=== rhs_spi_slave ===
Figure 1. Selected gate families (rhs_spi_slave).
Drawn at 3 px/um.
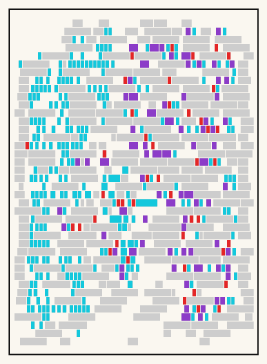
Figure 2. Signal metal coverage by tile (rhs_spi_slave).
Drawn at 3 px/um. The die is cut into 16 by 23 equal tiles; white is low, dark blue is high, scaled to the fullest tile. Values are wire area over tile area, all layers added.
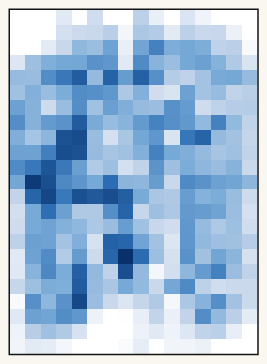
Figure 3. Track usage over the die (rhs_spi_slave).
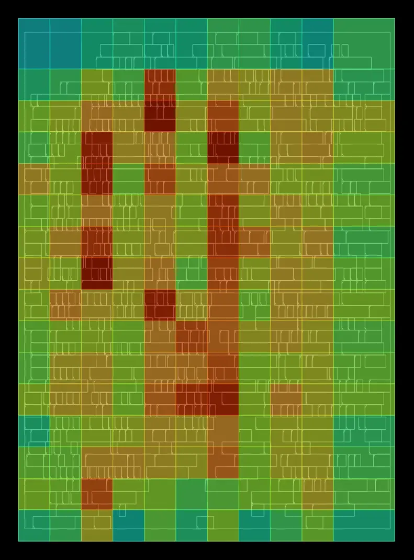
$ cat config.mk
export PLATFORM = sky130hd
export DESIGN_NAME = rhs_spi_slave
export DESIGN_NICKNAME = d
export VERILOG_FILES = /design/src/rtl/rhs_spi_slave_pkg.sv /design/src/rtl/spi_input_sync.sv /design/src/rtl/rhs_spi_slave.sv
export SDC_FILE = /design/constraint.sdc
export NUM_CORES = 1
export LEC_CHECK = 0
export ABC_AREA = 1
export CORE_ASPECT_RATIO = 1.4
export CORE_UTILIZATION = 54
export CTS_CLUSTER_DIAMETER = 50
export CTS_CLUSTER_SIZE = 25
export DETAILED_ROUTE_END_ITERATION = 8
export PLACE_DENSITY = 0.82
export SLEW_MARGIN = 0
export SYNTH_ARGS = -nofsm -noshare
export SYNTH_HDL_FRONTEND = slang
export SYNTH_SLANG_ARGS = --single-unit
$ cat constraint.sdc
create_clock -name clk -period 1.9 [get_ports clk]
set_input_delay 0.285 -clock clk [delete_from_list [all_inputs] [get_ports clk]]
set_output_delay 0.285 -clock clk [all_outputs]
set_load 0.05 [all_outputs]
$ cat src/rtl/rhs_spi_slave_pkg.sv
// rtl/rhs_spi_slave_pkg.sv - shared frame constants and FSM encoding for the RHS SPI link
package rhs_spi_slave_pkg;

    localparam int RHS_FRAME_BITS = 32;
    localparam int RHS_MIN_CLK_RATIO = 8;
    localparam int RHS_CNT_W = 6;

    typedef enum logic [1:0] {
        ST_IDLE   = 2'd0,
        ST_ACTIVE = 2'd1,
        ST_FINISH = 2'd2
    } rhs_state_t;

endpackage

$ cat src/rtl/spi_input_sync.sv
// rtl/spi_input_sync.sv - N-flop synchroniser with rise/fall pulses on the synced level
module spi_input_sync #(
    parameter int   STAGES   = 2,
    parameter logic IDLE_VAL = 1'b0
) (
    input  logic clk,
    input  logic rstn,
    input  logic din,
    output logic dout,
    output logic rise,
    output logic fall
);

    logic [STAGES-1:0] sync_q;
    logic              prev_q;

    always_ff @(posedge clk or negedge rstn) begin
        if (!rstn) begin
            sync_q <= {STAGES{IDLE_VAL}};
            prev_q <= IDLE_VAL;
        end else begin
            sync_q <= {sync_q[STAGES-2:0], din};
            prev_q <= sync_q[STAGES-1];
        end
    end

    // Edge pulses compare the synced level with one extra registered copy.
    assign dout = sync_q[STAGES-1];
    assign rise = sync_q[STAGES-1] & ~prev_q;
    assign fall = ~sync_q[STAGES-1] & prev_q;

endmodule

$ cat src/rtl/rhs_spi_slave.sv
// rtl/rhs_spi_slave.sv - oversampled mode-0 SPI target for 32-bit RHS command/response frames
module rhs_spi_slave
    import rhs_spi_slave_pkg::*;
#(
    parameter int FRAME_BITS  = RHS_FRAME_BITS,
    parameter int SYNC_STAGES = 2
) (
    input  logic                  clk,
    input  logic                  rstn,
    input  logic                  SCLK,
    input  logic                  CS,
    input  logic                  MOSI,
    output logic                  MISO,
    input  logic [FRAME_BITS-1:0] tx_data,
    output logic [FRAME_BITS-1:0] rx_data,
    output logic                  rx_valid,
    output logic                  frame_error,
    output logic                  busy
);

    localparam logic [RHS_CNT_W-1:0] CNT_FULL = RHS_CNT_W'(FRAME_BITS);
    localparam logic [RHS_CNT_W-1:0] CNT_SAT  = RHS_CNT_W'(FRAME_BITS + 1);

    logic sclk_s, sclk_rise, sclk_fall;
    logic cs_s, cs_rise, cs_fall;
    logic mosi_s, mosi_rise, mosi_fall;

    spi_input_sync #(.STAGES(SYNC_STAGES), .IDLE_VAL(1'b0)) u_sync_sclk (
        .clk  (clk),
        .rstn (rstn),
        .din  (SCLK),
        .dout (sclk_s),
        .rise (sclk_rise),
        .fall (sclk_fall)
    );

    spi_input_sync #(.STAGES(SYNC_STAGES), .IDLE_VAL(1'b1)) u_sync_cs (
        .clk  (clk),
        .rstn (rstn),
        .din  (CS),
        .dout (cs_s),
        .rise (cs_rise),
        .fall (cs_fall)
    );

    spi_input_sync #(.STAGES(SYNC_STAGES), .IDLE_VAL(1'b0)) u_sync_mosi (
        .clk  (clk),
        .rstn (rstn),
        .din  (MOSI),
        .dout (mosi_s),
        .rise (mosi_rise),
        .fall (mosi_fall)
    );

    logic unused_sync;
    assign unused_sync = &{1'b0, sclk_s, cs_fall, mosi_rise, mosi_fall};

    rhs_state_t                state_q, state_nxt;
    logic [RHS_CNT_W-1:0]      bit_count;
    logic [FRAME_BITS-1:0]     tx_shift;
    logic [FRAME_BITS-1:0]     rx_shift;

    always_ff @(posedge clk or negedge rstn) begin
        if (!rstn) begin
            state_q <= ST_IDLE;
        end else begin
            state_q <= state_nxt;
        end
    end

    // IDLE reacts to the CS level so a frame re-asserted during FINISH is still caught.
    always_comb begin
        state_nxt = state_q;
        case (state_q)
            ST_IDLE:   if (!cs_s) state_nxt = ST_ACTIVE;
            ST_ACTIVE: if (cs_rise) state_nxt = ST_FINISH;
            ST_FINISH: state_nxt = ST_IDLE;
            default:   state_nxt = ST_IDLE;
        endcase
    end

    always_comb begin
        busy = (state_q != ST_IDLE);
    end

    always_ff @(posedge clk or negedge rstn) begin
        if (!rstn) begin
            MISO        <= 1'b0;
            rx_data     <= '0;
            rx_valid    <= 1'b0;
            frame_error <= 1'b0;
            bit_count   <= '0;
            tx_shift    <= '0;
            rx_shift    <= '0;
        end else begin
            rx_valid    <= 1'b0;
            frame_error <= 1'b0;
            case (state_q)
                ST_IDLE: begin
                    if (!cs_s) begin
                        tx_shift  <= tx_data;
                        MISO      <= tx_data[FRAME_BITS-1];
                        bit_count <= '0;
                    end else begin
                        MISO <= 1'b0;
                    end
                end
                ST_ACTIVE: begin
                    // SCLK edges are applied even in the cycle CS rise is seen.
                    if (sclk_rise) begin
                        rx_shift <= {rx_shift[FRAME_BITS-2:0], mosi_s};
                        if (bit_count != CNT_SAT) bit_count <= bit_count + 1'b1;
                    end
                    if (sclk_fall && (bit_count < CNT_FULL)) begin
                        tx_shift <= tx_shift << 1;
                        MISO     <= tx_shift[FRAME_BITS-2];
                    end
                end
                ST_FINISH: begin
                    MISO <= 1'b0;
                    if (bit_count == CNT_FULL) begin
                        rx_data  <= rx_shift;
                        rx_valid <= 1'b1;
                    end else begin
                        frame_error <= 1'b1;
                    end
                end
                default: MISO <= 1'b0;
            endcase
        end
    end

endmodule

==> metrics.csv <==
metric,value,unit
status,"finished, final reports clean",
reg.largest.list,"rx_data (32), rx_shift (32), tx_shift (31)",
setup-violations-final,0,
clkLatencyLatePin,0.41,ns
ys_seq_elements,114,
cp_top_family,buffers and inverters,
die_w,82.4,um
ios,73,
mux_area_share,0,%
top_area_cell,dfrtp_1,
ys.flop_type,dfrtp_1,
cp-endpoint,rx_data[6],
worstPathRequired,1.62,ns
finalPower,7.96,mW
nClkBuffers,22,
synthCells,554,
crit_buf_inv,1,
synth.logic.top_family,simple AND/OR/NAND/NOR gates,
p_comb,1.89,mW
final_layout_size_suffix_gt1_share,11.7,%
crit_slowest_cell,clkdlybuf4s50_1,
dp_slack,0.189,ns
layout.nets,669,
p_clk,2.93,mW
buf_share,14.0,%
flop-count,114,
ant_nets,0,
common_cells,"261 x nand2_1, 111 x dfrtp_1, 43 x o21ai_1",
numCtsBuffers,17,
signal_buffers,83,
About Figure 1:
legend:
  inv cells:
    colour: red
    cells: 44
  nand cells:
    colour: cyan
    cells: 278
    where: spread over the die
  aoi and oai cells:
    colour: purple
    cells: 76
most numerous logic cell after layout: nand2_1
tally of non-filler cells in the final layout: 746

About Figure 2:
mean over tiles: 0.16
fullest tile: 0.40
densest ninth of the die: west
DR WL/cell: 12.5 um
final wirelength: 9.35 mm
GRT Total Usage: 22.9%
DR vias: 3,770

About Figure 3:
GR Util met1: 26.6%
post-layout util: 71.7%
GR Util met3: 7.81%
grt met2 use: 38.8%

-- timing repair --
action | in CTS | in global routing
setup endpoints to repair | 1 | 17
hold buffers | 1 | 0
gates resized | 1 | 18
hold endpoints to repair | 28 | 0
-- routing by layer --
layer	track usage [%]	part of all wire (%)	vias to the layer above
met3	7.81	4.0	11
met5	0	0	-
met4	7.95	1.0	0
met2	38.8	53	87
met1	26.6	42	1803
li1	-	-	1869
-- metrics by stage --
step	cell area (sq um)	utilization [%]	std cells
finish	6250	71.7	746
global route	6250	71.7	746
CTS	6210	71.3	746
detailed placement	5640	64.8	714
global placement	5640	64.8	714
floorplan	4890	-	554

=== multicycle_ctrl_flat ===
`config.mk`:
```
export PLATFORM = sky130hd
export DESIGN_NAME = multicycle_ctrl_flat
export DESIGN_NICKNAME = d
export VERILOG_FILES = /design/src/rtl/multicycle_ctrl_pkg.sv /design/src/rtl/multicycle_ctrl_if.sv /design/src/rtl/multicycle_ctrl_alu_decoder.sv /design/src/rtl/multicycle_ctrl.sv /design/src/flat_wrapper.sv
export SDC_FILE = /design/constraint.sdc
export NUM_CORES = 1
export LEC_CHECK = 0
export CAP_MARGIN = 15
export CORE_MARGIN = 3
export CORE_UTILIZATION = 30
export DETAILED_ROUTE_END_ITERATION = 16
export DONT_BUFFER_PORTS = 1
export PLACE_DENSITY = 0.41
export SLEW_MARGIN = 0
export SYNTH_ARGS = -nofsm -noshare
export SYNTH_HDL_FRONTEND = slang
export SYNTH_HIERARCHICAL = 1
export SYNTH_SLANG_ARGS = --single-unit
```
`constraint.sdc`:
```
create_clock -name clk -period 4.76 [get_ports clk]
set_clock_uncertainty 0.05 [all_clocks]
set_input_delay 0.952 -clock clk [delete_from_list [all_inputs] [get_ports clk]]
set_output_delay 0.952 -clock clk [all_outputs]
set_load 0.02 [all_outputs]
```
`src/rtl/multicycle_ctrl_pkg.sv`:
```
// rtl/multicycle_ctrl_pkg.sv - shared encodings for the multicycle RV32I control FSM
package multicycle_pkg;

    typedef enum logic [3:0] {
        S_FETCH,
        S_DECODE,
        S_MEMADR,
        S_MEMREAD,
        S_MEMWB,
        S_MEMWRITE,
        S_EXECUTER,
        S_EXECUTEI,
        S_ALUWB,
        S_BEQ,
        S_JAL
    } state_t;

    localparam logic [6:0] OP_LW  = 7'b0000011;
    localparam logic [6:0] OP_SW  = 7'b0100011;
    localparam logic [6:0] OP_R   = 7'b0110011;
    localparam logic [6:0] OP_I   = 7'b0010011;
    localparam logic [6:0] OP_BEQ = 7'b1100011;
    localparam logic [6:0] OP_JAL = 7'b1101111;

    typedef enum logic [1:0] {
        IMM_I = 2'b00,
        IMM_S = 2'b01,
        IMM_B = 2'b10,
        IMM_J = 2'b11
    } imm_src_e;

    typedef enum logic [2:0] {
        ALU_ADD = 3'b000,
        ALU_SUB = 3'b001,
        ALU_AND = 3'b010,
        ALU_OR  = 3'b011,
        ALU_SLT = 3'b101
    } alu_ctl_e;

    typedef enum logic [1:0] {
        RES_ALUOUT    = 2'b00,
        RES_DATA      = 2'b01,
        RES_ALURESULT = 2'b10
    } result_src_e;

    typedef enum logic [1:0] {
        SRCA_PC    = 2'b00,
        SRCA_OLDPC = 2'b01,
        SRCA_RS1   = 2'b10
    } src_a_e;

    typedef enum logic [1:0] {
        SRCB_RS2  = 2'b00,
        SRCB_IMM  = 2'b01,
        SRCB_FOUR = 2'b10
    } src_b_e;

    typedef enum logic [1:0] {
        ALUOP_ADD   = 2'b00,
        ALUOP_SUB   = 2'b01,
        ALUOP_FUNCT = 2'b10
    } alu_op_e;

    // Per-state Moore decode; fetch gates ir_write/pc_write with mem_ready
    typedef struct packed {
        logic        fetch;
        logic        pc_upd;
        logic        branch;
        logic        adr_src;
        logic        mem_write;
        logic        reg_write;
        logic        decode;
        result_src_e result_src;
        src_a_e      src_a;
        src_b_e      src_b;
        alu_op_e     alu_op;
    } ctl_t;

    function automatic imm_src_e imm_sel(input logic [6:0] op);
        case (op)
            OP_SW:   return IMM_S;
            OP_BEQ:  return IMM_B;
            OP_JAL:  return IMM_J;
            default: return IMM_I;
        endcase
    endfunction

    function automatic logic is_legal(input logic [6:0] op);
        return (op == OP_LW) || (op == OP_SW) || (op == OP_R) ||
               (op == OP_I) || (op == OP_BEQ) || (op == OP_JAL);
    endfunction

endpackage

```
`src/rtl/multicycle_ctrl_if.sv`:
```
// rtl/multicycle_ctrl_if.sv - instruction fields in, datapath controls out
interface multicycle_ctrl_if;
    logic [6:0] op;
    logic [2:0] funct3;
    logic       funct7_5;
    logic       zero;
    logic       mem_ready;

    logic       pc_write;
    logic       adr_src;
    logic       mem_write;
    logic       ir_write;
    logic [1:0] result_src;
    logic [1:0] alu_src_a;
    logic [1:0] alu_src_b;
    logic [2:0] alu_control;
    logic [1:0] imm_src;
    logic       reg_write;
    logic       illegal;

    modport master (
        input  op, funct3, funct7_5, zero, mem_ready,
        output pc_write, adr_src, mem_write, ir_write, result_src,
               alu_src_a, alu_src_b, alu_control, imm_src, reg_write, illegal
    );

    modport slave (
        output op, funct3, funct7_5, zero, mem_ready,
        input  pc_write, adr_src, mem_write, ir_write, result_src,
               alu_src_a, alu_src_b, alu_control, imm_src, reg_write, illegal
    );
endinterface

```
`src/rtl/multicycle_ctrl_alu_decoder.sv`:
```
// rtl/multicycle_ctrl_alu_decoder.sv - maps alu_op plus funct fields to alu_control
module alu_decoder
    import multicycle_pkg::*;
(
    input  alu_op_e    alu_op,
    input  logic [2:0] funct3,
    input  logic       op5,
    input  logic       funct7_5,
    output logic [2:0] alu_control
);

    always_comb begin
        alu_control = ALU_ADD;
        case (alu_op)
            ALUOP_SUB: alu_control = ALU_SUB;
            ALUOP_FUNCT: begin
                case (funct3)
                    // only R-type (op5=1) can request sub; addi with bit30 set stays add
                    3'b000:  alu_control = (op5 && funct7_5) ? ALU_SUB : ALU_ADD;
                    3'b010:  alu_control = ALU_SLT;
                    3'b110:  alu_control = ALU_OR;
                    3'b111:  alu_control = ALU_AND;
                    default: alu_control = ALU_ADD;
                endcase
            end
            default: alu_control = ALU_ADD;
        endcase
    end

endmodule

```
`src/rtl/multicycle_ctrl.sv`:
```
// rtl/multicycle_ctrl.sv - multicycle RV32I control FSM; CTRL_PERF_EN adds cycles/instret counters
module multicycle_ctrl
    import multicycle_pkg::*;
#(
    parameter state_t RESET_STATE = S_FETCH
) (
    input  logic               clk,
    input  logic               rst_n,
    multicycle_ctrl_if.master  bus
`ifdef CTRL_PERF_EN
    ,
    output logic [31:0]        instret,
    output logic [31:0]        cycles
`endif
);

    state_t state;
    state_t nxt;
    ctl_t   ctl;

    function automatic ctl_t state_ctl(input state_t s);
        ctl_t c;
        c = '0;
        case (s)
            S_FETCH: begin
                c.fetch      = 1'b1;
                c.src_b      = SRCB_FOUR;
                c.result_src = RES_ALURESULT;
            end
            S_DECODE: begin
                c.decode = 1'b1;
                c.src_a  = SRCA_OLDPC;
                c.src_b  = SRCB_IMM;
            end
            S_MEMADR: begin
                c.src_a = SRCA_RS1;
                c.src_b = SRCB_IMM;
            end
            S_MEMREAD:  c.adr_src = 1'b1;
            S_MEMWB: begin
                c.result_src = RES_DATA;
                c.reg_write  = 1'b1;
            end
            S_MEMWRITE: begin
                c.adr_src   = 1'b1;
                c.mem_write = 1'b1;
            end
            S_EXECUTER: begin
                c.src_a  = SRCA_RS1;
                c.alu_op = ALUOP_FUNCT;
            end
            S_EXECUTEI: begin
                c.src_a  = SRCA_RS1;
                c.src_b  = SRCB_IMM;
                c.alu_op = ALUOP_FUNCT;
            end
            S_ALUWB:    c.reg_write = 1'b1;
            S_BEQ: begin
                c.src_a  = SRCA_RS1;
                c.alu_op = ALUOP_SUB;
                c.branch = 1'b1;
            end
            S_JAL: begin
                c.src_a  = SRCA_OLDPC;
                c.src_b  = SRCB_FOUR;
                c.pc_upd = 1'b1;
            end
            default: c = '0;
        endcase
        return c;
    endfunction

    always_comb begin
        nxt = state;
        case (state)
            S_FETCH:    if (bus.mem_ready) nxt = S_DECODE;
            S_DECODE: begin
                case (bus.op)
                    OP_LW, OP_SW: nxt = S_MEMADR;
                    OP_R:         nxt = S_EXECUTER;
                    OP_I:         nxt = S_EXECUTEI;
                    OP_BEQ:       nxt = S_BEQ;
                    OP_JAL:       nxt = S_JAL;
                    default:      nxt = S_FETCH;
                endcase
            end
            S_MEMADR:   nxt = (bus.op == OP_LW) ? S_MEMREAD : S_MEMWRITE;
            S_MEMREAD:  if (bus.mem_ready) nxt = S_MEMWB;
            S_MEMWB:    nxt = S_FETCH;
            S_MEMWRITE: if (bus.mem_ready) nxt = S_FETCH;
            S_EXECUTER, S_EXECUTEI: nxt = S_ALUWB;
            S_ALUWB:    nxt = S_FETCH;
            S_BEQ:      nxt = S_FETCH;
            S_JAL:      nxt = S_ALUWB;
            default:    nxt = S_FETCH;
        endcase
    end

    // Controls are registered alongside the state so they come straight off flops
    always_ff @(posedge clk) begin
        if (!rst_n) begin
            state <= RESET_STATE;
            ctl   <= state_ctl(RESET_STATE);
        end else begin
            state <= nxt;
            ctl   <= state_ctl(nxt);
        end
    end

    assign bus.ir_write   = rst_n & ctl.fetch & bus.mem_ready;
    assign bus.pc_write   = rst_n & ((ctl.fetch & bus.mem_ready) | ctl.pc_upd |
                                     (ctl.branch & bus.zero));
    assign bus.mem_write  = rst_n & ctl.mem_write;
    assign bus.reg_write  = rst_n & ctl.reg_write;
    assign bus.illegal    = rst_n & ctl.decode & ~is_legal(bus.op);
    assign bus.adr_src    = ctl.adr_src;
    assign bus.result_src = ctl.result_src;
    assign bus.alu_src_a  = ctl.src_a;
    assign bus.alu_src_b  = ctl.src_b;
    assign bus.imm_src    = imm_sel(bus.op);

    alu_decoder u_alu_decoder (
        .alu_op      (ctl.alu_op),
        .funct3      (bus.funct3),
        .op5         (bus.op[5]),
        .funct7_5    (bus.funct7_5),
        .alu_control (bus.alu_control)
    );

`ifdef CTRL_PERF_EN
    logic retire;
    assign retire = (state == S_MEMWB) || (state == S_ALUWB) || (state == S_BEQ) ||
                    ((state == S_MEMWRITE) && bus.mem_ready);

    always_ff @(posedge clk) begin
        if (!rst_n) begin
            cycles  <= '0;
            instret <= '0;
        end else begin
            cycles <= cycles + 32'd1;
            if (retire) instret <= instret + 32'd1;
        end
    end
`endif

endmodule

```
`src/flat_wrapper.sv`:
```
// flat-port wrapper written by rule: the top's interface ports become plain ports
module multicycle_ctrl_flat import multicycle_pkg::*;
#(
    parameter state_t RESET_STATE = S_FETCH
)
  (clk, rst_n, bus_op, bus_funct3, bus_funct7_5, bus_zero, bus_mem_ready, bus_pc_write, bus_adr_src, bus_mem_write, bus_ir_write, bus_result_src, bus_alu_src_a, bus_alu_src_b, bus_alu_control, bus_imm_src, bus_reg_write, bus_illegal);
  multicycle_ctrl_if bus_i ();
  input  logic clk;
  input  logic rst_n;
  input wire logic [$bits(bus_i.op)-1:0] bus_op;
  input wire logic [$bits(bus_i.funct3)-1:0] bus_funct3;
  input wire logic [$bits(bus_i.funct7_5)-1:0] bus_funct7_5;
  input wire logic [$bits(bus_i.zero)-1:0] bus_zero;
  input wire logic [$bits(bus_i.mem_ready)-1:0] bus_mem_ready;
  output wire logic [$bits(bus_i.pc_write)-1:0] bus_pc_write;
  output wire logic [$bits(bus_i.adr_src)-1:0] bus_adr_src;
  output wire logic [$bits(bus_i.mem_write)-1:0] bus_mem_write;
  output wire logic [$bits(bus_i.ir_write)-1:0] bus_ir_write;
  output wire logic [$bits(bus_i.result_src)-1:0] bus_result_src;
  output wire logic [$bits(bus_i.alu_src_a)-1:0] bus_alu_src_a;
  output wire logic [$bits(bus_i.alu_src_b)-1:0] bus_alu_src_b;
  output wire logic [$bits(bus_i.alu_control)-1:0] bus_alu_control;
  output wire logic [$bits(bus_i.imm_src)-1:0] bus_imm_src;
  output wire logic [$bits(bus_i.reg_write)-1:0] bus_reg_write;
  output wire logic [$bits(bus_i.illegal)-1:0] bus_illegal;
  assign bus_i.op = bus_op;
  assign bus_i.funct3 = bus_funct3;
  assign bus_i.funct7_5 = bus_funct7_5;
  assign bus_i.zero = bus_zero;
  assign bus_i.mem_ready = bus_mem_ready;
  assign bus_pc_write = bus_i.pc_write;
  assign bus_adr_src = bus_i.adr_src;
  assign bus_mem_write = bus_i.mem_write;
  assign bus_ir_write = bus_i.ir_write;
  assign bus_result_src = bus_i.result_src;
  assign bus_alu_src_a = bus_i.alu_src_a;
  assign bus_alu_src_b = bus_i.alu_src_b;
  assign bus_alu_control = bus_i.alu_control;
  assign bus_imm_src = bus_i.imm_src;
  assign bus_reg_write = bus_i.reg_write;
  assign bus_illegal = bus_i.illegal;
  multicycle_ctrl #(.RESET_STATE(RESET_STATE)) u_core (.clk(clk), .rst_n(rst_n), .bus(bus_i));
endmodule
```
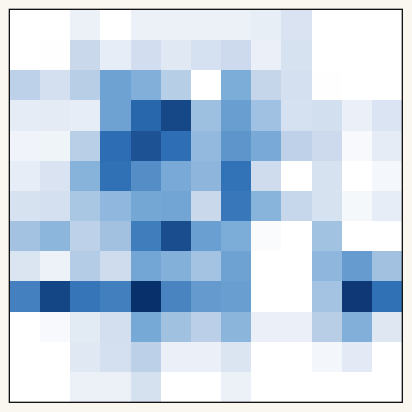
Figure 4: multicycle_ctrl_flat, signal metal coverage by tile.
Drawn at 6 px/um. The die is cut into 13 by 13 equal tiles; white is low, dark blue is high, scaled to the fullest tile. Values are wire area over tile area, all layers added.
densest ninth of the die: centre
fullest tile: 0.31
mean over tiles: 0.080
emptiest ninth of the die: north-east
tiles over half the peak: 19%
nearly empty tiles: 23%
final wirelength: 2.12 mm
GRT Total Usage: 10.5%
DR WL/cell: 14.3 um

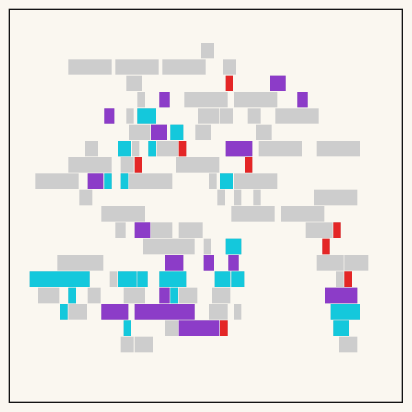
Figure 5: multicycle_ctrl_flat, selected gate families.
Drawn at 6 px/um.
legend:
  inv cells:
    colour: red
    cells: 8
  aoi and oai cells:
    colour: purple
    cells: 16
  nand cells:
    colour: cyan
    cells: 20
logic share of the area: 57.7%
tally of non-filler cells in the final layout: 148
most numerous logic cell after layout: dfxtp_1

==> metrics.csv <==
metric,value,unit
coreArea,3200,sq um
critical_path.cell_chain,inv_1 > ha_1 > nor4b_1,
status,"finished, final reports clean",
hold_violations,0,
switching_power,0.0625,mW
powerDensity,235,nW/um^2
met3_usage,5.64,%
start_kind,register,
adder_share,2.38,%
finalPower,0.251,mW
ios,32,
cts_resized,0,
criticalPathCategory,reg -> out,
p_int,0.189,mW
grt_remaining_overflow,0,
crit_buf_inv,1,
hold_buffers,0,
tns,0,ns
final_layout_size_suffix_gt1_share,20.2,%
ant_nets,0,
routed.top_layer,met4,
cts-root-buf,clkbuf_4,
synthCells,109,
hold-worst-slack,0.695,ns
use_met2,16.3,%
dpl.cell_count,144,
mux_area_share,3.92,%
post_cts_buffers,0,
clkTransAtPathRegs,0.10,ns
num_rows,20,
seq_share,31.9,%
top_power_group,sequential cells,
drt_iter0_drc,4,
clkLatencyLatePin,0.28,ns
crit_slowest_cell,nor4b_1,
utilization,33.3,%
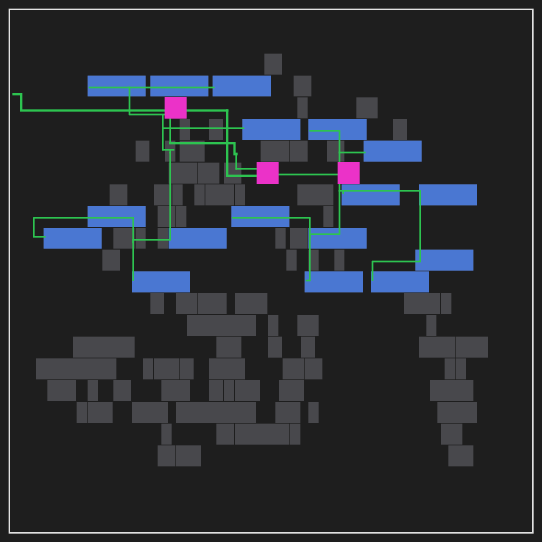
Figure 6: multicycle_ctrl_flat, routed clock nets over the placement.
Drawn at 8 px/um.
legend:
  clock wires:
    colour: green
    length: 221 um
  flip-flops:
    colour: blue
    count: 17
  clock-net drivers:
    colour: magenta
    count: 3
routed clock nets: 4

==> worst min-delay path by stage <==
stage	start	end	slack, ns	depth (start not counted)
5_1_grt	rst_n	u_core/bus.result_src[1]	0.67	1
3_3_place_gp	u_core/state[3]	u_core/bus.alu_src_b[0]	0.72	3
4_1_cts	rst_n	u_core/bus.result_src[1]	0.68	1
3_5_place_dp	u_core/state[3]	u_core/bus.alu_src_b[0]	0.73	3
6_report	rst_n	u_core/bus.result_src[1]	0.69	1
2_1_floorplan	u_core/state[0]	u_core/ctl[8]	0.61	3

=== countdown_timer ===
Figure 7. Routed clock nets over the placement (countdown_timer).
Drawn at 4 px/um.
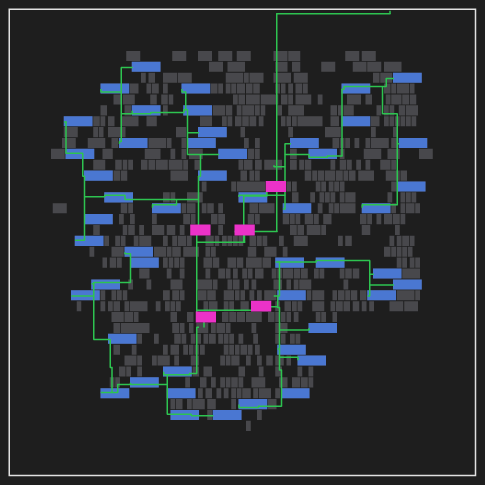
Figure 8. Signal metal coverage by tile (countdown_timer).
Drawn at 3 px/um. The die is cut into 23 by 23 equal tiles; white is low, dark blue is high, scaled to the fullest tile. Values are wire area over tile area, all layers added.
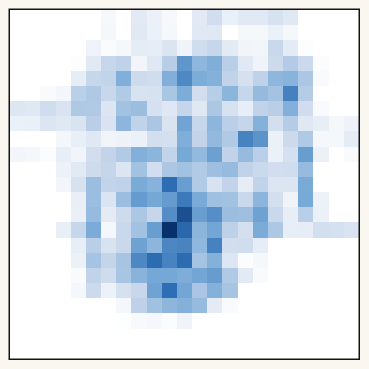
**src/rtl/timer_pkg.sv**
```systemverilog
// timer_pkg: shared state encoding and per-digit BCD limits for the countdown timer
package timer_pkg;
  typedef enum logic [1:0] {IDLE, RUN, PAUSE, ALARM} state_t;
  function automatic logic [3:0] digit_limit(input int i);
    return (i % 2 == 0) ? 4'd9 : 4'd5;
  endfunction
endpackage

```
**src/rtl/bcd_down_digit.sv**
```systemverilog
// bcd_down_digit: one BCD digit register with load, carry-chained increment and borrow-chained decrement
module bcd_down_digit #(
  parameter logic [3:0] LIMIT = 4'd9
) (
  input  logic       clk,
  input  logic       rst,
  input  logic       load,
  input  logic [3:0] load_val,
  input  logic       inc,
  input  logic       dec,
  output logic [3:0] q,
  output logic       carry,
  output logic       borrow
);
  assign carry = inc && q == LIMIT;
  assign borrow = dec && q == 4'd0;
  always_ff @(posedge clk)
    if (rst || load) q <= load_val;
    else if (inc) q <= carry ? 4'd0 : q + 4'd1;
    else if (dec) q <= borrow ? LIMIT : q - 4'd1;
endmodule

```
**src/rtl/countdown_timer.sv**
```systemverilog
// countdown_timer: BCD mm:ss countdown with set/run/pause/alarm control, 1 s prescaler and alarm blink
module countdown_timer
  import timer_pkg::*;
#(
  parameter int CLK_FREQ_KHZ = 50000,
  parameter int NUM_DIGITS = 4,
  parameter logic [NUM_DIGITS*4-1:0] PRESET_BCD = 16'h0300,
  parameter int ALARM_SEC = 10
) (
  input  logic                    clk,
  input  logic                    rst,
  input  logic                    start_stop_pls,
  input  logic                    set_pls,
  input  logic                    clear_pls,
  output logic [NUM_DIGITS*4-1:0] digits_bcd,
  output logic                    running,
  output logic                    timeup,
  output logic                    alarm_blink,
  output logic                    tick
);
  localparam int W = NUM_DIGITS * 4;
  localparam int TICKS = CLK_FREQ_KHZ * 1000;
  localparam int PW = $clog2(TICKS);
  localparam int AW = $clog2(ALARM_SEC + 1);
  localparam logic [PW-1:0] LIMIT = PW'(TICKS - 1);
  localparam logic [PW-1:0] HALF = PW'(TICKS / 2 - 1);
  localparam logic [AW-1:0] ALARM_LAST = AW'(ALARM_SEC - 1);
  state_t state, state_nx;
  logic [PW-1:0] presc, presc_nx;
  logic [AW-1:0] acnt, acnt_nx;
  logic blink, blink_nx;
  logic load, inc_en, dec_en;
  logic [NUM_DIGITS:0] carry, borrow;
  logic unused_chain;
  wire wrap = presc == LIMIT;
  wire any_pls = clear_pls || start_stop_pls || set_pls;
  wire is_zero = digits_bcd == '0;
  wire is_last = digits_bcd == W'(1);
  always_comb begin
    state_nx = state;
    presc_nx = presc;
    acnt_nx = acnt;
    blink_nx = 1'b0;
    load = 1'b0;
    inc_en = 1'b0;
    dec_en = 1'b0;
    case (state)
      IDLE:
        if (clear_pls) load = 1'b1;
        else if (start_stop_pls) begin
          state_nx = is_zero ? IDLE : RUN;
          presc_nx = '0;
        end else if (set_pls) inc_en = 1'b1;
      RUN:
        if (clear_pls) begin
          state_nx = IDLE;
          load = 1'b1;
          presc_nx = '0;
        end else begin
          presc_nx = wrap ? '0 : presc + 1'b1;
          dec_en = wrap;
          // the final decrement wins over a same-cycle pause so a zero count never sits in PAUSE
          if (wrap && is_last) begin
            state_nx = ALARM;
            acnt_nx = '0;
            blink_nx = 1'b1;
          end else if (start_stop_pls) state_nx = PAUSE;
        end
      PAUSE:
        if (clear_pls) begin
          state_nx = IDLE;
          load = 1'b1;
          presc_nx = '0;
        end else if (start_stop_pls) state_nx = RUN;
      ALARM:
        if (any_pls || (wrap && acnt == ALARM_LAST)) begin
          state_nx = IDLE;
          load = 1'b1;
          presc_nx = '0;
        end else begin
          presc_nx = wrap ? '0 : presc + 1'b1;
          acnt_nx = wrap ? acnt + 1'b1 : acnt;
          blink_nx = (wrap || presc == HALF) ? ~blink : blink;
        end
    endcase
  end
  always_ff @(posedge clk)
    if (rst) begin
      state <= IDLE;
      presc <= '0;
      acnt <= '0;
      blink <= 1'b0;
    end else begin
      state <= state_nx;
      presc <= presc_nx;
      acnt <= acnt_nx;
      blink <= blink_nx;
    end
  assign carry[0] = 1'b0;
  assign borrow[0] = dec_en;
  for (genvar i = 0; i < NUM_DIGITS; i++) begin : g_dig
    logic inc;
    if (i == 2) begin : g_set
      assign inc = inc_en;
    end else if (i > 2) begin : g_chain
      assign inc = carry[i];
    end else begin : g_sec
      assign inc = 1'b0;
    end
    bcd_down_digit #(.LIMIT(digit_limit(i))) u_dig (
      .clk(clk),
      .rst(rst),
      .load(load),
      .load_val(PRESET_BCD[4*i+:4]),
      .inc(inc),
      .dec(borrow[i]),
      .q(digits_bcd[4*i+:4]),
      .carry(carry[i+1]),
      .borrow(borrow[i+1])
    );
  end
  assign unused_chain = ^{carry, borrow[NUM_DIGITS]};
  assign running = state == RUN;
  assign timeup = state == ALARM;
  assign alarm_blink = blink;
  assign tick = (state == RUN || state == ALARM) && wrap;
endmodule

```
**config.mk**
```make
export PLATFORM = sky130hd
export DESIGN_NAME = countdown_timer
export DESIGN_NICKNAME = d
export VERILOG_FILES = /design/src/rtl/timer_pkg.sv /design/src/rtl/bcd_down_digit.sv /design/src/rtl/countdown_timer.sv
export SDC_FILE = /design/constraint.sdc
export NUM_CORES = 1
export LEC_CHECK = 0
export ABC_AREA = 1
export ABC_CLOCK_PERIOD_IN_PS = 4800
export CORE_MARGIN = 10
export CORE_UTILIZATION = 39
export CTS_CLUSTER_SIZE = 10
export DETAILED_ROUTE_END_ITERATION = 10
export GPL_TIMING_DRIVEN = 1
export SYNTH_ARGS = -nofsm -noshare
export SYNTH_HDL_FRONTEND = slang
export SYNTH_SLANG_ARGS = --single-unit
```
**constraint.sdc**
```tcl
create_clock -name clk -period 4.8 [get_ports clk]
set_input_delay 0.72 -clock clk [delete_from_list [all_inputs] [get_ports clk]]
set_output_delay 0.72 -clock clk [all_outputs]
set_load 0.1 [all_outputs]
```
==> metrics.csv <==
metric,value,unit
pwr-share-seq,55.2,%
routed-wl-met2,4.16,mm
largest_register,presc,
switching_power,0.213,mW
critPathMaxStageDelay,1.15,ns
rsz0062_at_grt,false,
slew_headroom,34.4,%
powerDensity,184,nW/um^2
drv_slew,0,
largest_reg_flops,26,
num-fill-cells,968,
synthCells,557,
hold_class,reg -> reg,
sh_comb_area,56.0,%
async_flop_share,0,%
coreArea,9110,sq um
inverters,87,
status,"finished, final reports clean",
comb.multi_input.count,415,
max-vdd-ir-drop,0.114,mV
place_area,3970,sq um
worstPathArrival,2.82,ns
comb_power_share,9.7,%
r2r_end,presc[17],
io_buffers,24,
cts-root-buf,clkbuf_8,
syn-cell-area,3610,sq um
Notes on Figure 7 above:
legend:
  clock-net drivers:
    colour: magenta
    count: 5
  flip-flops:
    colour: blue
    count: 49
  clock wires:
    colour: green
    length: 697 um
routed clock nets: 6

Notes on Figure 8 above:
nearly empty tiles: 40%
emptiest ninth of the die: south-east
densest ninth of the die: centre
tiles over half the peak: 7.6%
mean over tiles: 0.10
fullest tile: 0.62

logic make-up (layout without fill, tap and decap cells):
group | after synthesis | after routing | synth area share (%)
xor gates and xnor gates | 24 | 24 | 5.82
and+or+nand+nor | 315 | 315 | 42.6
AOI/OAI and AO/OA | 62 | 62 | 9.78
DFF | 49 | 49 | 27.2
adders and majority gates | 14 | 14 | 4.85
buffers and inverters | 93 | 120 | 9.81
stage by stage:
stage	hold WS (ns)	std cells
5_1_grt	0.551	695
4_1_cts	0.520	695
6_report	0.522	695
3_5_place_dp	0.504	687
3_3_place_gp	0.494	687
2_1_floorplan	0.478	557

=== parity_frame_rx ===
Figure 9. I/O nets highlighted (parity_frame_rx).
Drawn at 12 px/um.
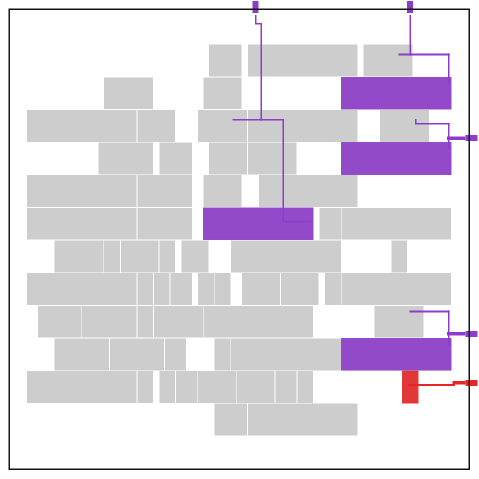
==> src/rtl/parity_frame_rx.sv <==
// parity_frame_rx: bit-strobed serial frame receiver (start, N data LSB first,
// even-parity bit, stop). Delivers each word with parity/framing flags.
// Optional: define PARITY_FRAME_RX_ERRCNT_EN to add a saturating 8-bit
// err_count of frames that carried a parity or framing error.
module parity_frame_rx #(
  parameter int N = 4
) (
  input  logic         clk,
  input  logic         rst,
  input  logic         bit_en,
  input  logic         rx_in,
  output logic [N-1:0] data_out,
  output logic         data_valid,
  output logic         parity_err,
  output logic         frame_err,
  output logic         busy
`ifdef PARITY_FRAME_RX_ERRCNT_EN
  ,output logic [7:0]  err_count
`endif
);

  localparam int CW = $clog2(N + 1);

  typedef enum logic [1:0] {IDLE, DATA, PARITY, STOP} state_t;

  state_t          state, state_nxt;
  logic [CW-1:0]   cnt;
  logic [N-1:0]    shreg, sh_next;
  logic            par_bit;
  logic            perr_nxt;

  // Right shift with the new bit entering at the MSB; N=1 degenerates to a copy.
  generate
    if (N == 1) begin : g_sh1
      assign sh_next = rx_in;
    end else begin : g_shn
      assign sh_next = {rx_in, shreg[N-1:1]};
    end
  endgenerate

  assign perr_nxt = (^shreg) != par_bit;
  assign busy     = (state != IDLE);

  // State register.
  always_ff @(posedge clk or posedge rst) begin
    if (rst) state <= IDLE;
    else     state <= state_nxt;
  end

  // Next-state logic; only a strobe may move the FSM.
  always_comb begin
    state_nxt = state;
    if (bit_en) begin
      case (state)
        IDLE:    if (!rx_in) state_nxt = DATA;
        DATA:    if (cnt == CW'(N - 1)) state_nxt = PARITY;
        PARITY:  state_nxt = STOP;
        STOP:    state_nxt = IDLE;
        default: state_nxt = IDLE;
      endcase
    end
  end

  // Datapath: shift/count, capture parity, publish word and flags at STOP.
  // data_valid self-clears every clock so the pulse is one cycle wide even
  // when strobes are sparse.
  always_ff @(posedge clk or posedge rst) begin
    if (rst) begin
      cnt        <= '0;
      shreg      <= '0;
      par_bit    <= 1'b0;
      data_out   <= '0;
      data_valid <= 1'b0;
      parity_err <= 1'b0;
      frame_err  <= 1'b0;
`ifdef PARITY_FRAME_RX_ERRCNT_EN
      err_count  <= 8'd0;
`endif
    end else begin
      data_valid <= 1'b0;
      if (bit_en) begin
        case (state)
          IDLE: begin
            if (!rx_in) begin
              shreg <= '0;
              cnt   <= '0;
            end
          end
          DATA: begin
            shreg <= sh_next;
            cnt   <= cnt + 1'b1;
          end
          PARITY: par_bit <= rx_in;
          STOP: begin
            data_out   <= shreg;
            parity_err <= perr_nxt;
            frame_err  <= ~rx_in;
            data_valid <= 1'b1;
`ifdef PARITY_FRAME_RX_ERRCNT_EN
            // One count per bad frame, saturating.
            if ((perr_nxt || !rx_in) && err_count != 8'hFF)
              err_count <= err_count + 8'd1;
`endif
          end
          default: ;
        endcase
      end
    end
  end

endmodule

==> config.mk <==
export PLATFORM = sky130hd
export DESIGN_NAME = parity_frame_rx
export DESIGN_NICKNAME = d
export VERILOG_FILES = /design/src/rtl/parity_frame_rx.sv
export SDC_FILE = /design/constraint.sdc
export NUM_CORES = 1
export LEC_CHECK = 0
export CAP_MARGIN = 10
export CORE_UTILIZATION = 60
export DETAILED_ROUTE_END_ITERATION = 10
export DONT_BUFFER_PORTS = 1
export GPL_ROUTABILITY_DRIVEN = 0
export GPL_TIMING_DRIVEN = 1
export PLACE_DENSITY_LB_ADDON = 0.25
export SLEW_MARGIN = 20
export SYNTH_ARGS = -nofsm -noshare
export SYNTH_HDL_FRONTEND = slang
export SYNTH_SLANG_ARGS = --single-unit
==> constraint.sdc <==
create_clock -name clk -period 3.3 [get_ports clk]
set_input_delay 0.825 -clock clk [delete_from_list [all_inputs] [get_ports clk]]
set_output_delay 0.825 -clock clk [all_outputs]
set_load 0.01 [all_outputs]
==> metrics.csv <==
metric,value,unit
status,"finished, final reports clean",
post_cts_buffers,0,
chipArea,1460,sq um
routed-wl-met2,538,um
critical_path.most_common_cell,inv_1,
die.size.y,38.2,um
ff2ff_path_depth,5,
clkLatencyLatePin,0.29,ns
hold_violations,0,
cts.path.max_buffers,2,
place_area,800,sq um
top_power_group,sequential cells,
met3_usage,3.49,%
clkCellAreaFrac,3.18,%
pwr-share-seq,47.5,%
yosys_cells,62,
synth_cell_type_count,16,
avgSynthCellArea,12.7,sq um
timing.fmax,492,MHz
switching_power,0.278,mW
tns,0,ns
cp-end-kind,primary output,
seq_share,51.5,%
flop-count,17,
postSynthSeqShare,54.1,%
ys_chip_area,787,sq um
p_int,0.503,mW
seq_area,425,sq um
ant_nets,0,
antenna_found_initial,0,
htree_levels,1,
comb_power_share,38.2,%
About Figure 9:
legend:
  data_out:
    colour: purple
    bits: 4
    direction: output
    edge: 2 north, 2 east
    end_cells: 4
    buffers: 0
    wire: 47.4 um
  rst:
    colour: red
    bits: 1
    direction: input
    edge: east
    end_cells: 1
    buffers: 0
    wire: 4.80 um

[logic make-up after synthesis]
group	synth area share (%)
buffers and inverters	4.45
muxes	11.3
DFF	54.1
adders and majority gates	9.54
and+or+nand+nor	3.18
AOI/OAI and AO/OA	12.4
xor gates and xnor gates	5.09
[worst paths after layout]
check,start,end
worst max-delay path,state[0],busy
worst min-delay path,rst,data_out[1]
worst max register to register,state[0],cnt[0]
worst min register to register,cnt[2],cnt[2]
max in group asynchronous,rst,state[1]
min in group clk,cnt[2],cnt[2]

=== alu_exec_unit ===
Figure 10. Routed clock nets over the placement (alu_exec_unit).
Drawn at 3 px/um.
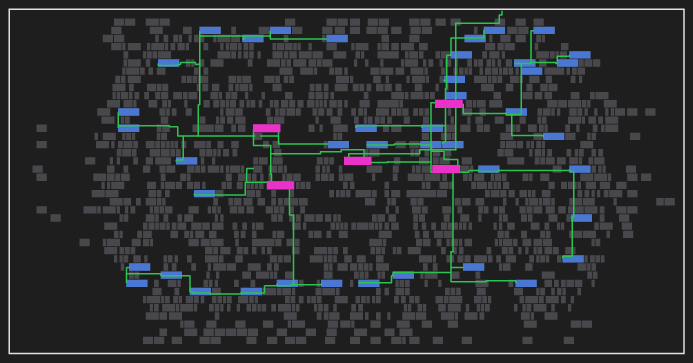
## config.mk

```make
export PLATFORM = sky130hd
export DESIGN_NAME = alu_exec_unit
export DESIGN_NICKNAME = d
export VERILOG_FILES = /design/src/rtl/alu_exec_unit.sv
export SDC_FILE = /design/constraint.sdc
export NUM_CORES = 1
export LEC_CHECK = 0
export CAP_MARGIN = 20
export CORE_ASPECT_RATIO = 0.5
export CORE_MARGIN = 2
export CORE_UTILIZATION = 34
export CTS_CLUSTER_SIZE = 28
export DETAILED_ROUTE_END_ITERATION = 12
export PLACE_DENSITY = 0.58
export SLEW_MARGIN = 10
export SYNTH_ARGS = -nofsm -noshare
export SYNTH_HDL_FRONTEND = slang
export SYNTH_SLANG_ARGS = --single-unit
```

## constraint.sdc

```tcl
create_clock -name clk -period 7.74 [get_ports clk]
set_clock_uncertainty 0.2 [all_clocks]
set_input_delay 1.548 -clock clk [delete_from_list [all_inputs] [get_ports clk]]
set_output_delay 1.548 -clock clk [all_outputs]
set_load 0.005 [all_outputs]
```

## src/rtl/alu_exec_unit.sv

```systemverilog
// Multi-cycle ALU execute stage: logic/arith in one cycle, serial shifts and multiply.
// Define ALU_EXEC_MUL_EN to build the iterative shift-add multiplier for code 1000.
module alu_exec_unit #(
    parameter int XLEN = 32,
    parameter int SHW  = 5
) (
    input  logic            clk,
    input  logic            reset,
    input  logic            in_valid,
    output logic            in_ready,
    input  logic [3:0]      alu_ctrl,
    input  logic [XLEN-1:0] op_a,
    input  logic [XLEN-1:0] op_b,
    output logic            out_valid,
    input  logic            out_ready,
    output logic [XLEN-1:0] result,
    output logic            zero,
    output logic            illegal
);

    localparam logic [1:0] S_IDLE = 2'd0;
    localparam logic [1:0] S_BUSY = 2'd1;
    localparam logic [1:0] S_DONE = 2'd2;

    localparam logic [1:0] K_SLL = 2'd0;
    localparam logic [1:0] K_SRL = 2'd1;
    localparam logic [1:0] K_SRA = 2'd2;
`ifdef ALU_EXEC_MUL_EN
    localparam logic [1:0] K_MUL = 2'd3;
`endif

    logic [1:0]      state;
    logic [1:0]      kind_q;
    logic [SHW-1:0]  count;
    logic [XLEN-1:0] res_q;
    logic            ill_q;

    logic            dec_single;
    logic            dec_shift;
    logic            dec_mul;
    logic [1:0]      dec_kind;
    logic [XLEN-1:0] single_res;
    logic [SHW-1:0]  shamt;

    logic [1:0]      sh_kind;
    logic [XLEN-1:0] sh_src;
    logic [XLEN-1:0] sh_one;

`ifdef ALU_EXEC_MUL_EN
    logic [XLEN-1:0] mcand;
    logic [XLEN-1:0] mplr;
    logic [XLEN-1:0] mul_acc;

    always_comb mul_acc = res_q + (mplr[0] ? mcand : '0);
`endif

    assign shamt = op_b[SHW-1:0];

    always_comb begin
        dec_single = 1'b0;
        dec_shift  = 1'b0;
        dec_mul    = 1'b0;
        dec_kind   = K_SLL;
        single_res = '0;
        unique case (alu_ctrl)
            4'b0000: begin dec_single = 1'b1; single_res = op_a & op_b; end
            4'b0001: begin dec_single = 1'b1; single_res = op_a | op_b; end
            4'b0010: begin dec_single = 1'b1; single_res = op_a + op_b; end
            4'b0110: begin dec_single = 1'b1; single_res = op_a - op_b; end
            4'b0111: begin
                dec_single = 1'b1;
                single_res = {{(XLEN-1){1'b0}}, ($signed(op_a) < $signed(op_b))};
            end
            4'b0011: begin dec_shift = 1'b1; dec_kind = K_SLL; end
            4'b0100: begin dec_shift = 1'b1; dec_kind = K_SRL; end
            4'b0101: begin dec_shift = 1'b1; dec_kind = K_SRA; end
`ifdef ALU_EXEC_MUL_EN
            4'b1000: begin dec_mul = 1'b1; dec_kind = K_MUL; end
`endif
            default: ;
        endcase
    end

    // The accept edge performs the first shift step, so a shift by N finishes in N cycles.
    always_comb begin
        sh_kind = (state == S_IDLE) ? dec_kind : kind_q;
        sh_src  = (state == S_IDLE) ? op_a : res_q;
        unique case (sh_kind)
            K_SLL:   sh_one = sh_src << 1;
            K_SRL:   sh_one = sh_src >> 1;
            default: sh_one = {sh_src[XLEN-1], sh_src[XLEN-1:1]};
        endcase
    end

    always_ff @(posedge clk) begin
        if (reset) begin
            state  <= S_IDLE;
            kind_q <= K_SLL;
            count  <= '0;
            res_q  <= '0;
            ill_q  <= 1'b0;
`ifdef ALU_EXEC_MUL_EN
            mcand  <= '0;
            mplr   <= '0;
`endif
        end else begin
            unique case (state)
                S_IDLE: begin
                    if (in_valid) begin
                        kind_q <= dec_kind;
                        ill_q  <= !(dec_single || dec_shift || dec_mul);
                        res_q  <= single_res;
                        state  <= S_DONE;
                        if (dec_shift) begin
                            res_q <= (shamt == '0) ? op_a : sh_one;
                            count <= shamt - SHW'(1);
                            if (shamt > SHW'(1)) state <= S_BUSY;
                        end
`ifdef ALU_EXEC_MUL_EN
                        if (dec_mul) begin
                            res_q <= op_b[0] ? op_a : '0;
                            mcand <= op_a << 1;
                            mplr  <= op_b >> 1;
                            count <= SHW'(XLEN - 1);
                            state <= S_BUSY;
                        end
`endif
                    end
                end
                S_BUSY: begin
                    count <= count - SHW'(1);
                    if (count == SHW'(1)) state <= S_DONE;
`ifdef ALU_EXEC_MUL_EN
                    if (kind_q == K_MUL) begin
                        res_q <= mul_acc;
                        mcand <= mcand << 1;
                        mplr  <= mplr >> 1;
                    end else begin
                        res_q <= sh_one;
                    end
`else
                    res_q <= sh_one;
`endif
                end
                S_DONE: begin
                    if (out_ready) state <= S_IDLE;
                end
                default: state <= S_IDLE;
            endcase
        end
    end

    assign in_ready  = (state == S_IDLE);
    assign out_valid = (state == S_DONE);
    assign result    = res_q;
    assign zero      = (res_q == '0);
    assign illegal   = ill_q;

endmodule

```

==> metrics.csv <==
metric,value,unit
common_cells,"167 x a21oi_1, 136 x o21ai_0, 116 x nand2_1",
dp_slack,2.12,ns
cp-end-kind,register,
layout-area-overhead-vs-synth,17.3,%
status,"finished, final reports clean",
ff2ff_path_depth,11,
p_comb,0.644,mW
setup-violations-final,0,
critPathLaunch,op_a[6],
swShare,47.6,%
numClockSinks,42,
buf_share,12.1,%
antenna_found_initial,0,
nClkBuffers,5,
pwr-share-seq,24.0,%
cp_max_fo,11,
Notes on Figure 10 above:
legend:
  flip-flops:
    colour: blue
    count: 42
  clock-net drivers:
    colour: magenta
    count: 5
  clock wires:
    colour: green
    length: 959 um
routed clock nets: 6
Clk pwr share: 20.8%
Late-Pin Clk Latency: 0.31 ns
Clk power: 0.243 mW

-- sequential cells by signal, summed over array words and instances (netlist names) --
register  count
result       32
count         5
kind_q        2
state         2
illegal       1
-- layer usage --
metal	share of wire, %	wire length (um)	up-vias
li1	-	-	4674
met1	45	16300	4777
met2	43	15400	613
met3	9.7	3520	82
met4	2.8	1020	0
met5	0	0	-
-- critical path: cells and delay by family --
kind / cells / cell delay [ns]
AOI/OAI and AO/OA: 6 / 2.27
buffers and inverters: 2 / 0.68
adders and majority gates: 1 / 0.50
and+or+nand+nor: 3 / 0.41

=== ps2_key_decoder ===
Figure 11. Selected gate families (ps2_key_decoder).
Drawn at 6 px/um.
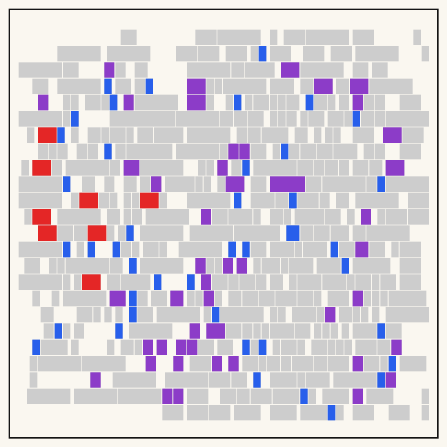
`src/rtl/ps2_pkg.sv`:
```
// Shared PS/2 set-2 scan-code constants, key indices and decoder state encoding.
package ps2_pkg;

  localparam logic [7:0] SC_EXT       = 8'hE0;
  localparam logic [7:0] SC_BRK       = 8'hF0;
  localparam logic [7:0] SC_PAUSE_PFX = 8'hE1;

  // Extended codes for the arrows, base codes for the rest.
  localparam logic [7:0] SC_UP    = 8'h75;
  localparam logic [7:0] SC_DOWN  = 8'h72;
  localparam logic [7:0] SC_LEFT  = 8'h6B;
  localparam logic [7:0] SC_RIGHT = 8'h74;
  localparam logic [7:0] SC_ENTER = 8'h5A;
  localparam logic [7:0] SC_ESC   = 8'h76;
  localparam logic [7:0] SC_SPACE = 8'h29;
  localparam logic [7:0] SC_P     = 8'h4D;

  localparam logic [2:0] KEY_UP    = 3'd0;
  localparam logic [2:0] KEY_DOWN  = 3'd1;
  localparam logic [2:0] KEY_LEFT  = 3'd2;
  localparam logic [2:0] KEY_RIGHT = 3'd3;
  localparam logic [2:0] KEY_ENTER = 3'd4;
  localparam logic [2:0] KEY_ESC   = 3'd5;
  localparam logic [2:0] KEY_SPACE = 3'd6;
  localparam logic [2:0] KEY_P     = 3'd7;

  typedef enum logic [1:0] {
    ST_IDLE,
    ST_EXT,
    ST_BRK,
    ST_EXT_BRK
  } state_t;

  function automatic logic is_prefix(input logic [7:0] b);
    return (b == SC_EXT) || (b == SC_BRK);
  endfunction

endpackage

```
`src/rtl/ps2_keymap.sv`:
```
// Combinational scan-code to key-index lookup; the ext flag selects the E0 code page.
module ps2_keymap
  import ps2_pkg::*;
(
  input  logic       ext,
  input  logic [7:0] code,
  output logic       hit,
  output logic [2:0] id
);

  always_comb begin
    hit = 1'b0;
    id  = 3'd0;
    if (ext) begin
      case (code)
        SC_UP:    begin hit = 1'b1; id = KEY_UP;    end
        SC_DOWN:  begin hit = 1'b1; id = KEY_DOWN;  end
        SC_LEFT:  begin hit = 1'b1; id = KEY_LEFT;  end
        SC_RIGHT: begin hit = 1'b1; id = KEY_RIGHT; end
        default:  begin hit = 1'b0; id = 3'd0;      end
      endcase
    end else begin
      // Base-page 75/72/6B/74 are keypad digits and deliberately fall to default.
      case (code)
        SC_ENTER: begin hit = 1'b1; id = KEY_ENTER; end
        SC_ESC:   begin hit = 1'b1; id = KEY_ESC;   end
        SC_SPACE: begin hit = 1'b1; id = KEY_SPACE; end
        SC_P:     begin hit = 1'b1; id = KEY_P;     end
        default:  begin hit = 1'b0; id = 3'd0;      end
      endcase
    end
  end

endmodule

```
`src/rtl/ps2_key_decoder.sv`:
```
// Turns PS/2 set-2 make/break/extended byte sequences into held-key levels,
// one-cycle press/release strobes and a debug word for the 7-segment display.
module ps2_key_decoder
  import ps2_pkg::*;
#(
  parameter int TIMEOUT_CYC = 2_500_000
) (
  input  logic        clk,
  input  logic        clr,
  input  logic        code_valid,
  input  logic [7:0]  code,
  output logic [7:0]  keys,
  output logic        key_evt,
  output logic [2:0]  key_id,
  output logic        key_make,
  output logic [15:0] dbg
);

  localparam int CW = (TIMEOUT_CYC > 2) ? $clog2(TIMEOUT_CYC) : 1;
  localparam logic [CW-1:0] CNT_MAX = CW'(TIMEOUT_CYC - 1);

  state_t        state;
  state_t        next_state;
  logic [CW-1:0] cnt;
  logic          done;
  logic          ext_seq;
  logic          brk_seq;
  logic          pfx;
  logic          hit;
  logic [2:0]    hit_id;
  logic          do_make;
  logic          do_break;

  always_ff @(posedge clk) begin
    if (!clr) begin
      state <= ST_IDLE;
      cnt   <= '0;
    end else begin
      state <= next_state;
      if (code_valid || (state == ST_IDLE) || (cnt == CNT_MAX))
        cnt <= '0;
      else
        cnt <= cnt + 1'b1;
    end
  end

  // done marks a byte that completes a sequence; pfx marks a byte that only extends one.
  always_comb begin
    next_state = state;
    done       = 1'b0;
    ext_seq    = 1'b0;
    brk_seq    = 1'b0;
    pfx        = 1'b0;
    if (code_valid) begin
      case (state)
        ST_IDLE: begin
          if (code == SC_EXT) begin
            next_state = ST_EXT;
            pfx        = 1'b1;
          end else if (code == SC_BRK) begin
            next_state = ST_BRK;
            pfx        = 1'b1;
          end else if (code != SC_PAUSE_PFX) begin
            done = 1'b1;
          end
        end
        ST_EXT: begin
          next_state = ST_IDLE;
          if (code == SC_BRK) begin
            next_state = ST_EXT_BRK;
            pfx        = 1'b1;
          end else if (code == SC_EXT) begin
            next_state = ST_EXT;
            pfx        = 1'b1;
          end else if (code != SC_PAUSE_PFX) begin
            done    = 1'b1;
            ext_seq = 1'b1;
          end
        end
        ST_BRK: begin
          next_state = ST_IDLE;
          if (!is_prefix(code) && (code != SC_PAUSE_PFX)) begin
            done    = 1'b1;
            brk_seq = 1'b1;
          end
        end
        ST_EXT_BRK: begin
          next_state = ST_IDLE;
          if (!is_prefix(code) && (code != SC_PAUSE_PFX)) begin
            done    = 1'b1;
            ext_seq = 1'b1;
            brk_seq = 1'b1;
          end
        end
        default: next_state = ST_IDLE;
      endcase
    end else if ((state != ST_IDLE) && (cnt == CNT_MAX)) begin
      next_state = ST_IDLE;
    end
  end

  ps2_keymap u_keymap (
    .ext  (ext_seq),
    .code (code),
    .hit  (hit),
    .id   (hit_id)
  );

  // Typematic repeats and breaks of unheld keys are filtered by the current level.
  assign do_make  = done && hit && !brk_seq && !keys[hit_id];
  assign do_break = done && hit &&  brk_seq &&  keys[hit_id];

  always_ff @(posedge clk) begin
    if (!clr) begin
      keys     <= '0;
      key_evt  <= 1'b0;
      key_id   <= 3'd0;
      key_make <= 1'b0;
      dbg      <= '0;
    end else begin
      key_evt <= do_make || do_break;
      if (do_make || do_break) begin
        keys[hit_id] <= do_make;
        key_id       <= hit_id;
        key_make     <= do_make;
      end
      if (code_valid) begin
        dbg[7:0] <= code;
        if (!pfx)
          dbg[15:8] <= ext_seq ? SC_EXT : (brk_seq ? SC_BRK : 8'h00);
      end
    end
  end

endmodule

```
`config.mk`:
```
export PLATFORM = sky130hd
export DESIGN_NAME = ps2_key_decoder
export DESIGN_NICKNAME = d
export VERILOG_FILES = /design/src/rtl/ps2_pkg.sv /design/src/rtl/ps2_keymap.sv /design/src/rtl/ps2_key_decoder.sv
export SDC_FILE = /design/constraint.sdc
export NUM_CORES = 1
export LEC_CHECK = 0
export ABC_AREA = 1
export CAP_MARGIN = 20
export CORE_UTILIZATION = 54
export CTS_CLUSTER_DIAMETER = 120
export DETAILED_ROUTE_END_ITERATION = 10
export PLACE_DENSITY = 0.8
export SKIP_CTS_REPAIR_TIMING = 1
export SLEW_MARGIN = 30
export SYNTH_ARGS = -nofsm -noshare
export SYNTH_HDL_FRONTEND = slang
export SYNTH_SLANG_ARGS = --single-unit
```
`constraint.sdc`:
```
create_clock -name clk -period 2.4 [get_ports clk]
set_clock_uncertainty 0.2 [all_clocks]
set_input_delay 0.24 -clock clk [delete_from_list [all_inputs] [get_ports clk]]
set_output_delay 0.24 -clock clk [all_outputs]
set_load 0.02 [all_outputs]
```
==> metrics.csv <==
metric,value,unit
power_frac_clock,39.1,%
buf_share,20.2,%
top_power_group,sequential cells,
ys_sh_aoi,11.7,%
flop-count,47,
setup_ws,0.00698,ns
adder_share,0.484,%
dp_slack,-0.418,ns
hold-worst-slack,0.107,ns
cts_tree,yes,
syn-cell-area,2580,sq um
drt_iter0_drc,287,
sh_comb_area,43.8,%
tap_cells,52,
hold_class,in -> reg,
num-fill-cells,299,
switching_power,0.396,mW
status,"complete, but fails checks",
simple_gate_area_share,39.0,%
reg.largest.list,"cnt (22), dbg (10), keys (8)",
swShare,25.3,%
drcViolationCount,2,
violations,DRC,
Notes on Figure 11 above:
legend:
  xor and xnor cells:
    colour: red
    cells: 8
    where: west
  inv cells:
    colour: blue
    cells: 42
    where: spread over the die
  aoi and oai cells:
    colour: purple
    cells: 47

==> routing by layer <==
metal	wire length [um]	global-route usage [%]	up-vias	share of wire, %
li1	-	-	1324	-
met5	0	0	-	0
met1	3050	31.2	1278	43
met3	351	3.28	36	4.9
met4	240	8.89	0	3.4
met2	3510	44.3	121	49
==> final timing paths <==
check	start	endpoint	slack (ns)	cells after the start
setup / recovery	code[5]	key_id[0]	0.007	18
hold / removal	code[3]	dbg[3]	0.11	3
setup reg to reg	state[0]	keys[5]	0.12	14
hold reg to reg	cnt[0]	cnt[0]	0.26	1

=== write_register_16_bit ===
File: src/rtl/write_register_16_bit.sv
// rtl/write_register_16_bit.sv - write side of the 16 x 16-bit register file with sequenced clear
//
// Owns the register storage and presents it on a flat bus to the read mux.
// Single-word writes use a valid/ready handshake; a clear request zeros one
// register per cycle, starting at index 0, over DEPTH cycles.
//
// Optional feature macro: R0_ZERO_EN
//   defined   -> register 0 is hardwired to 0; writes to address 0 are acked
//                but their data is discarded
//   undefined -> register 0 is an ordinary writable register
//
// Ports:
//   clk            system clock, rising-edge active
//   rst_n          asynchronous active-low reset
//   wr_valid       write request valid
//   wr_ready       write can be accepted this cycle
//   wr_addr        destination register index
//   wr_data        data to write
//   wr_ack         one-cycle pulse the cycle after an accepted write
//   clr_req        request to clear all registers
//   busy           clear sequence in progress
//   clr_done       one-cycle pulse after the last register is cleared
//   registers_flat register i on bits [i*WIDTH +: WIDTH]

module write_register_16_bit #(
    parameter int WIDTH  = 16,
    parameter int DEPTH  = 16,
    parameter int ADDR_W = 4
) (
    input  logic                   clk,
    input  logic                   rst_n,
    input  logic                   wr_valid,
    output logic                   wr_ready,
    input  logic [ADDR_W-1:0]      wr_addr,
    input  logic [WIDTH-1:0]       wr_data,
    output logic                   wr_ack,
    input  logic                   clr_req,
    output logic                   busy,
    output logic                   clr_done,
    output logic [WIDTH*DEPTH-1:0] registers_flat
);

`ifdef R0_ZERO_EN
    localparam bit R0_ZERO = 1'b1;
`else
    localparam bit R0_ZERO = 1'b0;
`endif

    localparam logic [ADDR_W-1:0] LAST_IDX = ADDR_W'(DEPTH - 1);

    typedef enum logic {
        IDLE  = 1'b0,
        CLEAR = 1'b1
    } state_t;

    state_t            state;
    state_t            state_next;
    logic [ADDR_W-1:0] cnt;
    logic [ADDR_W-1:0] cnt_next;
    logic              wr_en;
    logic              clr_last;

    logic [WIDTH-1:0]  regs [DEPTH];

    // clr_req blocks writes combinationally so a simultaneous write is never
    // acknowledged once the clear has been chosen.
    assign wr_ready = (state == IDLE) && !clr_req;
    assign busy     = (state == CLEAR);
    assign clr_last = (state == CLEAR) && (cnt == LAST_IDX);

    always_comb begin
        state_next = state;
        cnt_next   = cnt;
        wr_en      = 1'b0;
        case (state)
            IDLE: begin
                if (clr_req) begin
                    state_next = CLEAR;
                    cnt_next   = '0;
                end else if (wr_valid) begin
                    wr_en = 1'b1;
                end
            end
            CLEAR: begin
                // Counter wraps back to 0 on the final step.
                cnt_next = cnt + 1'b1;
                if (cnt == LAST_IDX) begin
                    state_next = IDLE;
                end
            end
            default: begin
                state_next = IDLE;
                cnt_next   = '0;
            end
        endcase
    end

    always_ff @(posedge clk or negedge rst_n) begin
        if (!rst_n) begin
            state    <= IDLE;
            cnt      <= '0;
            wr_ack   <= 1'b0;
            clr_done <= 1'b0;
        end else begin
            state    <= state_next;
            cnt      <= cnt_next;
            wr_ack   <= wr_en;
            clr_done <= clr_last;
        end
    end

    always_ff @(posedge clk or negedge rst_n) begin
        if (!rst_n) begin
            for (int i = 0; i < DEPTH; i++) begin
                regs[i] <= '0;
            end
        end else if (state == CLEAR) begin
            regs[cnt] <= '0;
        end else if (wr_en && !(R0_ZERO && (wr_addr == '0))) begin
            regs[wr_addr] <= wr_data;
        end
    end

    for (genvar g = 0; g < DEPTH; g++) begin : g_flat
        assign registers_flat[g*WIDTH +: WIDTH] = regs[g];
    end

endmodule

File: config.mk
export PLATFORM = sky130hd
export DESIGN_NAME = write_register_16_bit
export DESIGN_NICKNAME = d
export VERILOG_FILES = /design/src/rtl/write_register_16_bit.sv
export SDC_FILE = /design/constraint.sdc
export NUM_CORES = 1
export LEC_CHECK = 0
export CORE_ASPECT_RATIO = 0.75
export CORE_UTILIZATION = 53
export CTS_CLUSTER_DIAMETER = 100
export CTS_CLUSTER_SIZE = 12
export DETAILED_ROUTE_END_ITERATION = 6
export GPL_TIMING_DRIVEN = 0
export PLACE_DENSITY = 0.85
export SLEW_MARGIN = 20
export SYNTH_ARGS = -nofsm -noshare
export SYNTH_HDL_FRONTEND = slang
export SYNTH_SLANG_ARGS = --single-unit
export TNS_END_PERCENT = 10
File: constraint.sdc
create_clock -name clk -period 2.7 [get_ports clk]
set_input_delay 0.405 -clock clk [delete_from_list [all_inputs] [get_ports clk]]
set_output_delay 0.405 -clock clk [all_outputs]
set_load 0.05 [all_outputs]
==> metrics.csv <==
metric,value,unit
start_kind,register,
status,"finished, final reports clean",
met1_length,13.9,mm
cp-end-kind,primary output,
tns,0,ns
ant_nets,0,
crit_buf_inv,3,
grt-busiest-layer,met2,
use_met1,42.0,%
vias,8653,
tightest_slew,0.954,ns
adder_share,0.665,%
die.size.y,128,um
syn-cell-area,11300,sq um
layout-area-overhead-vs-synth,34.3,%
sh_comb_area,27.5,%
stdcell_count,1557,
setup_ws,0.128,ns
utilization,73.8,%
numCtsBuffers,25,
critical_path.cell_chain,buf_6 > clkbuf_1 > nor2_1 > dlygate4sd2_1,
grt_remaining_overflow,0,
layout.nets,1306,
drt_iter0_drc,696,
period_used_share,95.3,%
numClockSinks,263,
routed.top_layer,met4,
-- final timing paths --
check                              startpoint                   to  slack, ns  depth (start not counted)
min in group asynchronous               rst_n  registers_flat[111]       0.44                          2
min                                wr_addr[1]   registers_flat[51]       0.39                          3
min reg2reg                registers_flat[46]   registers_flat[46]       0.52                          2
max in group asynchronous               rst_n  registers_flat[184]       1.34                          3
max                                      busy             wr_ready       0.13                          4
max reg2reg                            cnt[2]  registers_flat[126]       0.47                          6
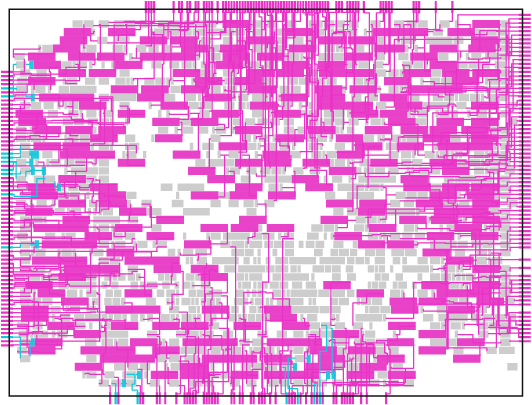
Figure 12: write_register_16_bit, I/O nets highlighted.
Drawn at 3 px/um.
legend:
  wr_data:
    colour: cyan
    bits: 16
    direction: input
    edge: 10 west, 6 south
    end_cells: 16
    buffers: 16
    wire: 200 um
  registers_flat:
    colour: magenta
    bits: 256
    direction: output
    edge: 76 east, 74 north, 58 west, 48 south
    end_cells: 256
    buffers: 256
    wire: 10,100 um
I/O pins: 284
# port buffers: 282

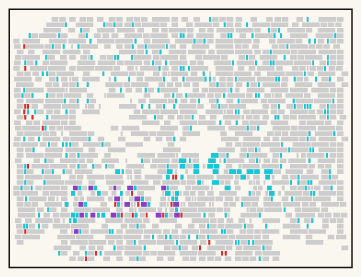
Figure 13: write_register_16_bit, selected gate families.
Drawn at 2 px/um.
legend:
  aoi and oai cells:
    colour: purple
    cells: 17
  inv cells:
    colour: red
    cells: 27
  nand cells:
    colour: cyan
    cells: 292
    where: spread over the die


=== timer_period_ctrl ===
Figure 14. Routed clock nets over the placement (timer_period_ctrl).
Drawn at 4 px/um.
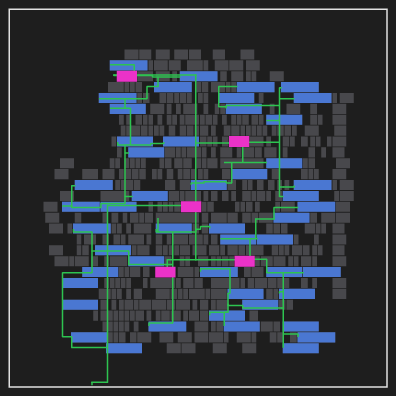
Figure 15. Selected gate families (timer_period_ctrl).
Drawn at 4 px/um.
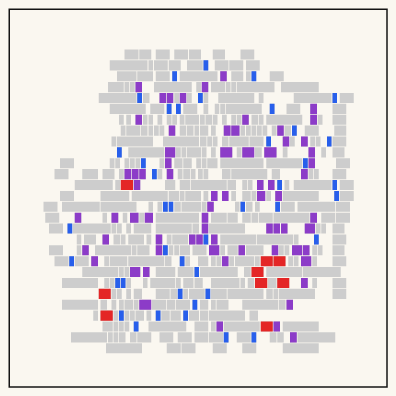
Figure 16. I/O nets highlighted (timer_period_ctrl).
Drawn at 4 px/um.
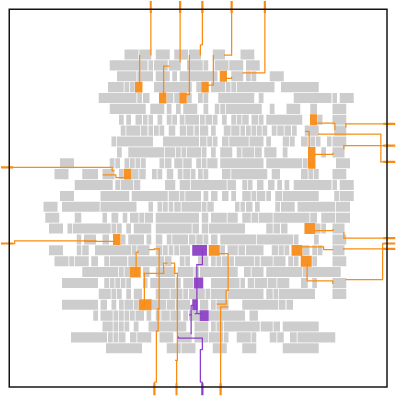
==> config.mk <==
export PLATFORM = sky130hd
export DESIGN_NAME = timer_period_ctrl
export DESIGN_NICKNAME = d
export VERILOG_FILES = /design/src/rtl/timer_period_ctrl.sv
export SDC_FILE = /design/constraint.sdc
export NUM_CORES = 1
export LEC_CHECK = 0
export ABC_AREA = 1
export CORE_MARGIN = 8
export CORE_UTILIZATION = 47
export CTS_CLUSTER_DIAMETER = 150
export DETAILED_ROUTE_END_ITERATION = 10
export GPL_TIMING_DRIVEN = 1
export PLACE_DENSITY = 0.87
export SLEW_MARGIN = 25
export SYNTH_ARGS = -nofsm -noshare
export SYNTH_HDL_FRONTEND = slang
export SYNTH_SLANG_ARGS = --single-unit
export TNS_END_PERCENT = 1
==> constraint.sdc <==
create_clock -name clk -period 1.97 [get_ports clk]
set_clock_uncertainty 0.2 [all_clocks]
set_input_delay 0.197 -clock clk [delete_from_list [all_inputs] [get_ports clk]]
set_output_delay 0.197 -clock clk [all_outputs]
set_load 0.005 [all_outputs]
==> src/rtl/timer_period_ctrl.sv <==
// ---------------------------------------------------------------------------
// timer_period_ctrl
//
// Timer/period control stage sitting in front of an external TMR/PR magnitude
// comparator. It owns the 16-bit timer count, the period register and the
// control register, and turns the comparator's match result into a timer
// reload, a one-cycle match pulse and a postscaled sticky interrupt flag.
// Software reaches all of it through a small write port and a combinational
// read mux.
//
// Ports
//   clk          system clock, all state changes on the rising edge
//   rst_n        asynchronous active-low reset
//   wr_en        single-cycle register write strobe
//   wr_addr      write target: 0=TMR 1=PR 2=CON 3=FLAG_CLR
//   wr_data      write data
//   rd_addr      read select, same map (3 returns the flag in bit 0)
//   rd_data      combinational readback of the selected register
//   match_in     comparator result (tmr == pr), fed back from tmr/pr
//   tmr          current timer count, to the comparator
//   pr           period register, to the comparator
//   match_pulse  one-cycle pulse after a tick that saw match_in high
//   tmr_if       sticky interrupt flag, set once every (post_sel+1) matches
//
// CON layout
//   bit 0      ton        timer enable
//   bits 2:1   presc_sel  00=1:1 01=1:4 10=1:16 11=1:16
//   bits 6:3   post_sel   n selects a 1:(n+1) postscaler
// ---------------------------------------------------------------------------
module timer_period_ctrl #(
  parameter int               WIDTH  = 16,
  parameter logic [WIDTH-1:0] PR_RST = {WIDTH{1'b1}}
) (
  input  logic             clk,
  input  logic             rst_n,
  input  logic             wr_en,
  input  logic [1:0]       wr_addr,
  input  logic [WIDTH-1:0] wr_data,
  input  logic [1:0]       rd_addr,
  output logic [WIDTH-1:0] rd_data,
  input  logic             match_in,
  output logic [WIDTH-1:0] tmr,
  output logic [WIDTH-1:0] pr,
  output logic             match_pulse,
  output logic             tmr_if
);

  localparam logic [1:0] ADDR_TMR  = 2'd0;
  localparam logic [1:0] ADDR_PR   = 2'd1;
  localparam logic [1:0] ADDR_CON  = 2'd2;
  localparam logic [1:0] ADDR_FLAG = 2'd3;

  logic [6:0] con;
  logic [3:0] presc_cnt;
  logic [3:0] post_cnt;
  logic [3:0] presc_max;

  logic       ton;
  logic [1:0] presc_sel;
  logic [3:0] post_sel;

  logic       tmr_wr;
  logic       pr_wr;
  logic       con_wr;
  logic       flag_clr;
  logic       tick;
  logic       tick_eff;
  logic       match_tick;
  logic       post_wrap;
  logic       flag_set;

  assign ton       = con[0];
  assign presc_sel = con[2:1];
  assign post_sel  = con[6:3];

  assign tmr_wr   = wr_en && (wr_addr == ADDR_TMR);
  assign pr_wr    = wr_en && (wr_addr == ADDR_PR);
  assign con_wr   = wr_en && (wr_addr == ADDR_CON);
  assign flag_clr = wr_en && (wr_addr == ADDR_FLAG) && wr_data[0];

  // Terminal count of the prescaler for the selected division ratio. Both
  // 1:16 encodings share one terminal value.
  always_comb begin
    presc_max = 4'd15;
    case (presc_sel)
      2'b00:   presc_max = 4'd0;
      2'b01:   presc_max = 4'd3;
      default: presc_max = 4'd15;
    endcase
  end

  // A tick is the prescaler reaching its terminal count while running.
  // Writes to TMR or CON restart the prescaler/postscaler and therefore
  // swallow any tick landing on the same edge; a PR write does not, so that
  // tick still acts on the comparator result of the old period.
  assign tick       = ton && (presc_cnt == presc_max);
  assign tick_eff   = tick && !tmr_wr && !con_wr;
  assign match_tick = tick_eff && match_in;
  assign post_wrap  = (post_cnt == post_sel);
  assign flag_set   = match_tick && post_wrap;

  // Prescaler: free-runs while enabled, wraps on the tick, holds when the
  // timer is off, and restarts on any TMR or CON write.
  always_ff @(posedge clk or negedge rst_n) begin
    if (!rst_n) begin
      presc_cnt <= 4'd0;
    end else if (tmr_wr || con_wr) begin
      presc_cnt <= 4'd0;
    end else if (ton) begin
      if (tick) begin
        presc_cnt <= 4'd0;
      end else begin
        presc_cnt <= presc_cnt + 4'd1;
      end
    end
  end

  // Timer count: a software write has priority; otherwise each tick either
  // reloads to zero on a period match or advances by one. Counting past the
  // all-ones value simply wraps, so a count that starts above the period
  // travels through zero before it can meet the period again.
  always_ff @(posedge clk or negedge rst_n) begin
    if (!rst_n) begin
      tmr <= '0;
    end else if (tmr_wr) begin
      tmr <= wr_data;
    end else if (tick_eff) begin
      if (match_in) begin
        tmr <= '0;
      end else begin
        tmr <= tmr + {{(WIDTH-1){1'b0}}, 1'b1};
      end
    end
  end

  // Period and control registers are plain software-written storage. Only the
  // low seven CON bits exist; the rest read back as zero.
  always_ff @(posedge clk or negedge rst_n) begin
    if (!rst_n) begin
      pr  <= PR_RST;
      con <= 7'd0;
    end else begin
      if (pr_wr) begin
        pr <= wr_data;
      end
      if (con_wr) begin
        con <= wr_data[6:0];
      end
    end
  end

  // Postscaler: counts period matches and wraps when it reaches post_sel,
  // which is the same edge that raises the interrupt flag.
  always_ff @(posedge clk or negedge rst_n) begin
    if (!rst_n) begin
      post_cnt <= 4'd0;
    end else if (tmr_wr || con_wr) begin
      post_cnt <= 4'd0;
    end else if (match_tick) begin
      if (post_wrap) begin
        post_cnt <= 4'd0;
      end else begin
        post_cnt <= post_cnt + 4'd1;
      end
    end
  end

  // Match pulse and sticky flag are registered so they appear together with
  // the timer reload. A flag set beats a same-edge software clear so that an
  // interrupt can never be lost to a racing acknowledge.
  always_ff @(posedge clk or negedge rst_n) begin
    if (!rst_n) begin
      match_pulse <= 1'b0;
      tmr_if      <= 1'b0;
    end else begin
      match_pulse <= match_tick;
      if (flag_set) begin
        tmr_if <= 1'b1;
      end else if (flag_clr) begin
        tmr_if <= 1'b0;
      end
    end
  end

  // Combinational readback mux.
  always_comb begin
    rd_data = '0;
    case (rd_addr)
      ADDR_TMR: rd_data = tmr;
      ADDR_PR:  rd_data = pr;
      ADDR_CON: rd_data = {{(WIDTH-7){1'b0}}, con};
      default:  rd_data = {{(WIDTH-1){1'b0}}, tmr_if};
    endcase
  end

endmodule

==> metrics.csv <==
metric,value,unit
synth.logic.top_family,simple AND/OR/NAND/NOR gates,
powerDensity,921,nW/um^2
ys_top_cells_by_area,"dfrtp_1 29%, nand2_1 16%, dfstp_2 15%",
syn_nets,406,
grt_remaining_overflow,0,
cp_top_family,buffers and inverters,
async_flop_share,100,%
layout.nets,493,
utilization,65.8,%
numClockSinks,49,
crit_buf_inv,5,
antennaDiodeCount,0,
adder_share,1.31,%
critPathMaxStageDelay,0.49,ns
syn-cell-area,2870,sq um
synthCells,379,
r2r_end,tmr[15],
top_area_cell,dfrtp_1,
buf_share,21.8,%
max-vdd-ir-drop,0.635,mV
io_buffers,73,
critical_path.cell_chain,clkdlybuf4s50_1 > buf_4 > nand2_1 > inv_1 > buf_4 > nand2_1 > o211ai_1 > dlygate4sd2_1,
cellLeakagePower,1.75,nW
reg.largest.list,"pr (16), tmr (16), con (7)",
worstPathArrival,1.51,ns
dpl.cell_count,533,
status,"finished, final reports clean",
r2r_start,tmr[0],
yosys_cells,379,
synth_warnings,0,
dp_hpwl,6.22,mm
use_met2,33.1,%
num_rows,28,
numCtsBuffers,5,
finalPower,3.59,mW
grt_pass1_wl,14.1,mm
criticalPathCategory,in -> out,
timing.fmax,524,MHz
openroad.warnings,26,
inverters,41,
logic_area,1420,sq um
routed.top_layer,met4,
Notes on Figure 14 above:
legend:
  flip-flops:
    colour: blue
    count: 49
  clock wires:
    colour: green
    length: 631 um
  clock-net drivers:
    colour: magenta
    count: 5
routed clock nets: 6
Late-Pin Clk Latency: 0.31 ns
Clk power: 0.862 mW
Clk pwr share: 24.0%

Notes on Figure 15 above:
legend:
  inv cells:
    colour: blue
    cells: 41
  aoi and oai cells:
    colour: purple
    cells: 70
  xor and xnor cells:
    colour: red
    cells: 9
most numerous logic cell after layout: nand2_1
logic share of the area: 36.5%

Notes on Figure 16 above:
legend:
  rd_data:
    colour: orange
    bits: 16
    direction: output
    edge: 6 east, 5 north, 3 south, 2 west
    end_cells: 16
    buffers: 16
    wire: 438 um
  wr_en:
    colour: purple
    bits: 1
    direction: input
    edge: south
    end_cells: 4
    buffers: 2
    wire: 46.4 um

-- power by group --
group	switching (mW)	total [mW]	internal, mW
clock	0.357	0.862	0.504
sequential	0.271	1.53	1.26
combinational	0.584	1.20	0.615
-- what timing repair did --
item                       4_1_cts  5_1_grt
hold buffers                     1        0
hold endpoints to repair        25        0
pin swaps                        1        0
gates resized                   18        6
setup buffers                    0        0
setup endpoints to repair       16        4
-- worst register-to-register path: stages, from the launching register on --
cell and delay, ns:
dfrtp_1 0.43, inv_1 0.14, nor2_2 0.25, nand2_2 0.16, o21ai_0 0.25, nand3_1 0.15, a21oi_2 0.14

=== pipe_ctrl ===
[src/rtl/ctrl_pkg.sv]
// Shared definitions for the pipeline control slice: sequencer states,
// the hard-wired zero register and the default halt drain length.
package ctrl_pkg;

   typedef enum logic [1:0] {
      BOOT   = 2'd0,
      RUN    = 2'd1,
      DRAIN  = 2'd2,
      HALTED = 2'd3
   } state_e;

   localparam logic [4:0] REG_ZERO             = 5'd0;
   localparam int         DEFAULT_DRAIN_CYCLES = 3;

   // True when a live source operand names a real (non-zero) destination.
   function automatic logic reg_match(input logic       uses,
                                      input logic [4:0] src,
                                      input logic [4:0] dst);
      return uses && (src == dst) && (dst != REG_ZERO);
   endfunction

endpackage

[src/rtl/hazard_detect.sv]
// Combinational hazard classification for the instruction in ID:
// load-use, branch/jump-register operand dependence, and PC redirect.
module hazard_detect
   import ctrl_pkg::*;
(
   input  logic [4:0] id_rs,
   input  logic [4:0] id_rt,
   input  logic       id_uses_rs,
   input  logic       id_uses_rt,
   input  logic       id_branch,
   input  logic       id_branch_taken,
   input  logic       id_jump,
   input  logic       id_jumpr,
   input  logic       ex_regwrite,
   input  logic       ex_memread,
   input  logic [4:0] ex_wreg,
   input  logic       mem_memread,
   input  logic [4:0] mem_wreg,
   output logic       hz_lu,
   output logic       hz_br,
   output logic       redirect
);

   logic ex_dep_s;
   logic mem_dep_s;

   // Operand dependence of the ID instruction on the EX and MEM destinations.
   always_comb begin
      ex_dep_s  = reg_match(id_uses_rs, id_rs, ex_wreg)  | reg_match(id_uses_rt, id_rt, ex_wreg);
      mem_dep_s = reg_match(id_uses_rs, id_rs, mem_wreg) | reg_match(id_uses_rt, id_rt, mem_wreg);
   end

   // Branch operands are compared in ID, so even ALU results in EX and loads in MEM are too late.
   always_comb begin
      hz_lu    = ex_memread & ex_regwrite & ex_dep_s;
      hz_br    = (id_branch | id_jumpr) & ((ex_regwrite & ex_dep_s) | (mem_memread & mem_dep_s));
      redirect = (id_branch & id_branch_taken) | id_jump | id_jumpr;
   end

endmodule

[src/rtl/pipe_ctrl.sv]
// Pipeline sequencer: per-stage enables/flushes, hazard stalls, memory-wait
// freezes, halt drain and saturating stall/flush performance counters.
module pipe_ctrl
   import ctrl_pkg::*;
#(
   parameter int DRAIN_CYCLES = DEFAULT_DRAIN_CYCLES,
   parameter int CNT_W        = 16
) (
   input  logic             clk,
   input  logic             rst_n,
   input  logic [4:0]       id_rs,
   input  logic [4:0]       id_rt,
   input  logic             id_uses_rs,
   input  logic             id_uses_rt,
   input  logic             id_branch,
   input  logic             id_branch_taken,
   input  logic             id_jump,
   input  logic             id_jumpr,
   input  logic             id_halt,
   input  logic             ex_regwrite,
   input  logic             ex_memread,
   input  logic [4:0]       ex_wreg,
   input  logic             mem_memread,
   input  logic [4:0]       mem_wreg,
   input  logic             dmem_req,
   input  logic             dmem_ready,
   output logic             pc_en,
   output logic             if_id_en,
   output logic             if_id_flush,
   output logic             id_ex_en,
   output logic             id_ex_flush,
   output logic             ex_mem_en,
   output logic             mem_wb_en,
   output logic             halted,
   output logic [CNT_W-1:0] stall_cnt,
   output logic [CNT_W-1:0] flush_cnt
);

   localparam int DW = $clog2(DRAIN_CYCLES + 1);

   state_e            state_r, next_state_s;
   logic [DW-1:0]     drain_cnt_r, drain_next_s;
   logic [CNT_W-1:0]  stall_cnt_r, flush_cnt_r;
   logic              hz_lu_s, hz_br_s, redirect_s, freeze_s;
   logic              stall_inc_s, flush_inc_s;

   hazard_detect u_hazard (
      .id_rs           (id_rs),
      .id_rt           (id_rt),
      .id_uses_rs      (id_uses_rs),
      .id_uses_rt      (id_uses_rt),
      .id_branch       (id_branch),
      .id_branch_taken (id_branch_taken),
      .id_jump         (id_jump),
      .id_jumpr        (id_jumpr),
      .ex_regwrite     (ex_regwrite),
      .ex_memread      (ex_memread),
      .ex_wreg         (ex_wreg),
      .mem_memread     (mem_memread),
      .mem_wreg        (mem_wreg),
      .hz_lu           (hz_lu_s),
      .hz_br           (hz_br_s),
      .redirect        (redirect_s)
   );

   assign freeze_s = dmem_req & ~dmem_ready;

   // Next-state and per-stage control; a frozen cycle leaves everything still.
   always_comb begin
      next_state_s = state_r;
      drain_next_s = drain_cnt_r;
      stall_inc_s  = 1'b0;
      flush_inc_s  = 1'b0;
      pc_en        = 1'b0;
      if_id_en     = 1'b0;
      if_id_flush  = 1'b0;
      id_ex_en     = 1'b0;
      id_ex_flush  = 1'b0;
      ex_mem_en    = 1'b0;
      mem_wb_en    = 1'b0;
      halted       = 1'b0;
      case (state_r)
         BOOT: begin
            if_id_flush  = 1'b1;
            id_ex_flush  = 1'b1;
            next_state_s = RUN;
         end
         RUN: begin
            if (freeze_s) begin
               next_state_s = RUN;
            end else if (hz_lu_s | hz_br_s | id_halt) begin
               id_ex_en    = 1'b1;
               id_ex_flush = 1'b1;
               ex_mem_en   = 1'b1;
               mem_wb_en   = 1'b1;
               if (hz_lu_s | hz_br_s) begin
                  stall_inc_s = 1'b1;
               end else begin
                  drain_next_s = DW'(DRAIN_CYCLES);
                  next_state_s = DRAIN;
               end
            end else begin
               pc_en       = 1'b1;
               if_id_en    = 1'b1;
               id_ex_en    = 1'b1;
               ex_mem_en   = 1'b1;
               mem_wb_en   = 1'b1;
               if_id_flush = redirect_s;
               flush_inc_s = redirect_s;
            end
         end
         DRAIN: begin
            if (freeze_s) begin
               next_state_s = DRAIN;
            end else begin
               id_ex_en     = 1'b1;
               id_ex_flush  = 1'b1;
               ex_mem_en    = 1'b1;
               mem_wb_en    = 1'b1;
               drain_next_s = drain_cnt_r - DW'(1);
               if (drain_cnt_r == DW'(1)) begin
                  next_state_s = HALTED;
               end else begin
                  next_state_s = DRAIN;
               end
            end
         end
         HALTED: begin
            halted = 1'b1;
         end
         default: begin
            next_state_s = BOOT;
         end
      endcase
   end

   // Sequencer state and drain countdown.
   always_ff @(posedge clk or negedge rst_n) begin
      if (!rst_n) begin
         state_r     <= BOOT;
         drain_cnt_r <= {DW{1'b0}};
      end else begin
         state_r     <= next_state_s;
         drain_cnt_r <= drain_next_s;
      end
   end

   // Performance counters stick at all-ones instead of wrapping.
   always_ff @(posedge clk or negedge rst_n) begin
      if (!rst_n) begin
         stall_cnt_r <= {CNT_W{1'b0}};
         flush_cnt_r <= {CNT_W{1'b0}};
      end else begin
         if (stall_inc_s && (stall_cnt_r != {CNT_W{1'b1}})) begin
            stall_cnt_r <= stall_cnt_r + CNT_W'(1);
         end
         if (flush_inc_s && (flush_cnt_r != {CNT_W{1'b1}})) begin
            flush_cnt_r <= flush_cnt_r + CNT_W'(1);
         end
      end
   end

   assign stall_cnt = stall_cnt_r;
   assign flush_cnt = flush_cnt_r;

endmodule

[config.mk]
export PLATFORM = sky130hd
export DESIGN_NAME = pipe_ctrl
export DESIGN_NICKNAME = d
export VERILOG_FILES = /design/src/rtl/ctrl_pkg.sv /design/src/rtl/hazard_detect.sv /design/src/rtl/pipe_ctrl.sv
export SDC_FILE = /design/constraint.sdc
export NUM_CORES = 1
export LEC_CHECK = 0
export CORE_MARGIN = 5
export CORE_UTILIZATION = 47
export DETAILED_ROUTE_END_ITERATION = 7
export GPL_TIMING_DRIVEN = 0
export PLACE_DENSITY = 0.81
export SYNTH_ARGS = -nofsm -noshare
export SYNTH_HDL_FRONTEND = slang
export SYNTH_HIERARCHICAL = 1
export SYNTH_SLANG_ARGS = --single-unit
[constraint.sdc]
create_clock -name clk -period 3.4 [get_ports clk]
set_input_delay 0.68 -clock clk [delete_from_list [all_inputs] [get_ports clk]]
set_output_delay 0.68 -clock clk [all_outputs]
set_load 0.05 [all_outputs]
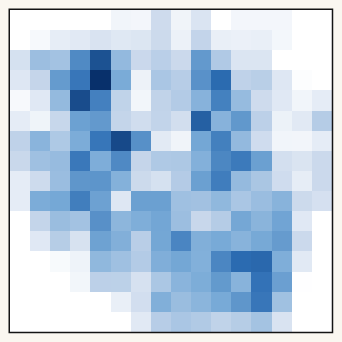
Figure 17: pipe_ctrl, signal metal coverage by tile.
Drawn at 4 px/um. The die is cut into 16 by 16 equal tiles; white is low, dark blue is high, scaled to the fullest tile. Values are wire area over tile area, all layers added.
fullest tile: 0.48
emptiest ninth of the die: south-west
tiles over half the peak: 21%
mean over tiles: 0.14
final wirelength: 5.91 mm
DR vias: 2,095
GRT Total Usage: 19.2%

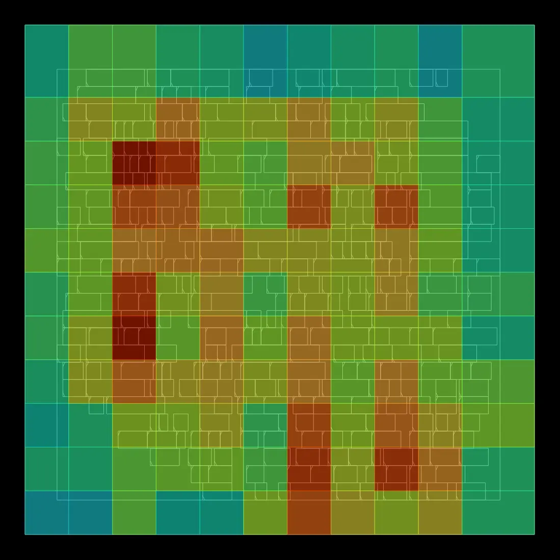
Figure 18: pipe_ctrl, track usage over the die.
post-layout util: 70.6%
GR peak layer: met2
GR Util met3: 3.70%
GR Util met1: 24.8%

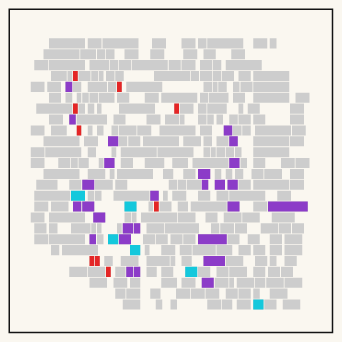
Figure 19: pipe_ctrl, selected gate families.
Drawn at 4 px/um.
legend:
  non-inverting ao/oa cells:
    colour: cyan
    cells: 6
  aoi and oai cells:
    colour: purple
    cells: 27
  inv cells:
    colour: red
    cells: 9

==> metrics.csv <==
metric,value,unit
final_layout_top_logic_cells,"46 x clkdlybuf4s50_1, 36 x dfrtp_1, 25 x xor2_1",
routed.top_layer,met4,
hold_class,in -> async,
grt_pass1_vias,2065,
final_layout_size_suffix_gt1_share,17.0,%
htree_levels,2,
logic_area,1460,sq um
mux_area_share,3.49,%
setup_ws,0.0160,ns
edf_count,0,
clkCellAreaFrac,2.68,%
start_kind,primary input,
synth_cell_type_count,47,
signal_buffers,83,
cp_top_family,simple AND/OR/NAND/NOR gates,
ff2ff_path_depth,5,
layout-area-overhead-vs-synth,44.0,%
clkLatencyLatePin,0.29,ns
powerDensity,529,nW/um^2
dp_slack,-0.966,ns
inverters,9,
flop-count,36,
syn-cell-area,2330,sq um
pwr-share-seq,31.8,%
status,"finished, final reports clean",
postSynthSeqShare,38.6,%
numCtsBuffers,5,
comb_power_share,50.5,%
seq_share,26.8,%
buf_share,23.4,%
synth_warnings,6,
ff2ff_setup_slack,1.45,ns
layout_top_cell,clkdlybuf4s50_1,
cp-endpoint,id_ex_flush,
async_flop_share,100,%
largestClassByArea,logic gates,
slew_headroom,47.9,%
gp_congestion,0.821,
antenna_found_initial,0,
worstPathArrival,2.70,ns
## cells in the mapped netlist (all sizes together) (5+ instances only)
cell type	n
ha	7
nand4	15
nor4	9
nor2	7
buf	7
a211oi	6
o21ai	5
and4	7
inv	9
nand2	12
mux2	6
nand3	12
xor2	27
nor3	6
and3	9
xnor2	16
dfrtp	36
a21oi	5
## power by group through the flow
stage	Sequential, mW	Clock, mW	Combinational [mW]
6_report	0.566	0.314	0.896
5_1_grt	0.576	0.341	0.964
4_1_cts	0.564	0.321	0.895
3_5_place_dp	0.572	0	0.899
3_3_place_gp	0.568	0	0.883
2_1_floorplan	0.697	0	0.464

=== parking_controller_n ===
Figure 20. Routed clock nets over the placement (parking_controller_n).
Drawn at 8 px/um.
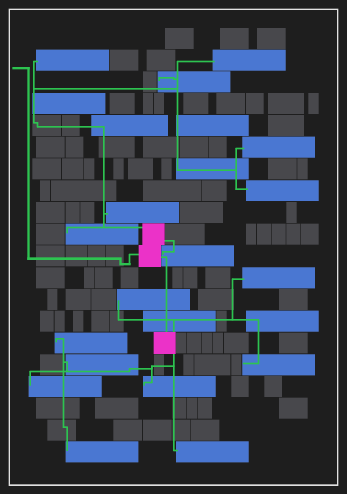
==> src/rtl/parking_pkg.sv <==
// Shared definitions for the parking controller slice.
//   - door_state_e : state encoding shared by the gate and blink timers
//   - idx_width()  : width of a bay index, at least 1 bit
//   - cnt_width()  : width of a counter that can hold 0..n
//   - DEF_*        : default parameter values for the blocks below
package parking_pkg;

  localparam int DEF_NUM_SLOTS    = 4;
  localparam int DEF_DOOR_CYCLES  = 4;
  localparam int DEF_BLINK_CYCLES = 6;

  typedef enum logic {
    CLOSED = 1'b0,
    OPEN   = 1'b1
  } door_state_e;

  function automatic int idx_width(input int n);
    return (n <= 2) ? 1 : $clog2(n);
  endfunction

  function automatic int cnt_width(input int n);
    return $clog2(n + 1);
  endfunction

endpackage

==> src/rtl/parking_door_timer.sv <==
// Restartable open/closed timer.
// After a trigger, open stays high for exactly CYCLES cycles. A trigger
// while already open reloads the count, so the window is always measured
// from the most recent trigger.
// Ports:
//   clk     in  rising-edge clock
//   reset   in  asynchronous active-low reset
//   trigger in  load the timer and open (single-cycle strobe)
//   open    out high while the FSM is in OPEN
module parking_door_timer
  import parking_pkg::*;
#(
  parameter int CYCLES = DEF_DOOR_CYCLES
) (
  input  logic clk,
  input  logic reset,
  input  logic trigger,
  output logic open
);

  localparam int TW = $clog2(CYCLES + 1);

  door_state_e   state_q, state_d;
  logic [TW-1:0] cnt_q, cnt_d;

  always_ff @(posedge clk or negedge reset) begin
    if (!reset) begin
      state_q <= CLOSED;
      cnt_q   <= '0;
    end else begin
      state_q <= state_d;
      cnt_q   <= cnt_d;
    end
  end

  always_comb begin
    state_d = state_q;
    cnt_d   = cnt_q;
    if (trigger) begin
      state_d = OPEN;
      cnt_d   = TW'(CYCLES);
    end else if (state_q == OPEN) begin
      cnt_d = cnt_q - TW'(1);
      // Close on the edge that consumes the last count, so OPEN lasts
      // exactly CYCLES cycles including the load cycle.
      if (cnt_q == TW'(1)) begin
        state_d = CLOSED;
      end
    end
  end

  assign open = (state_q == OPEN);

endmodule

==> src/rtl/parking_controller_n.sv <==
// Parking lot controller for NUM_SLOTS bays.
// Allocates the lowest free bay on an entry edge, frees a chosen bay on an
// exit edge, keeps a free-bay count, times the gate and flags rejected
// entries (full_blink) and illegal exits (exit_error). All outputs are
// driven from flops.
// Ports:
//   clk, reset     clock, asynchronous active-low reset
//   entry_sensor   level, car waiting at entry
//   exit_sensor    level, car waiting at exit
//   exit_slot      bay being vacated, sampled with the exit edge
//   occupied       per-bay occupancy bitmap
//   free_count     number of free bays
//   assigned_slot  bay granted by last accepted entry
//   assign_valid   1-cycle pulse on accepted entry
//   full           free_count == 0
//   door_open      gate open
//   full_blink     toggling rejection indicator
//   exit_error     1-cycle pulse on illegal exit
module parking_controller_n
  import parking_pkg::*;
#(
  parameter int  NUM_SLOTS    = DEF_NUM_SLOTS,
  parameter int  DOOR_CYCLES  = DEF_DOOR_CYCLES,
  parameter int  BLINK_CYCLES = DEF_BLINK_CYCLES,
  localparam int IDX_W        = idx_width(NUM_SLOTS),
  localparam int CNT_W        = cnt_width(NUM_SLOTS)
) (
  input  logic                 clk,
  input  logic                 reset,
  input  logic                 entry_sensor,
  input  logic                 exit_sensor,
  input  logic [IDX_W-1:0]     exit_slot,
  output logic [NUM_SLOTS-1:0] occupied,
  output logic [CNT_W-1:0]     free_count,
  output logic [IDX_W-1:0]     assigned_slot,
  output logic                 assign_valid,
  output logic                 full,
  output logic                 door_open,
  output logic                 full_blink,
  output logic                 exit_error
);

  localparam int PAD_W = 1 << IDX_W;

  // Lowest-index zero bit of the bitmap; only used when a free bay exists.
  function automatic logic [IDX_W-1:0] lowest_free(input logic [NUM_SLOTS-1:0] occ);
    logic [IDX_W-1:0] idx;
    idx = '0;
    for (int i = NUM_SLOTS - 1; i >= 0; i--) begin
      if (!occ[i]) idx = IDX_W'(i);
    end
    return idx;
  endfunction

  logic                 entry_q, exit_q;
  logic [NUM_SLOTS-1:0] occupied_q, occupied_d;
  logic [CNT_W-1:0]     free_count_q, free_count_d;
  logic [IDX_W-1:0]     assigned_slot_q, assigned_slot_d;
  logic                 assign_valid_q, exit_error_q, full_q, blink_q;
  logic                 blink_q_d;
  logic                 entry_ev, exit_ev, entry_ok, exit_ok, reject;
  logic                 blink_active;
  logic [PAD_W-1:0]     occ_pad;
  logic [IDX_W-1:0]     alloc_idx;

  assign entry_ev  = entry_sensor & ~entry_q;
  assign exit_ev   = exit_sensor & ~exit_q;
  assign alloc_idx = lowest_free(occupied_q);

  // Zero-padded bitmap: an exit_slot beyond NUM_SLOTS-1 reads as a free
  // bay and is therefore rejected as an illegal exit.
  always_comb begin
    occ_pad                = '0;
    occ_pad[NUM_SLOTS-1:0] = occupied_q;
  end

  // Decisions use the pre-update bitmap and count, so a bay freed this
  // cycle cannot be handed out this cycle, and a full lot rejects entry
  // even alongside a valid exit.
  assign exit_ok  = exit_ev && occ_pad[exit_slot];
  assign entry_ok = entry_ev && (free_count_q != '0);
  assign reject   = entry_ev && !entry_ok;

  always_comb begin
    occupied_d      = occupied_q;
    free_count_d    = free_count_q;
    assigned_slot_d = assigned_slot_q;
    for (int i = 0; i < NUM_SLOTS; i++) begin
      if (exit_ok && (exit_slot == IDX_W'(i))) occupied_d[i] = 1'b0;
      if (entry_ok && (alloc_idx == IDX_W'(i))) occupied_d[i] = 1'b1;
    end
    if (entry_ok) assigned_slot_d = alloc_idx;
    case ({entry_ok, exit_ok})
      2'b10:   free_count_d = free_count_q - CNT_W'(1);
      2'b01:   free_count_d = free_count_q + CNT_W'(1);
      default: free_count_d = free_count_q;
    endcase
    // Restart the blink pattern at 1 on a rejection; otherwise toggle while
    // the blink timer runs and rest at 0.
    if (reject)            blink_q_d = 1'b1;
    else if (blink_active) blink_q_d = ~blink_q;
    else                   blink_q_d = 1'b0;
  end

  always_ff @(posedge clk or negedge reset) begin
    if (!reset) begin
      entry_q         <= 1'b0;
      exit_q          <= 1'b0;
      occupied_q      <= '0;
      free_count_q    <= CNT_W'(NUM_SLOTS);
      assigned_slot_q <= '0;
      assign_valid_q  <= 1'b0;
      exit_error_q    <= 1'b0;
      full_q          <= 1'b0;
      blink_q         <= 1'b0;
    end else begin
      entry_q         <= entry_sensor;
      exit_q          <= exit_sensor;
      occupied_q      <= occupied_d;
      free_count_q    <= free_count_d;
      assigned_slot_q <= assigned_slot_d;
      assign_valid_q  <= entry_ok;
      exit_error_q    <= exit_ev && !exit_ok;
      full_q          <= (free_count_d == '0);
      blink_q         <= blink_q_d;
    end
  end

  parking_door_timer #(.CYCLES(DOOR_CYCLES)) u_door (
    .clk     (clk),
    .reset   (reset),
    .trigger (entry_ok | exit_ok),
    .open    (door_open)
  );

  parking_door_timer #(.CYCLES(BLINK_CYCLES)) u_blink (
    .clk     (clk),
    .reset   (reset),
    .trigger (reject),
    .open    (blink_active)
  );

  assign occupied      = occupied_q;
  assign free_count    = free_count_q;
  assign assigned_slot = assigned_slot_q;
  assign assign_valid  = assign_valid_q;
  assign full          = full_q;
  assign exit_error    = exit_error_q;
  // Both terms are flops; gating by the timer keeps the pattern 0 once the
  // blink window has ended.
  assign full_blink    = blink_q & blink_active;

endmodule

==> config.mk <==
export PLATFORM = sky130hd
export DESIGN_NAME = parking_controller_n
export DESIGN_NICKNAME = d
export VERILOG_FILES = /design/src/rtl/parking_pkg.sv /design/src/rtl/parking_door_timer.sv /design/src/rtl/parking_controller_n.sv
export SDC_FILE = /design/constraint.sdc
export NUM_CORES = 1
export LEC_CHECK = 0
export CORE_ASPECT_RATIO = 1.5
export CORE_MARGIN = 2
export CORE_UTILIZATION = 54
export CTS_CLUSTER_SIZE = 12
export DETAILED_ROUTE_END_ITERATION = 7
export PLACE_DENSITY = 0.78
export SYNTH_ARGS = -nofsm -noshare
export SYNTH_HDL_FRONTEND = slang
export SYNTH_SLANG_ARGS = --single-unit
==> constraint.sdc <==
create_clock -name clk -period 3.5 [get_ports clk]
set_input_delay 0.35 -clock clk [delete_from_list [all_inputs] [get_ports clk]]
set_output_delay 0.35 -clock clk [all_outputs]
set_load 0.1 [all_outputs]
==> metrics.csv <==
metric,value,unit
worstSetupPathDepth,10,
critical_path.most_common_cell,inv_1,
crit_slowest_cell,clkdlybuf4s50_1,
ant_nets,0,
inverters,11,
viasPerCell,5.41,
cts_resized,0,
ios,20,
vias,763,
ff2ff_path_depth,9,
drt_iter0_drc,12,
numCtsBuffers,3,
period_used_share,76.2,%
use_met2,29.5,%
syn-cell-area,1100,sq um
edf_count,0,
final_layout_size_suffix_gt1_share,9.24,%
tap_cells,22,
initCoreUtil,55.7,%
clkLatencyLatePin,0.30,ns
cp-endpoint,full,
rsz0062_at_grt,false,
simple_gate_area_share,14.2,%
clkTransAtPathRegs,0.12,ns
timing.fmax,375,MHz
xor_area_share,4.77,%
yosys_cells,96,
worstPathArrival,2.90,ns
dp_slack,0.516,ns
grt_remaining_overflow,0,
chipArea,2420,sq um
grt-busiest-layer,met2,
antennaDiodeCount,0,
synth.logic.top_family,simple AND/OR/NAND/NOR gates,
sh_comb_area,35.7,%
status,"finished, final reports clean",
cp_max_fo,5,
adder_share,8.64,%
hold-worst-slack,0.458,ns
use_met1,23.3,%
cap_violations,0,
final_layout_top_logic_cells,"22 x dfrtp_1, 19 x clkdlybuf4s50_1, 10 x inv_1",
avgSynthCellArea,11.5,sq um
nClkBuffers,4,
About Figure 20:
legend:
  clock wires:
    colour: green
    length: 250 um
  flip-flops:
    colour: blue
    count: 23
  clock-net drivers:
    colour: magenta
    count: 3
flops lie: spread over the die
routed clock nets: 4

==> cells in the mapped netlist, types with 3 or more instances <==
cell / instances / area share [%]
inv_1: 10 / 3.4
nor2_1: 3 / 1.0
mux2_4: 3 / 4.1
a21oi_1: 5 / 2.3
xnor2_1: 3 / 2.4
nand2_1: 9 / 3.1
a22o_1: 3 / 2.4
xor2_1: 3 / 2.4
nor2b_1: 4 / 2.3
dfrtp_1: 22 / 50
and2_1: 3 / 1.7
ha_1: 6 / 6.8
o21ai_0: 5 / 2.3

=== window_extreme ===
Figure 21. Signal metal coverage by tile (window_extreme).
Drawn at 3 px/um. The die is cut into 24 by 24 equal tiles; white is low, dark blue is high, scaled to the fullest tile. Values are wire area over tile area, all layers added.
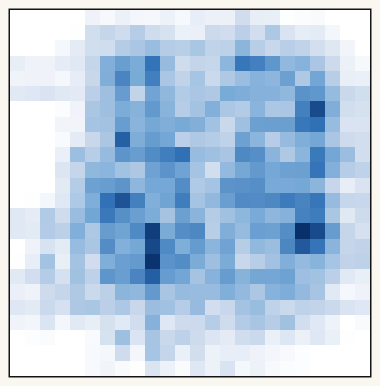
Figure 22. Track usage over the die (window_extreme).
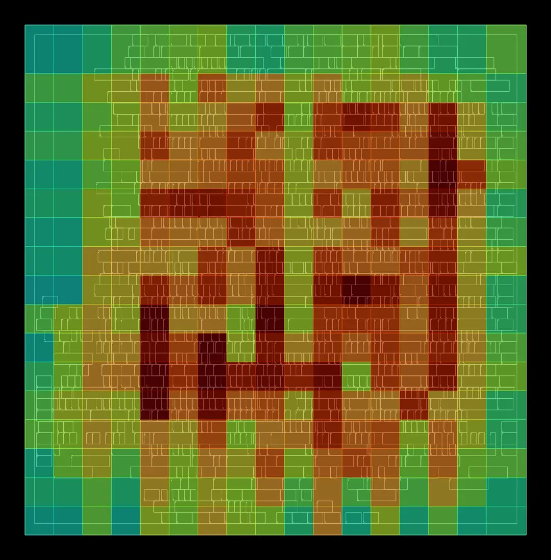
**src/rtl/window_extreme_pkg.sv**
```systemverilog
// Shared encodings and default widths for the windowed extreme-value tracker.
package window_extreme_pkg;

  localparam int unsigned W_DEF     = 32;
  localparam int unsigned CNT_W_DEF = 16;

  typedef enum logic {
    ST_IDLE = 1'b0,
    ST_RUN  = 1'b1
  } state_e;

  localparam logic MODE_MAX = 1'b0;
  localparam logic MODE_MIN = 1'b1;

endpackage

```
**src/rtl/window_extreme_cmp.sv**
```systemverilog
// Combinational strict compare: replace is high when b strictly beats a
// (greater for max mode, less for min mode), signed or unsigned.
module extreme_cmp
  import window_extreme_pkg::*;
#(
  parameter int unsigned W = W_DEF
) (
  input  logic [W-1:0] a,
  input  logic [W-1:0] b,
  input  logic         sgn,
  input  logic         mode,
  output logic         replace
);

  logic [W-1:0] a_k;
  logic [W-1:0] b_k;

  // Flipping the sign bit maps two's-complement order onto unsigned order.
  always_comb begin
    a_k     = {a[W-1] ^ sgn, a[W-2:0]};
    b_k     = {b[W-1] ^ sgn, b[W-2:0]};
    replace = (mode == MODE_MIN) ? (b_k < a_k) : (b_k > a_k);
  end

endmodule

```
**src/rtl/window_extreme.sv**
```systemverilog
// Windowed max/min tracker: scans len accepted samples and reports the extreme
// value and its in-window index with a one-cycle y_valid pulse.
module window_extreme
  import window_extreme_pkg::*;
#(
  parameter int unsigned W     = W_DEF,
  parameter int unsigned CNT_W = CNT_W_DEF
) (
  input  logic             clk,
  input  logic             rst,
  input  logic             start,
  input  logic [CNT_W-1:0] len,
  input  logic             mode,
  input  logic             sgn,
  input  logic             cont,
  input  logic             x_valid,
  input  logic [W-1:0]     x,
  output logic             busy,
  output logic [W-1:0]     y,
  output logic [CNT_W-1:0] y_idx,
  output logic             y_valid
);

  state_e           state_q, state_d;
  logic [CNT_W-1:0] cnt_q, cnt_d;
  logic [CNT_W-1:0] len_q, len_d;
  logic             mode_q, mode_d;
  logic             sgn_q, sgn_d;
  logic [W-1:0]     acc_q, acc_d;
  logic [CNT_W-1:0] idx_q, idx_d;
  logic [W-1:0]     y_q, y_d;
  logic [CNT_W-1:0] y_idx_q, y_idx_d;
  logic             y_valid_q, y_valid_d;
  logic             busy_q, busy_d;

  logic             replace;
  logic [W-1:0]     acc_upd;
  logic [CNT_W-1:0] idx_upd;
  logic             last;

  extreme_cmp #(.W(W)) u_cmp (
    .a       (acc_q),
    .b       (x),
    .sgn     (sgn_q),
    .mode    (mode_q),
    .replace (replace)
  );

  always_ff @(posedge clk or posedge rst) begin
    if (rst) begin
      state_q   <= ST_IDLE;
      cnt_q     <= '0;
      len_q     <= '0;
      mode_q    <= 1'b0;
      sgn_q     <= 1'b0;
      acc_q     <= '0;
      idx_q     <= '0;
      y_q       <= '0;
      y_idx_q   <= '0;
      y_valid_q <= 1'b0;
      busy_q    <= 1'b0;
    end else begin
      state_q   <= state_d;
      cnt_q     <= cnt_d;
      len_q     <= len_d;
      mode_q    <= mode_d;
      sgn_q     <= sgn_d;
      acc_q     <= acc_d;
      idx_q     <= idx_d;
      y_q       <= y_d;
      y_idx_q   <= y_idx_d;
      y_valid_q <= y_valid_d;
      busy_q    <= busy_d;
    end
  end

  always_comb begin
    state_d   = state_q;
    cnt_d     = cnt_q;
    len_d     = len_q;
    mode_d    = mode_q;
    sgn_d     = sgn_q;
    acc_d     = acc_q;
    idx_d     = idx_q;
    y_d       = y_q;
    y_idx_d   = y_idx_q;
    y_valid_d = 1'b0;
    last      = 1'b0;
    acc_upd   = acc_q;
    idx_upd   = idx_q;

    // First sample of a window loads unconditionally; later ones need a strict win.
    if (cnt_q == '0) begin
      acc_upd = x;
      idx_upd = '0;
    end else if (replace) begin
      acc_upd = x;
      idx_upd = cnt_q;
    end

    case (state_q)
      ST_IDLE: begin
        if (start && (len != '0)) begin
          len_d   = len;
          mode_d  = mode;
          sgn_d   = sgn;
          cnt_d   = '0;
          state_d = ST_RUN;
        end
      end
      ST_RUN: begin
        if (x_valid) begin
          last = (cnt_q == (len_q - CNT_W'(1)));
          if (last) begin
            y_d       = acc_upd;
            y_idx_d   = idx_upd;
            y_valid_d = 1'b1;
          end
        end
        // A completing window still reports; start then overrides cont.
        if (start) begin
          len_d   = len;
          mode_d  = mode;
          sgn_d   = sgn;
          cnt_d   = '0;
          state_d = (len != '0) ? ST_RUN : ST_IDLE;
        end else if (x_valid) begin
          acc_d = acc_upd;
          idx_d = idx_upd;
          if (last) begin
            cnt_d = '0;
            if (!cont) state_d = ST_IDLE;
          end else begin
            cnt_d = cnt_q + CNT_W'(1);
          end
        end
      end
      default: state_d = ST_IDLE;
    endcase

    busy_d = (state_d == ST_RUN);
  end

  assign busy    = busy_q;
  assign y       = y_q;
  assign y_idx   = y_idx_q;
  assign y_valid = y_valid_q;

endmodule

```
**config.mk**
```make
export PLATFORM = sky130hd
export DESIGN_NAME = window_extreme
export DESIGN_NICKNAME = d
export VERILOG_FILES = /design/src/rtl/window_extreme_pkg.sv /design/src/rtl/window_extreme_cmp.sv /design/src/rtl/window_extreme.sv
export SDC_FILE = /design/constraint.sdc
export NUM_CORES = 1
export LEC_CHECK = 0
export ABC_AREA = 1
export CORE_AREA = 2 2 118 120
export CTS_CLUSTER_SIZE = 30
export DETAILED_ROUTE_END_ITERATION = 12
export DIE_AREA = 0 0 120 122
export GPL_ROUTABILITY_DRIVEN = 0
export PLACE_DENSITY = 0.94
export SLEW_MARGIN = 20
export SYNTH_ARGS = -nofsm -noshare
export SYNTH_HDL_FRONTEND = slang
export SYNTH_SLANG_ARGS = --single-unit
```
**constraint.sdc**
```tcl
create_clock -name clk -period 8 [get_ports clk]
set_input_delay 1.6 -clock clk [delete_from_list [all_inputs] [get_ports clk]]
set_output_delay 1.6 -clock clk [all_outputs]
set_load 0.01 [all_outputs]
```
==> metrics.csv <==
metric,value,unit
die.size.y,122,um
io_buffers,104,
pwr-share-seq,35.2,%
routed-wl-met2,10.2,mm
numCtsBuffers,17,
max-vdd-ir-drop,0.158,mV
cp_max_fo,48,
mux_area_share,0.142,%
cap_violations,0,
status,"finished, final reports clean",
initCoreUtil,58.7,%
rsz0062_at_grt,false,
antennaDiodeCount,0,
dpl.cell_count,1347,
grtUsageTotal,29.9,%
ff2ff_path_depth,16,
final_layout_size_suffix_gt1_share,5.00,%
synth_warnings,0,
cellLeakagePower,5.11,nW
comb.multi_input.count,785,
avgSynthCellArea,7.14,sq um
drt_iter0_drc,907,
holdCritStartpoint,y[19],
stdcell_count,1379,
slew_headroom,42.4,%
common_cells,"389 x nand2_1, 174 x nand3_1, 133 x inv_1",
whs_path_depth,2,
async_flop_share,100,%
grt_remaining_overflow,0,
cts_tree,yes,
top_area_cell,dfrtp_1,
## Picture notes: Figure 21
tiles over half the peak: 20%
fullest tile: 0.80
mean over tiles: 0.24
nearly empty tiles: 13%
DR vias: 7,817
final wirelength: 20.9 mm
DR WL/cell: 15.1 um

## Picture notes: Figure 22
GR peak layer: met2
GR Util met1: 36.3%

==> critical path: stages <==
cell and delay, ns:
clkdlybuf4s50_1 0.46, ha_1 0.33, nand2_1 0.08, nand2_1 0.07, nand2_1 0.09, nand2_1 0.05
nand2_1 0.08, nand3_1 0.15, a21oi_1 0.20, nand3_1 0.46, nand2_1 0.29, buf_4 0.50
nand3_1 0.22, nand3_1 0.14, nand2_1 0.07
==> cell families (layout without fill, tap and decap cells) <==
logic type      Yosys count  count (layout)
buf+inv                 192             282
mux                       1               1
flops                   132             132
fa+ha+maj                35              35
compound gates           60              60
xor+xnor                 31              31
simple gates            658             658

=== ddr_rr_arbiter ===
Figure 23. Routed clock nets over the placement (ddr_rr_arbiter).
Drawn at 3 px/um.
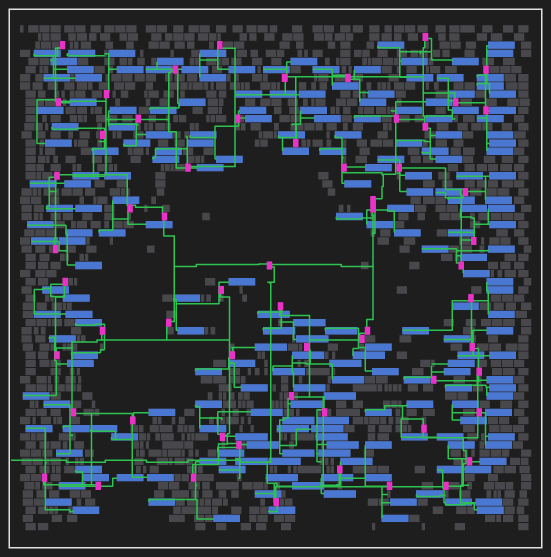
Figure 24. Selected gate families (ddr_rr_arbiter).
Drawn at 2 px/um.
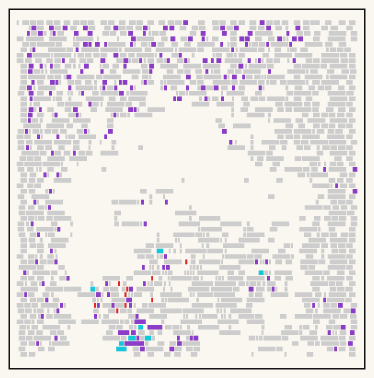
<file path="src/rtl/ddr_rr_arbiter.sv">
// Round-robin arbiter sharing one 64-bit DDR port among NumPorts requesters, with an in-order read tag FIFO.
// Optional DDR_ARB_STATS_EN adds per-port grant counters and a stall-cycle counter.
module ddr_rr_arbiter #(
  parameter int unsigned NumPorts       = 2,
  parameter int unsigned MaxOutstanding = 32
) (
  input  logic                   clk_i,
  input  logic                   rst_ni,
  input  logic [NumPorts-1:0]    req_valid_i,
  output logic [NumPorts-1:0]    req_ready_o,
  input  logic [NumPorts*32-1:0] req_addr_i,
  input  logic [NumPorts-1:0]    req_we_i,
  input  logic [NumPorts*64-1:0] req_wdata_i,
  input  logic [NumPorts*8-1:0]  req_be_i,
  output logic [63:0]            rsp_data_o,
  output logic [NumPorts-1:0]    rsp_valid_o,
  output logic [31:0]            mem_addr_o,
  output logic [63:0]            mem_data_o,
  output logic                   mem_write_en_o,
  output logic                   mem_read_en_o,
  output logic [7:0]             mem_byte_en_o,
  input  logic [63:0]            mem_data_i,
  input  logic                   mem_data_valid_i,
  output logic                   err_o
`ifdef DDR_ARB_STATS_EN
  ,
  output logic [NumPorts*32-1:0] grant_cnt_o,
  output logic [31:0]            stall_cnt_o
`endif
);

  localparam int unsigned TagW = $clog2(NumPorts);
  localparam int unsigned PtrW = $clog2(MaxOutstanding);
  localparam int unsigned CntW = $clog2(MaxOutstanding + 1);
  localparam logic [TagW:0] NumPortsW = (TagW + 1)'(NumPorts);

  logic [TagW-1:0] r_rr_ptr;
  logic [TagW-1:0] r_tag_mem [MaxOutstanding];
  logic [PtrW-1:0] r_wr_ptr;
  logic [PtrW-1:0] r_rd_ptr;
  logic [CntW-1:0] r_count;
  logic            r_err;

  logic                w_full;
  logic                w_empty;
  logic                w_pop;
  logic                w_push;
  logic [NumPorts-1:0] w_eligible;
  logic [NumPorts-1:0] w_ready;
  logic                w_gnt_valid;
  logic [TagW-1:0]     w_gnt_idx;
  logic [TagW-1:0]     w_next_ptr;
  logic [TagW:0]       w_sum;
  logic [TagW-1:0]     w_idx;
  logic [31:0]         w_sel_addr;
  logic                w_sel_we;
  logic [63:0]         w_sel_wdata;
  logic [7:0]          w_sel_be;
  logic [NumPorts-1:0] w_rsp_oh;

  function automatic logic [PtrW-1:0] inc_ptr(input logic [PtrW-1:0] p);
    return (p == PtrW'(MaxOutstanding - 1)) ? '0 : p + 1'b1;
  endfunction

  // A read may still be granted into a full FIFO when the head pops this cycle.
  always_comb begin
    w_full  = (r_count == CntW'(MaxOutstanding));
    w_empty = (r_count == '0);
    w_pop   = mem_data_valid_i && !w_empty;
    for (int unsigned p = 0; p < NumPorts; p++) begin
      w_eligible[p] = req_valid_i[p] && (req_we_i[p] || !w_full || w_pop);
    end
  end

  always_comb begin
    w_gnt_valid = 1'b0;
    w_gnt_idx   = '0;
    w_ready     = '0;
    w_sum       = '0;
    w_idx       = '0;
    for (int unsigned i = 0; i < NumPorts; i++) begin
      w_sum = {1'b0, r_rr_ptr} + (TagW + 1)'(i);
      if (w_sum >= NumPortsW) w_sum = w_sum - NumPortsW;
      w_idx = w_sum[TagW-1:0];
      if (!w_gnt_valid && w_eligible[w_idx]) begin
        w_gnt_valid = 1'b1;
        w_gnt_idx   = w_idx;
      end
    end
    if (w_gnt_valid) w_ready[w_gnt_idx] = 1'b1;
    w_sum = {1'b0, w_gnt_idx} + 1'b1;
    if (w_sum >= NumPortsW) w_sum = '0;
    w_next_ptr = w_sum[TagW-1:0];
  end

  always_comb begin
    w_sel_addr  = '0;
    w_sel_we    = 1'b0;
    w_sel_wdata = '0;
    w_sel_be    = '0;
    for (int unsigned p = 0; p < NumPorts; p++) begin
      if (w_ready[p]) begin
        w_sel_addr  = req_addr_i[p*32 +: 32];
        w_sel_we    = req_we_i[p];
        w_sel_wdata = req_wdata_i[p*64 +: 64];
        w_sel_be    = req_be_i[p*8 +: 8];
      end
    end
    w_push   = w_gnt_valid && !w_sel_we;
    w_rsp_oh = '0;
    w_rsp_oh[r_tag_mem[r_rd_ptr]] = 1'b1;
  end

  assign req_ready_o = w_ready;
  assign err_o       = r_err;

  always_ff @(posedge clk_i or negedge rst_ni) begin
    if (!rst_ni) begin
      r_rr_ptr       <= '0;
      mem_addr_o     <= '0;
      mem_data_o     <= '0;
      mem_write_en_o <= 1'b0;
      mem_read_en_o  <= 1'b0;
      mem_byte_en_o  <= '0;
    end else begin
      mem_write_en_o <= w_gnt_valid && w_sel_we;
      mem_read_en_o  <= w_gnt_valid && !w_sel_we;
      if (w_gnt_valid) begin
        r_rr_ptr      <= w_next_ptr;
        mem_addr_o    <= {w_sel_addr[31:3], 3'b000};
        mem_byte_en_o <= w_sel_we ? w_sel_be : 8'hFF;
        if (w_sel_we) mem_data_o <= w_sel_wdata;
      end
    end
  end

  always_ff @(posedge clk_i) begin
    if (w_push) r_tag_mem[r_wr_ptr] <= w_gnt_idx;
  end

  // A pop against an empty FIFO is never performed, so push+pop when empty is a plain push.
  always_ff @(posedge clk_i or negedge rst_ni) begin
    if (!rst_ni) begin
      r_wr_ptr    <= '0;
      r_rd_ptr    <= '0;
      r_count     <= '0;
      r_err       <= 1'b0;
      rsp_data_o  <= '0;
      rsp_valid_o <= '0;
    end else begin
      if (w_push) r_wr_ptr <= inc_ptr(r_wr_ptr);
      if (w_pop)  r_rd_ptr <= inc_ptr(r_rd_ptr);
      if (w_push && !w_pop)      r_count <= r_count + CntW'(1);
      else if (!w_push && w_pop) r_count <= r_count - CntW'(1);
      if ((w_gnt_valid && (w_sel_addr[2:0] != 3'b000)) || (mem_data_valid_i && w_empty)) begin
        r_err <= 1'b1;
      end
      if (w_pop) begin
        rsp_data_o  <= mem_data_i;
        rsp_valid_o <= w_rsp_oh;
      end else begin
        rsp_valid_o <= '0;
      end
    end
  end

`ifdef DDR_ARB_STATS_EN
  always_ff @(posedge clk_i or negedge rst_ni) begin
    if (!rst_ni) begin
      grant_cnt_o <= '0;
      stall_cnt_o <= '0;
    end else begin
      for (int unsigned p = 0; p < NumPorts; p++) begin
        if (w_ready[p] && (grant_cnt_o[p*32 +: 32] != '1)) begin
          grant_cnt_o[p*32 +: 32] <= grant_cnt_o[p*32 +: 32] + 32'd1;
        end
      end
      if ((|req_valid_i) && !w_gnt_valid) stall_cnt_o <= stall_cnt_o + 32'd1;
    end
  end
`endif

endmodule

</file>
<file path="config.mk">
export PLATFORM = sky130hd
export DESIGN_NAME = ddr_rr_arbiter
export DESIGN_NICKNAME = d
export VERILOG_FILES = /design/src/rtl/ddr_rr_arbiter.sv
export SDC_FILE = /design/constraint.sdc
export NUM_CORES = 1
export LEC_CHECK = 0
export CORE_AREA = 3 3 174 176
export CTS_BUF_LIST = sky130_fd_sc_hd__clkbuf_2
export DETAILED_ROUTE_END_ITERATION = 6
export DIE_AREA = 0 0 177 179
export GPL_ROUTABILITY_DRIVEN = 1
export PLACE_DENSITY = 0.72
export SYNTH_ARGS = -nofsm -noshare
export SYNTH_HDL_FRONTEND = slang
export SYNTH_SLANG_ARGS = --single-unit
</file>
<file path="constraint.sdc">
create_clock -name clk_i -period 10.2 [get_ports clk_i]
set_input_delay 1.53 -clock clk_i [delete_from_list [all_inputs] [get_ports clk_i]]
set_output_delay 1.53 -clock clk_i [all_outputs]
set_load 0.05 [all_outputs]
</file>
==> metrics.csv <==
metric,value,unit
status,"finished, final reports clean",
grt_pass1_vias,8289,
critical_path.cell_chain,clkdlybuf4s50_1 > nand2b_1 > o41a_1 > a21oi_4 > clkdlybuf4s50_1,
dp_hpwl,23.5,mm
critPathMaxStageDelay,0.85,ns
ff2ff_setup_slack,6.17,ns
drt_first_pass_iters,5,
synth_cell_type_count,44,
ys_seq_elements,219,
cts.path.max_buffers,3,
dr_wl_met3,3.25,mm
routed-wl-met2,15.5,mm
crit_slowest_cell,clkdlybuf4s50_1,
place_area,14400,sq um
avgSynthCellArea,11.7,sq um
rsz0062_at_grt,false,
worstSetupPathDepth,5,
setup_ws,4.80,ns
start_kind,primary input,
simple_gate_area_share,8.28,%
worstPathArrival,3.87,ns
synth_top_area_share,48.8,%
cts-root-buf,clkbuf_2,
met1_length,12.4,mm
drcViolationCount,0,
gp_congestion,0.856,
numCtsBuffers,60,
async_flop_share,85.4,%
About Figure 23:
legend:
  flip-flops:
    colour: blue
    count: 219
  clock-net drivers:
    colour: magenta
    count: 60
  clock wires:
    colour: green
    length: 3,350 um
routed clock nets: 61
flops lie: spread over the die

About Figure 24:
legend:
  non-inverting ao/oa cells:
    colour: cyan
    cells: 8
  inv cells:
    colour: red
    cells: 9
  aoi and oai cells:
    colour: purple
    cells: 199
    where: spread over the die
logic share of the area: 24.6%
most numerous logic cell after layout: clkdlybuf4s50_1
tally of non-filler cells in the final layout: 1,709

==> cell type report <==
type | count | area [sq um]
Fill cell | 2554 | 13900
Sequential cell | 219 | 5640
Timing Repair Buffer | 457 | 4560
Multi-Input combinational cell | 534 | 3660
Tap cell | 384 | 480
Clock buffer | 94 | 470
Clock inverter | 11 | 48.8
Inverter | 9 | 33.8
Antenna cell | 1 | 2.50
==> where the power goes <==
| part | total, mW | switching [mW] | internal (mW) |
|---|---|---|---|
| combinational | 1.41 | 0.869 | 0.539 |
| clock | 0.605 | 0.364 | 0.241 |
| sequential | 1.19 | 0.134 | 1.06 |
| total | 3.20 | 1.37 | 1.84 |


==> screenshots <==
Routed clock nets over the placement.
picture 1
Drawn at 6 px/um.
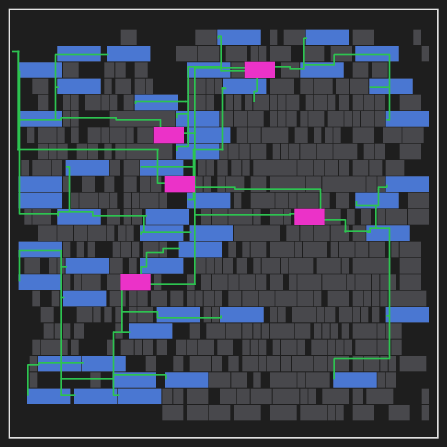
picture 2
Drawn at 12 px/um.
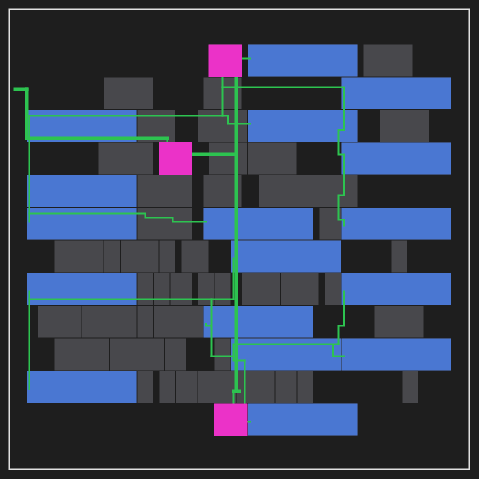
picture 3
Drawn at 4 px/um.
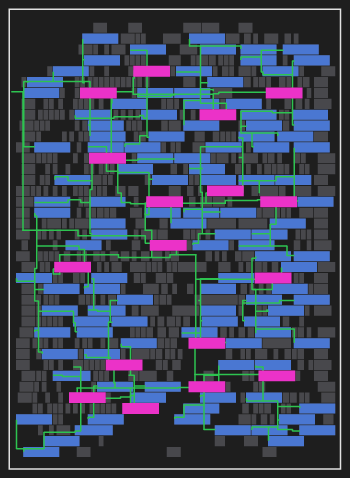
picture 4
Drawn at 6 px/um.
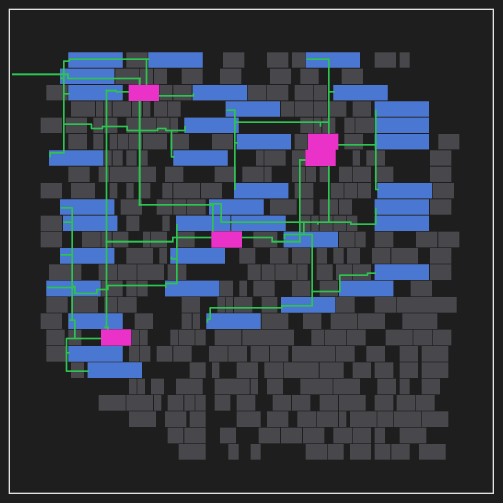
picture 5
Drawn at 4 px/um.
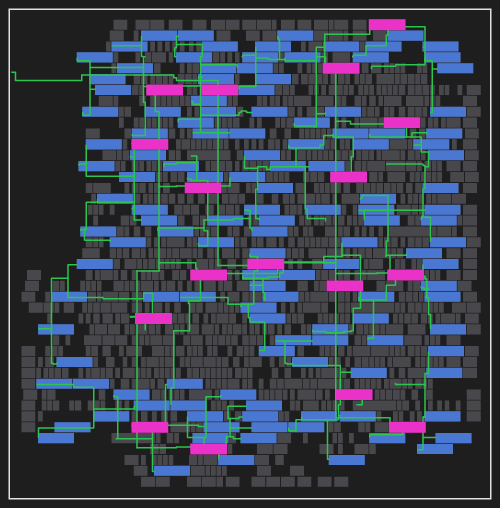
picture 6
Drawn at 3 px/um.
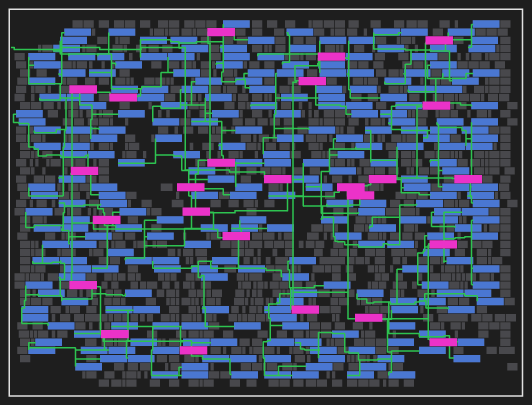
The one with the most sequential cells is picture 6.
| from | picture |
|---|---|
| write_register_16_bit | picture 6 |
| ps2_key_decoder | picture 1 |
| rhs_spi_slave | picture 3 |
| parity_frame_rx | picture 2 |
| pipe_ctrl | picture 4 |
| window_extreme | picture 5 |

Key to picture 5:
legend:
  clock wires:
    colour: green
    length: 1,790 um
  clock-net drivers:
    colour: magenta
    count: 17
  flip-flops:
    colour: blue
    count: 132
routed clock nets: 18


==> gallery <==
Track usage over the die.
image #1
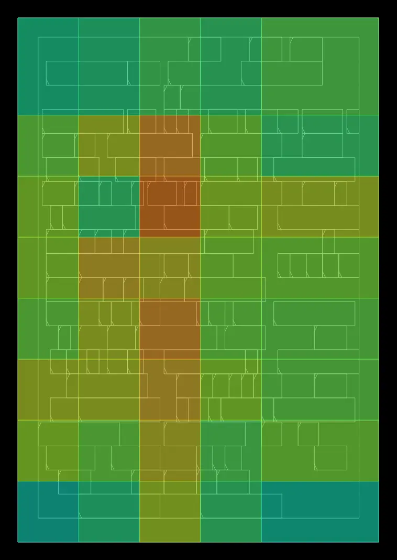
image #2
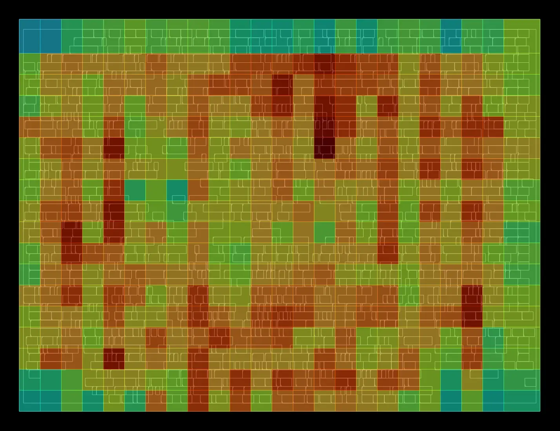
image #3
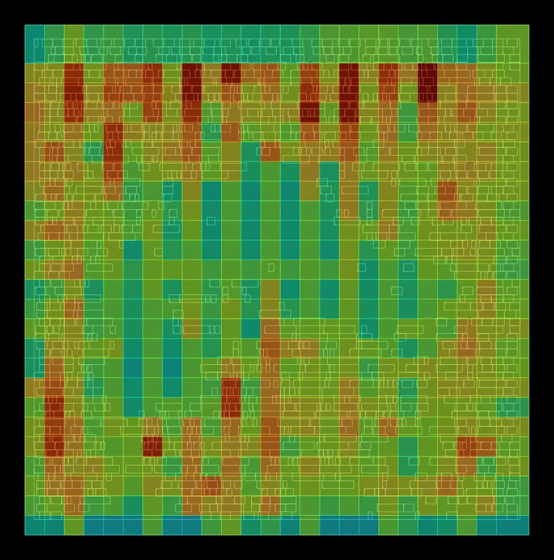
image #4
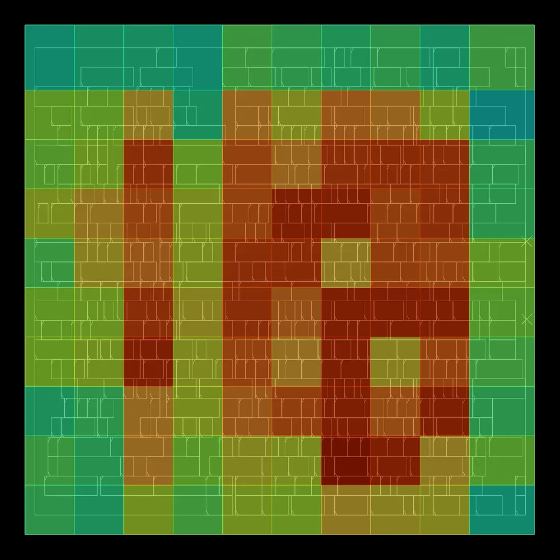
image #5
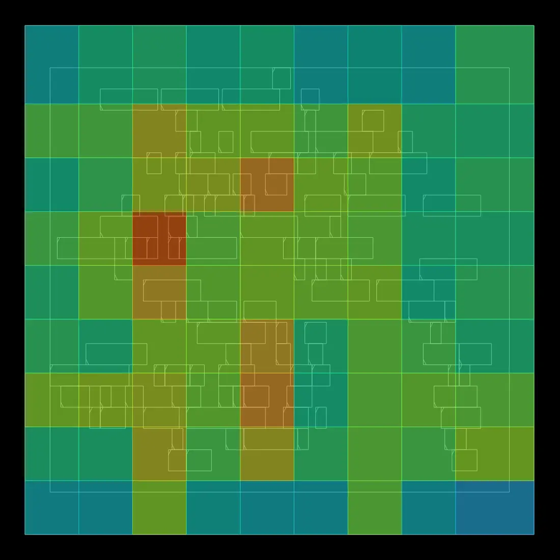
image #6
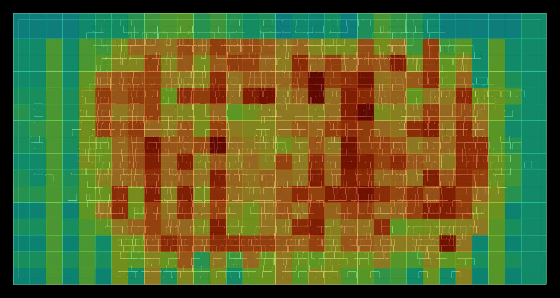
image #3 -> ddr_rr_arbiter
image #2 -> write_register_16_bit
image #5 -> multicycle_ctrl_flat
image #1 -> parking_controller_n
image #4 -> ps2_key_decoder
image #6 -> alu_exec_unit
The one with the lowest utilization is image #5.
The one with the lowest track usage is image #5.

Power and IR drop assume default switching activity.
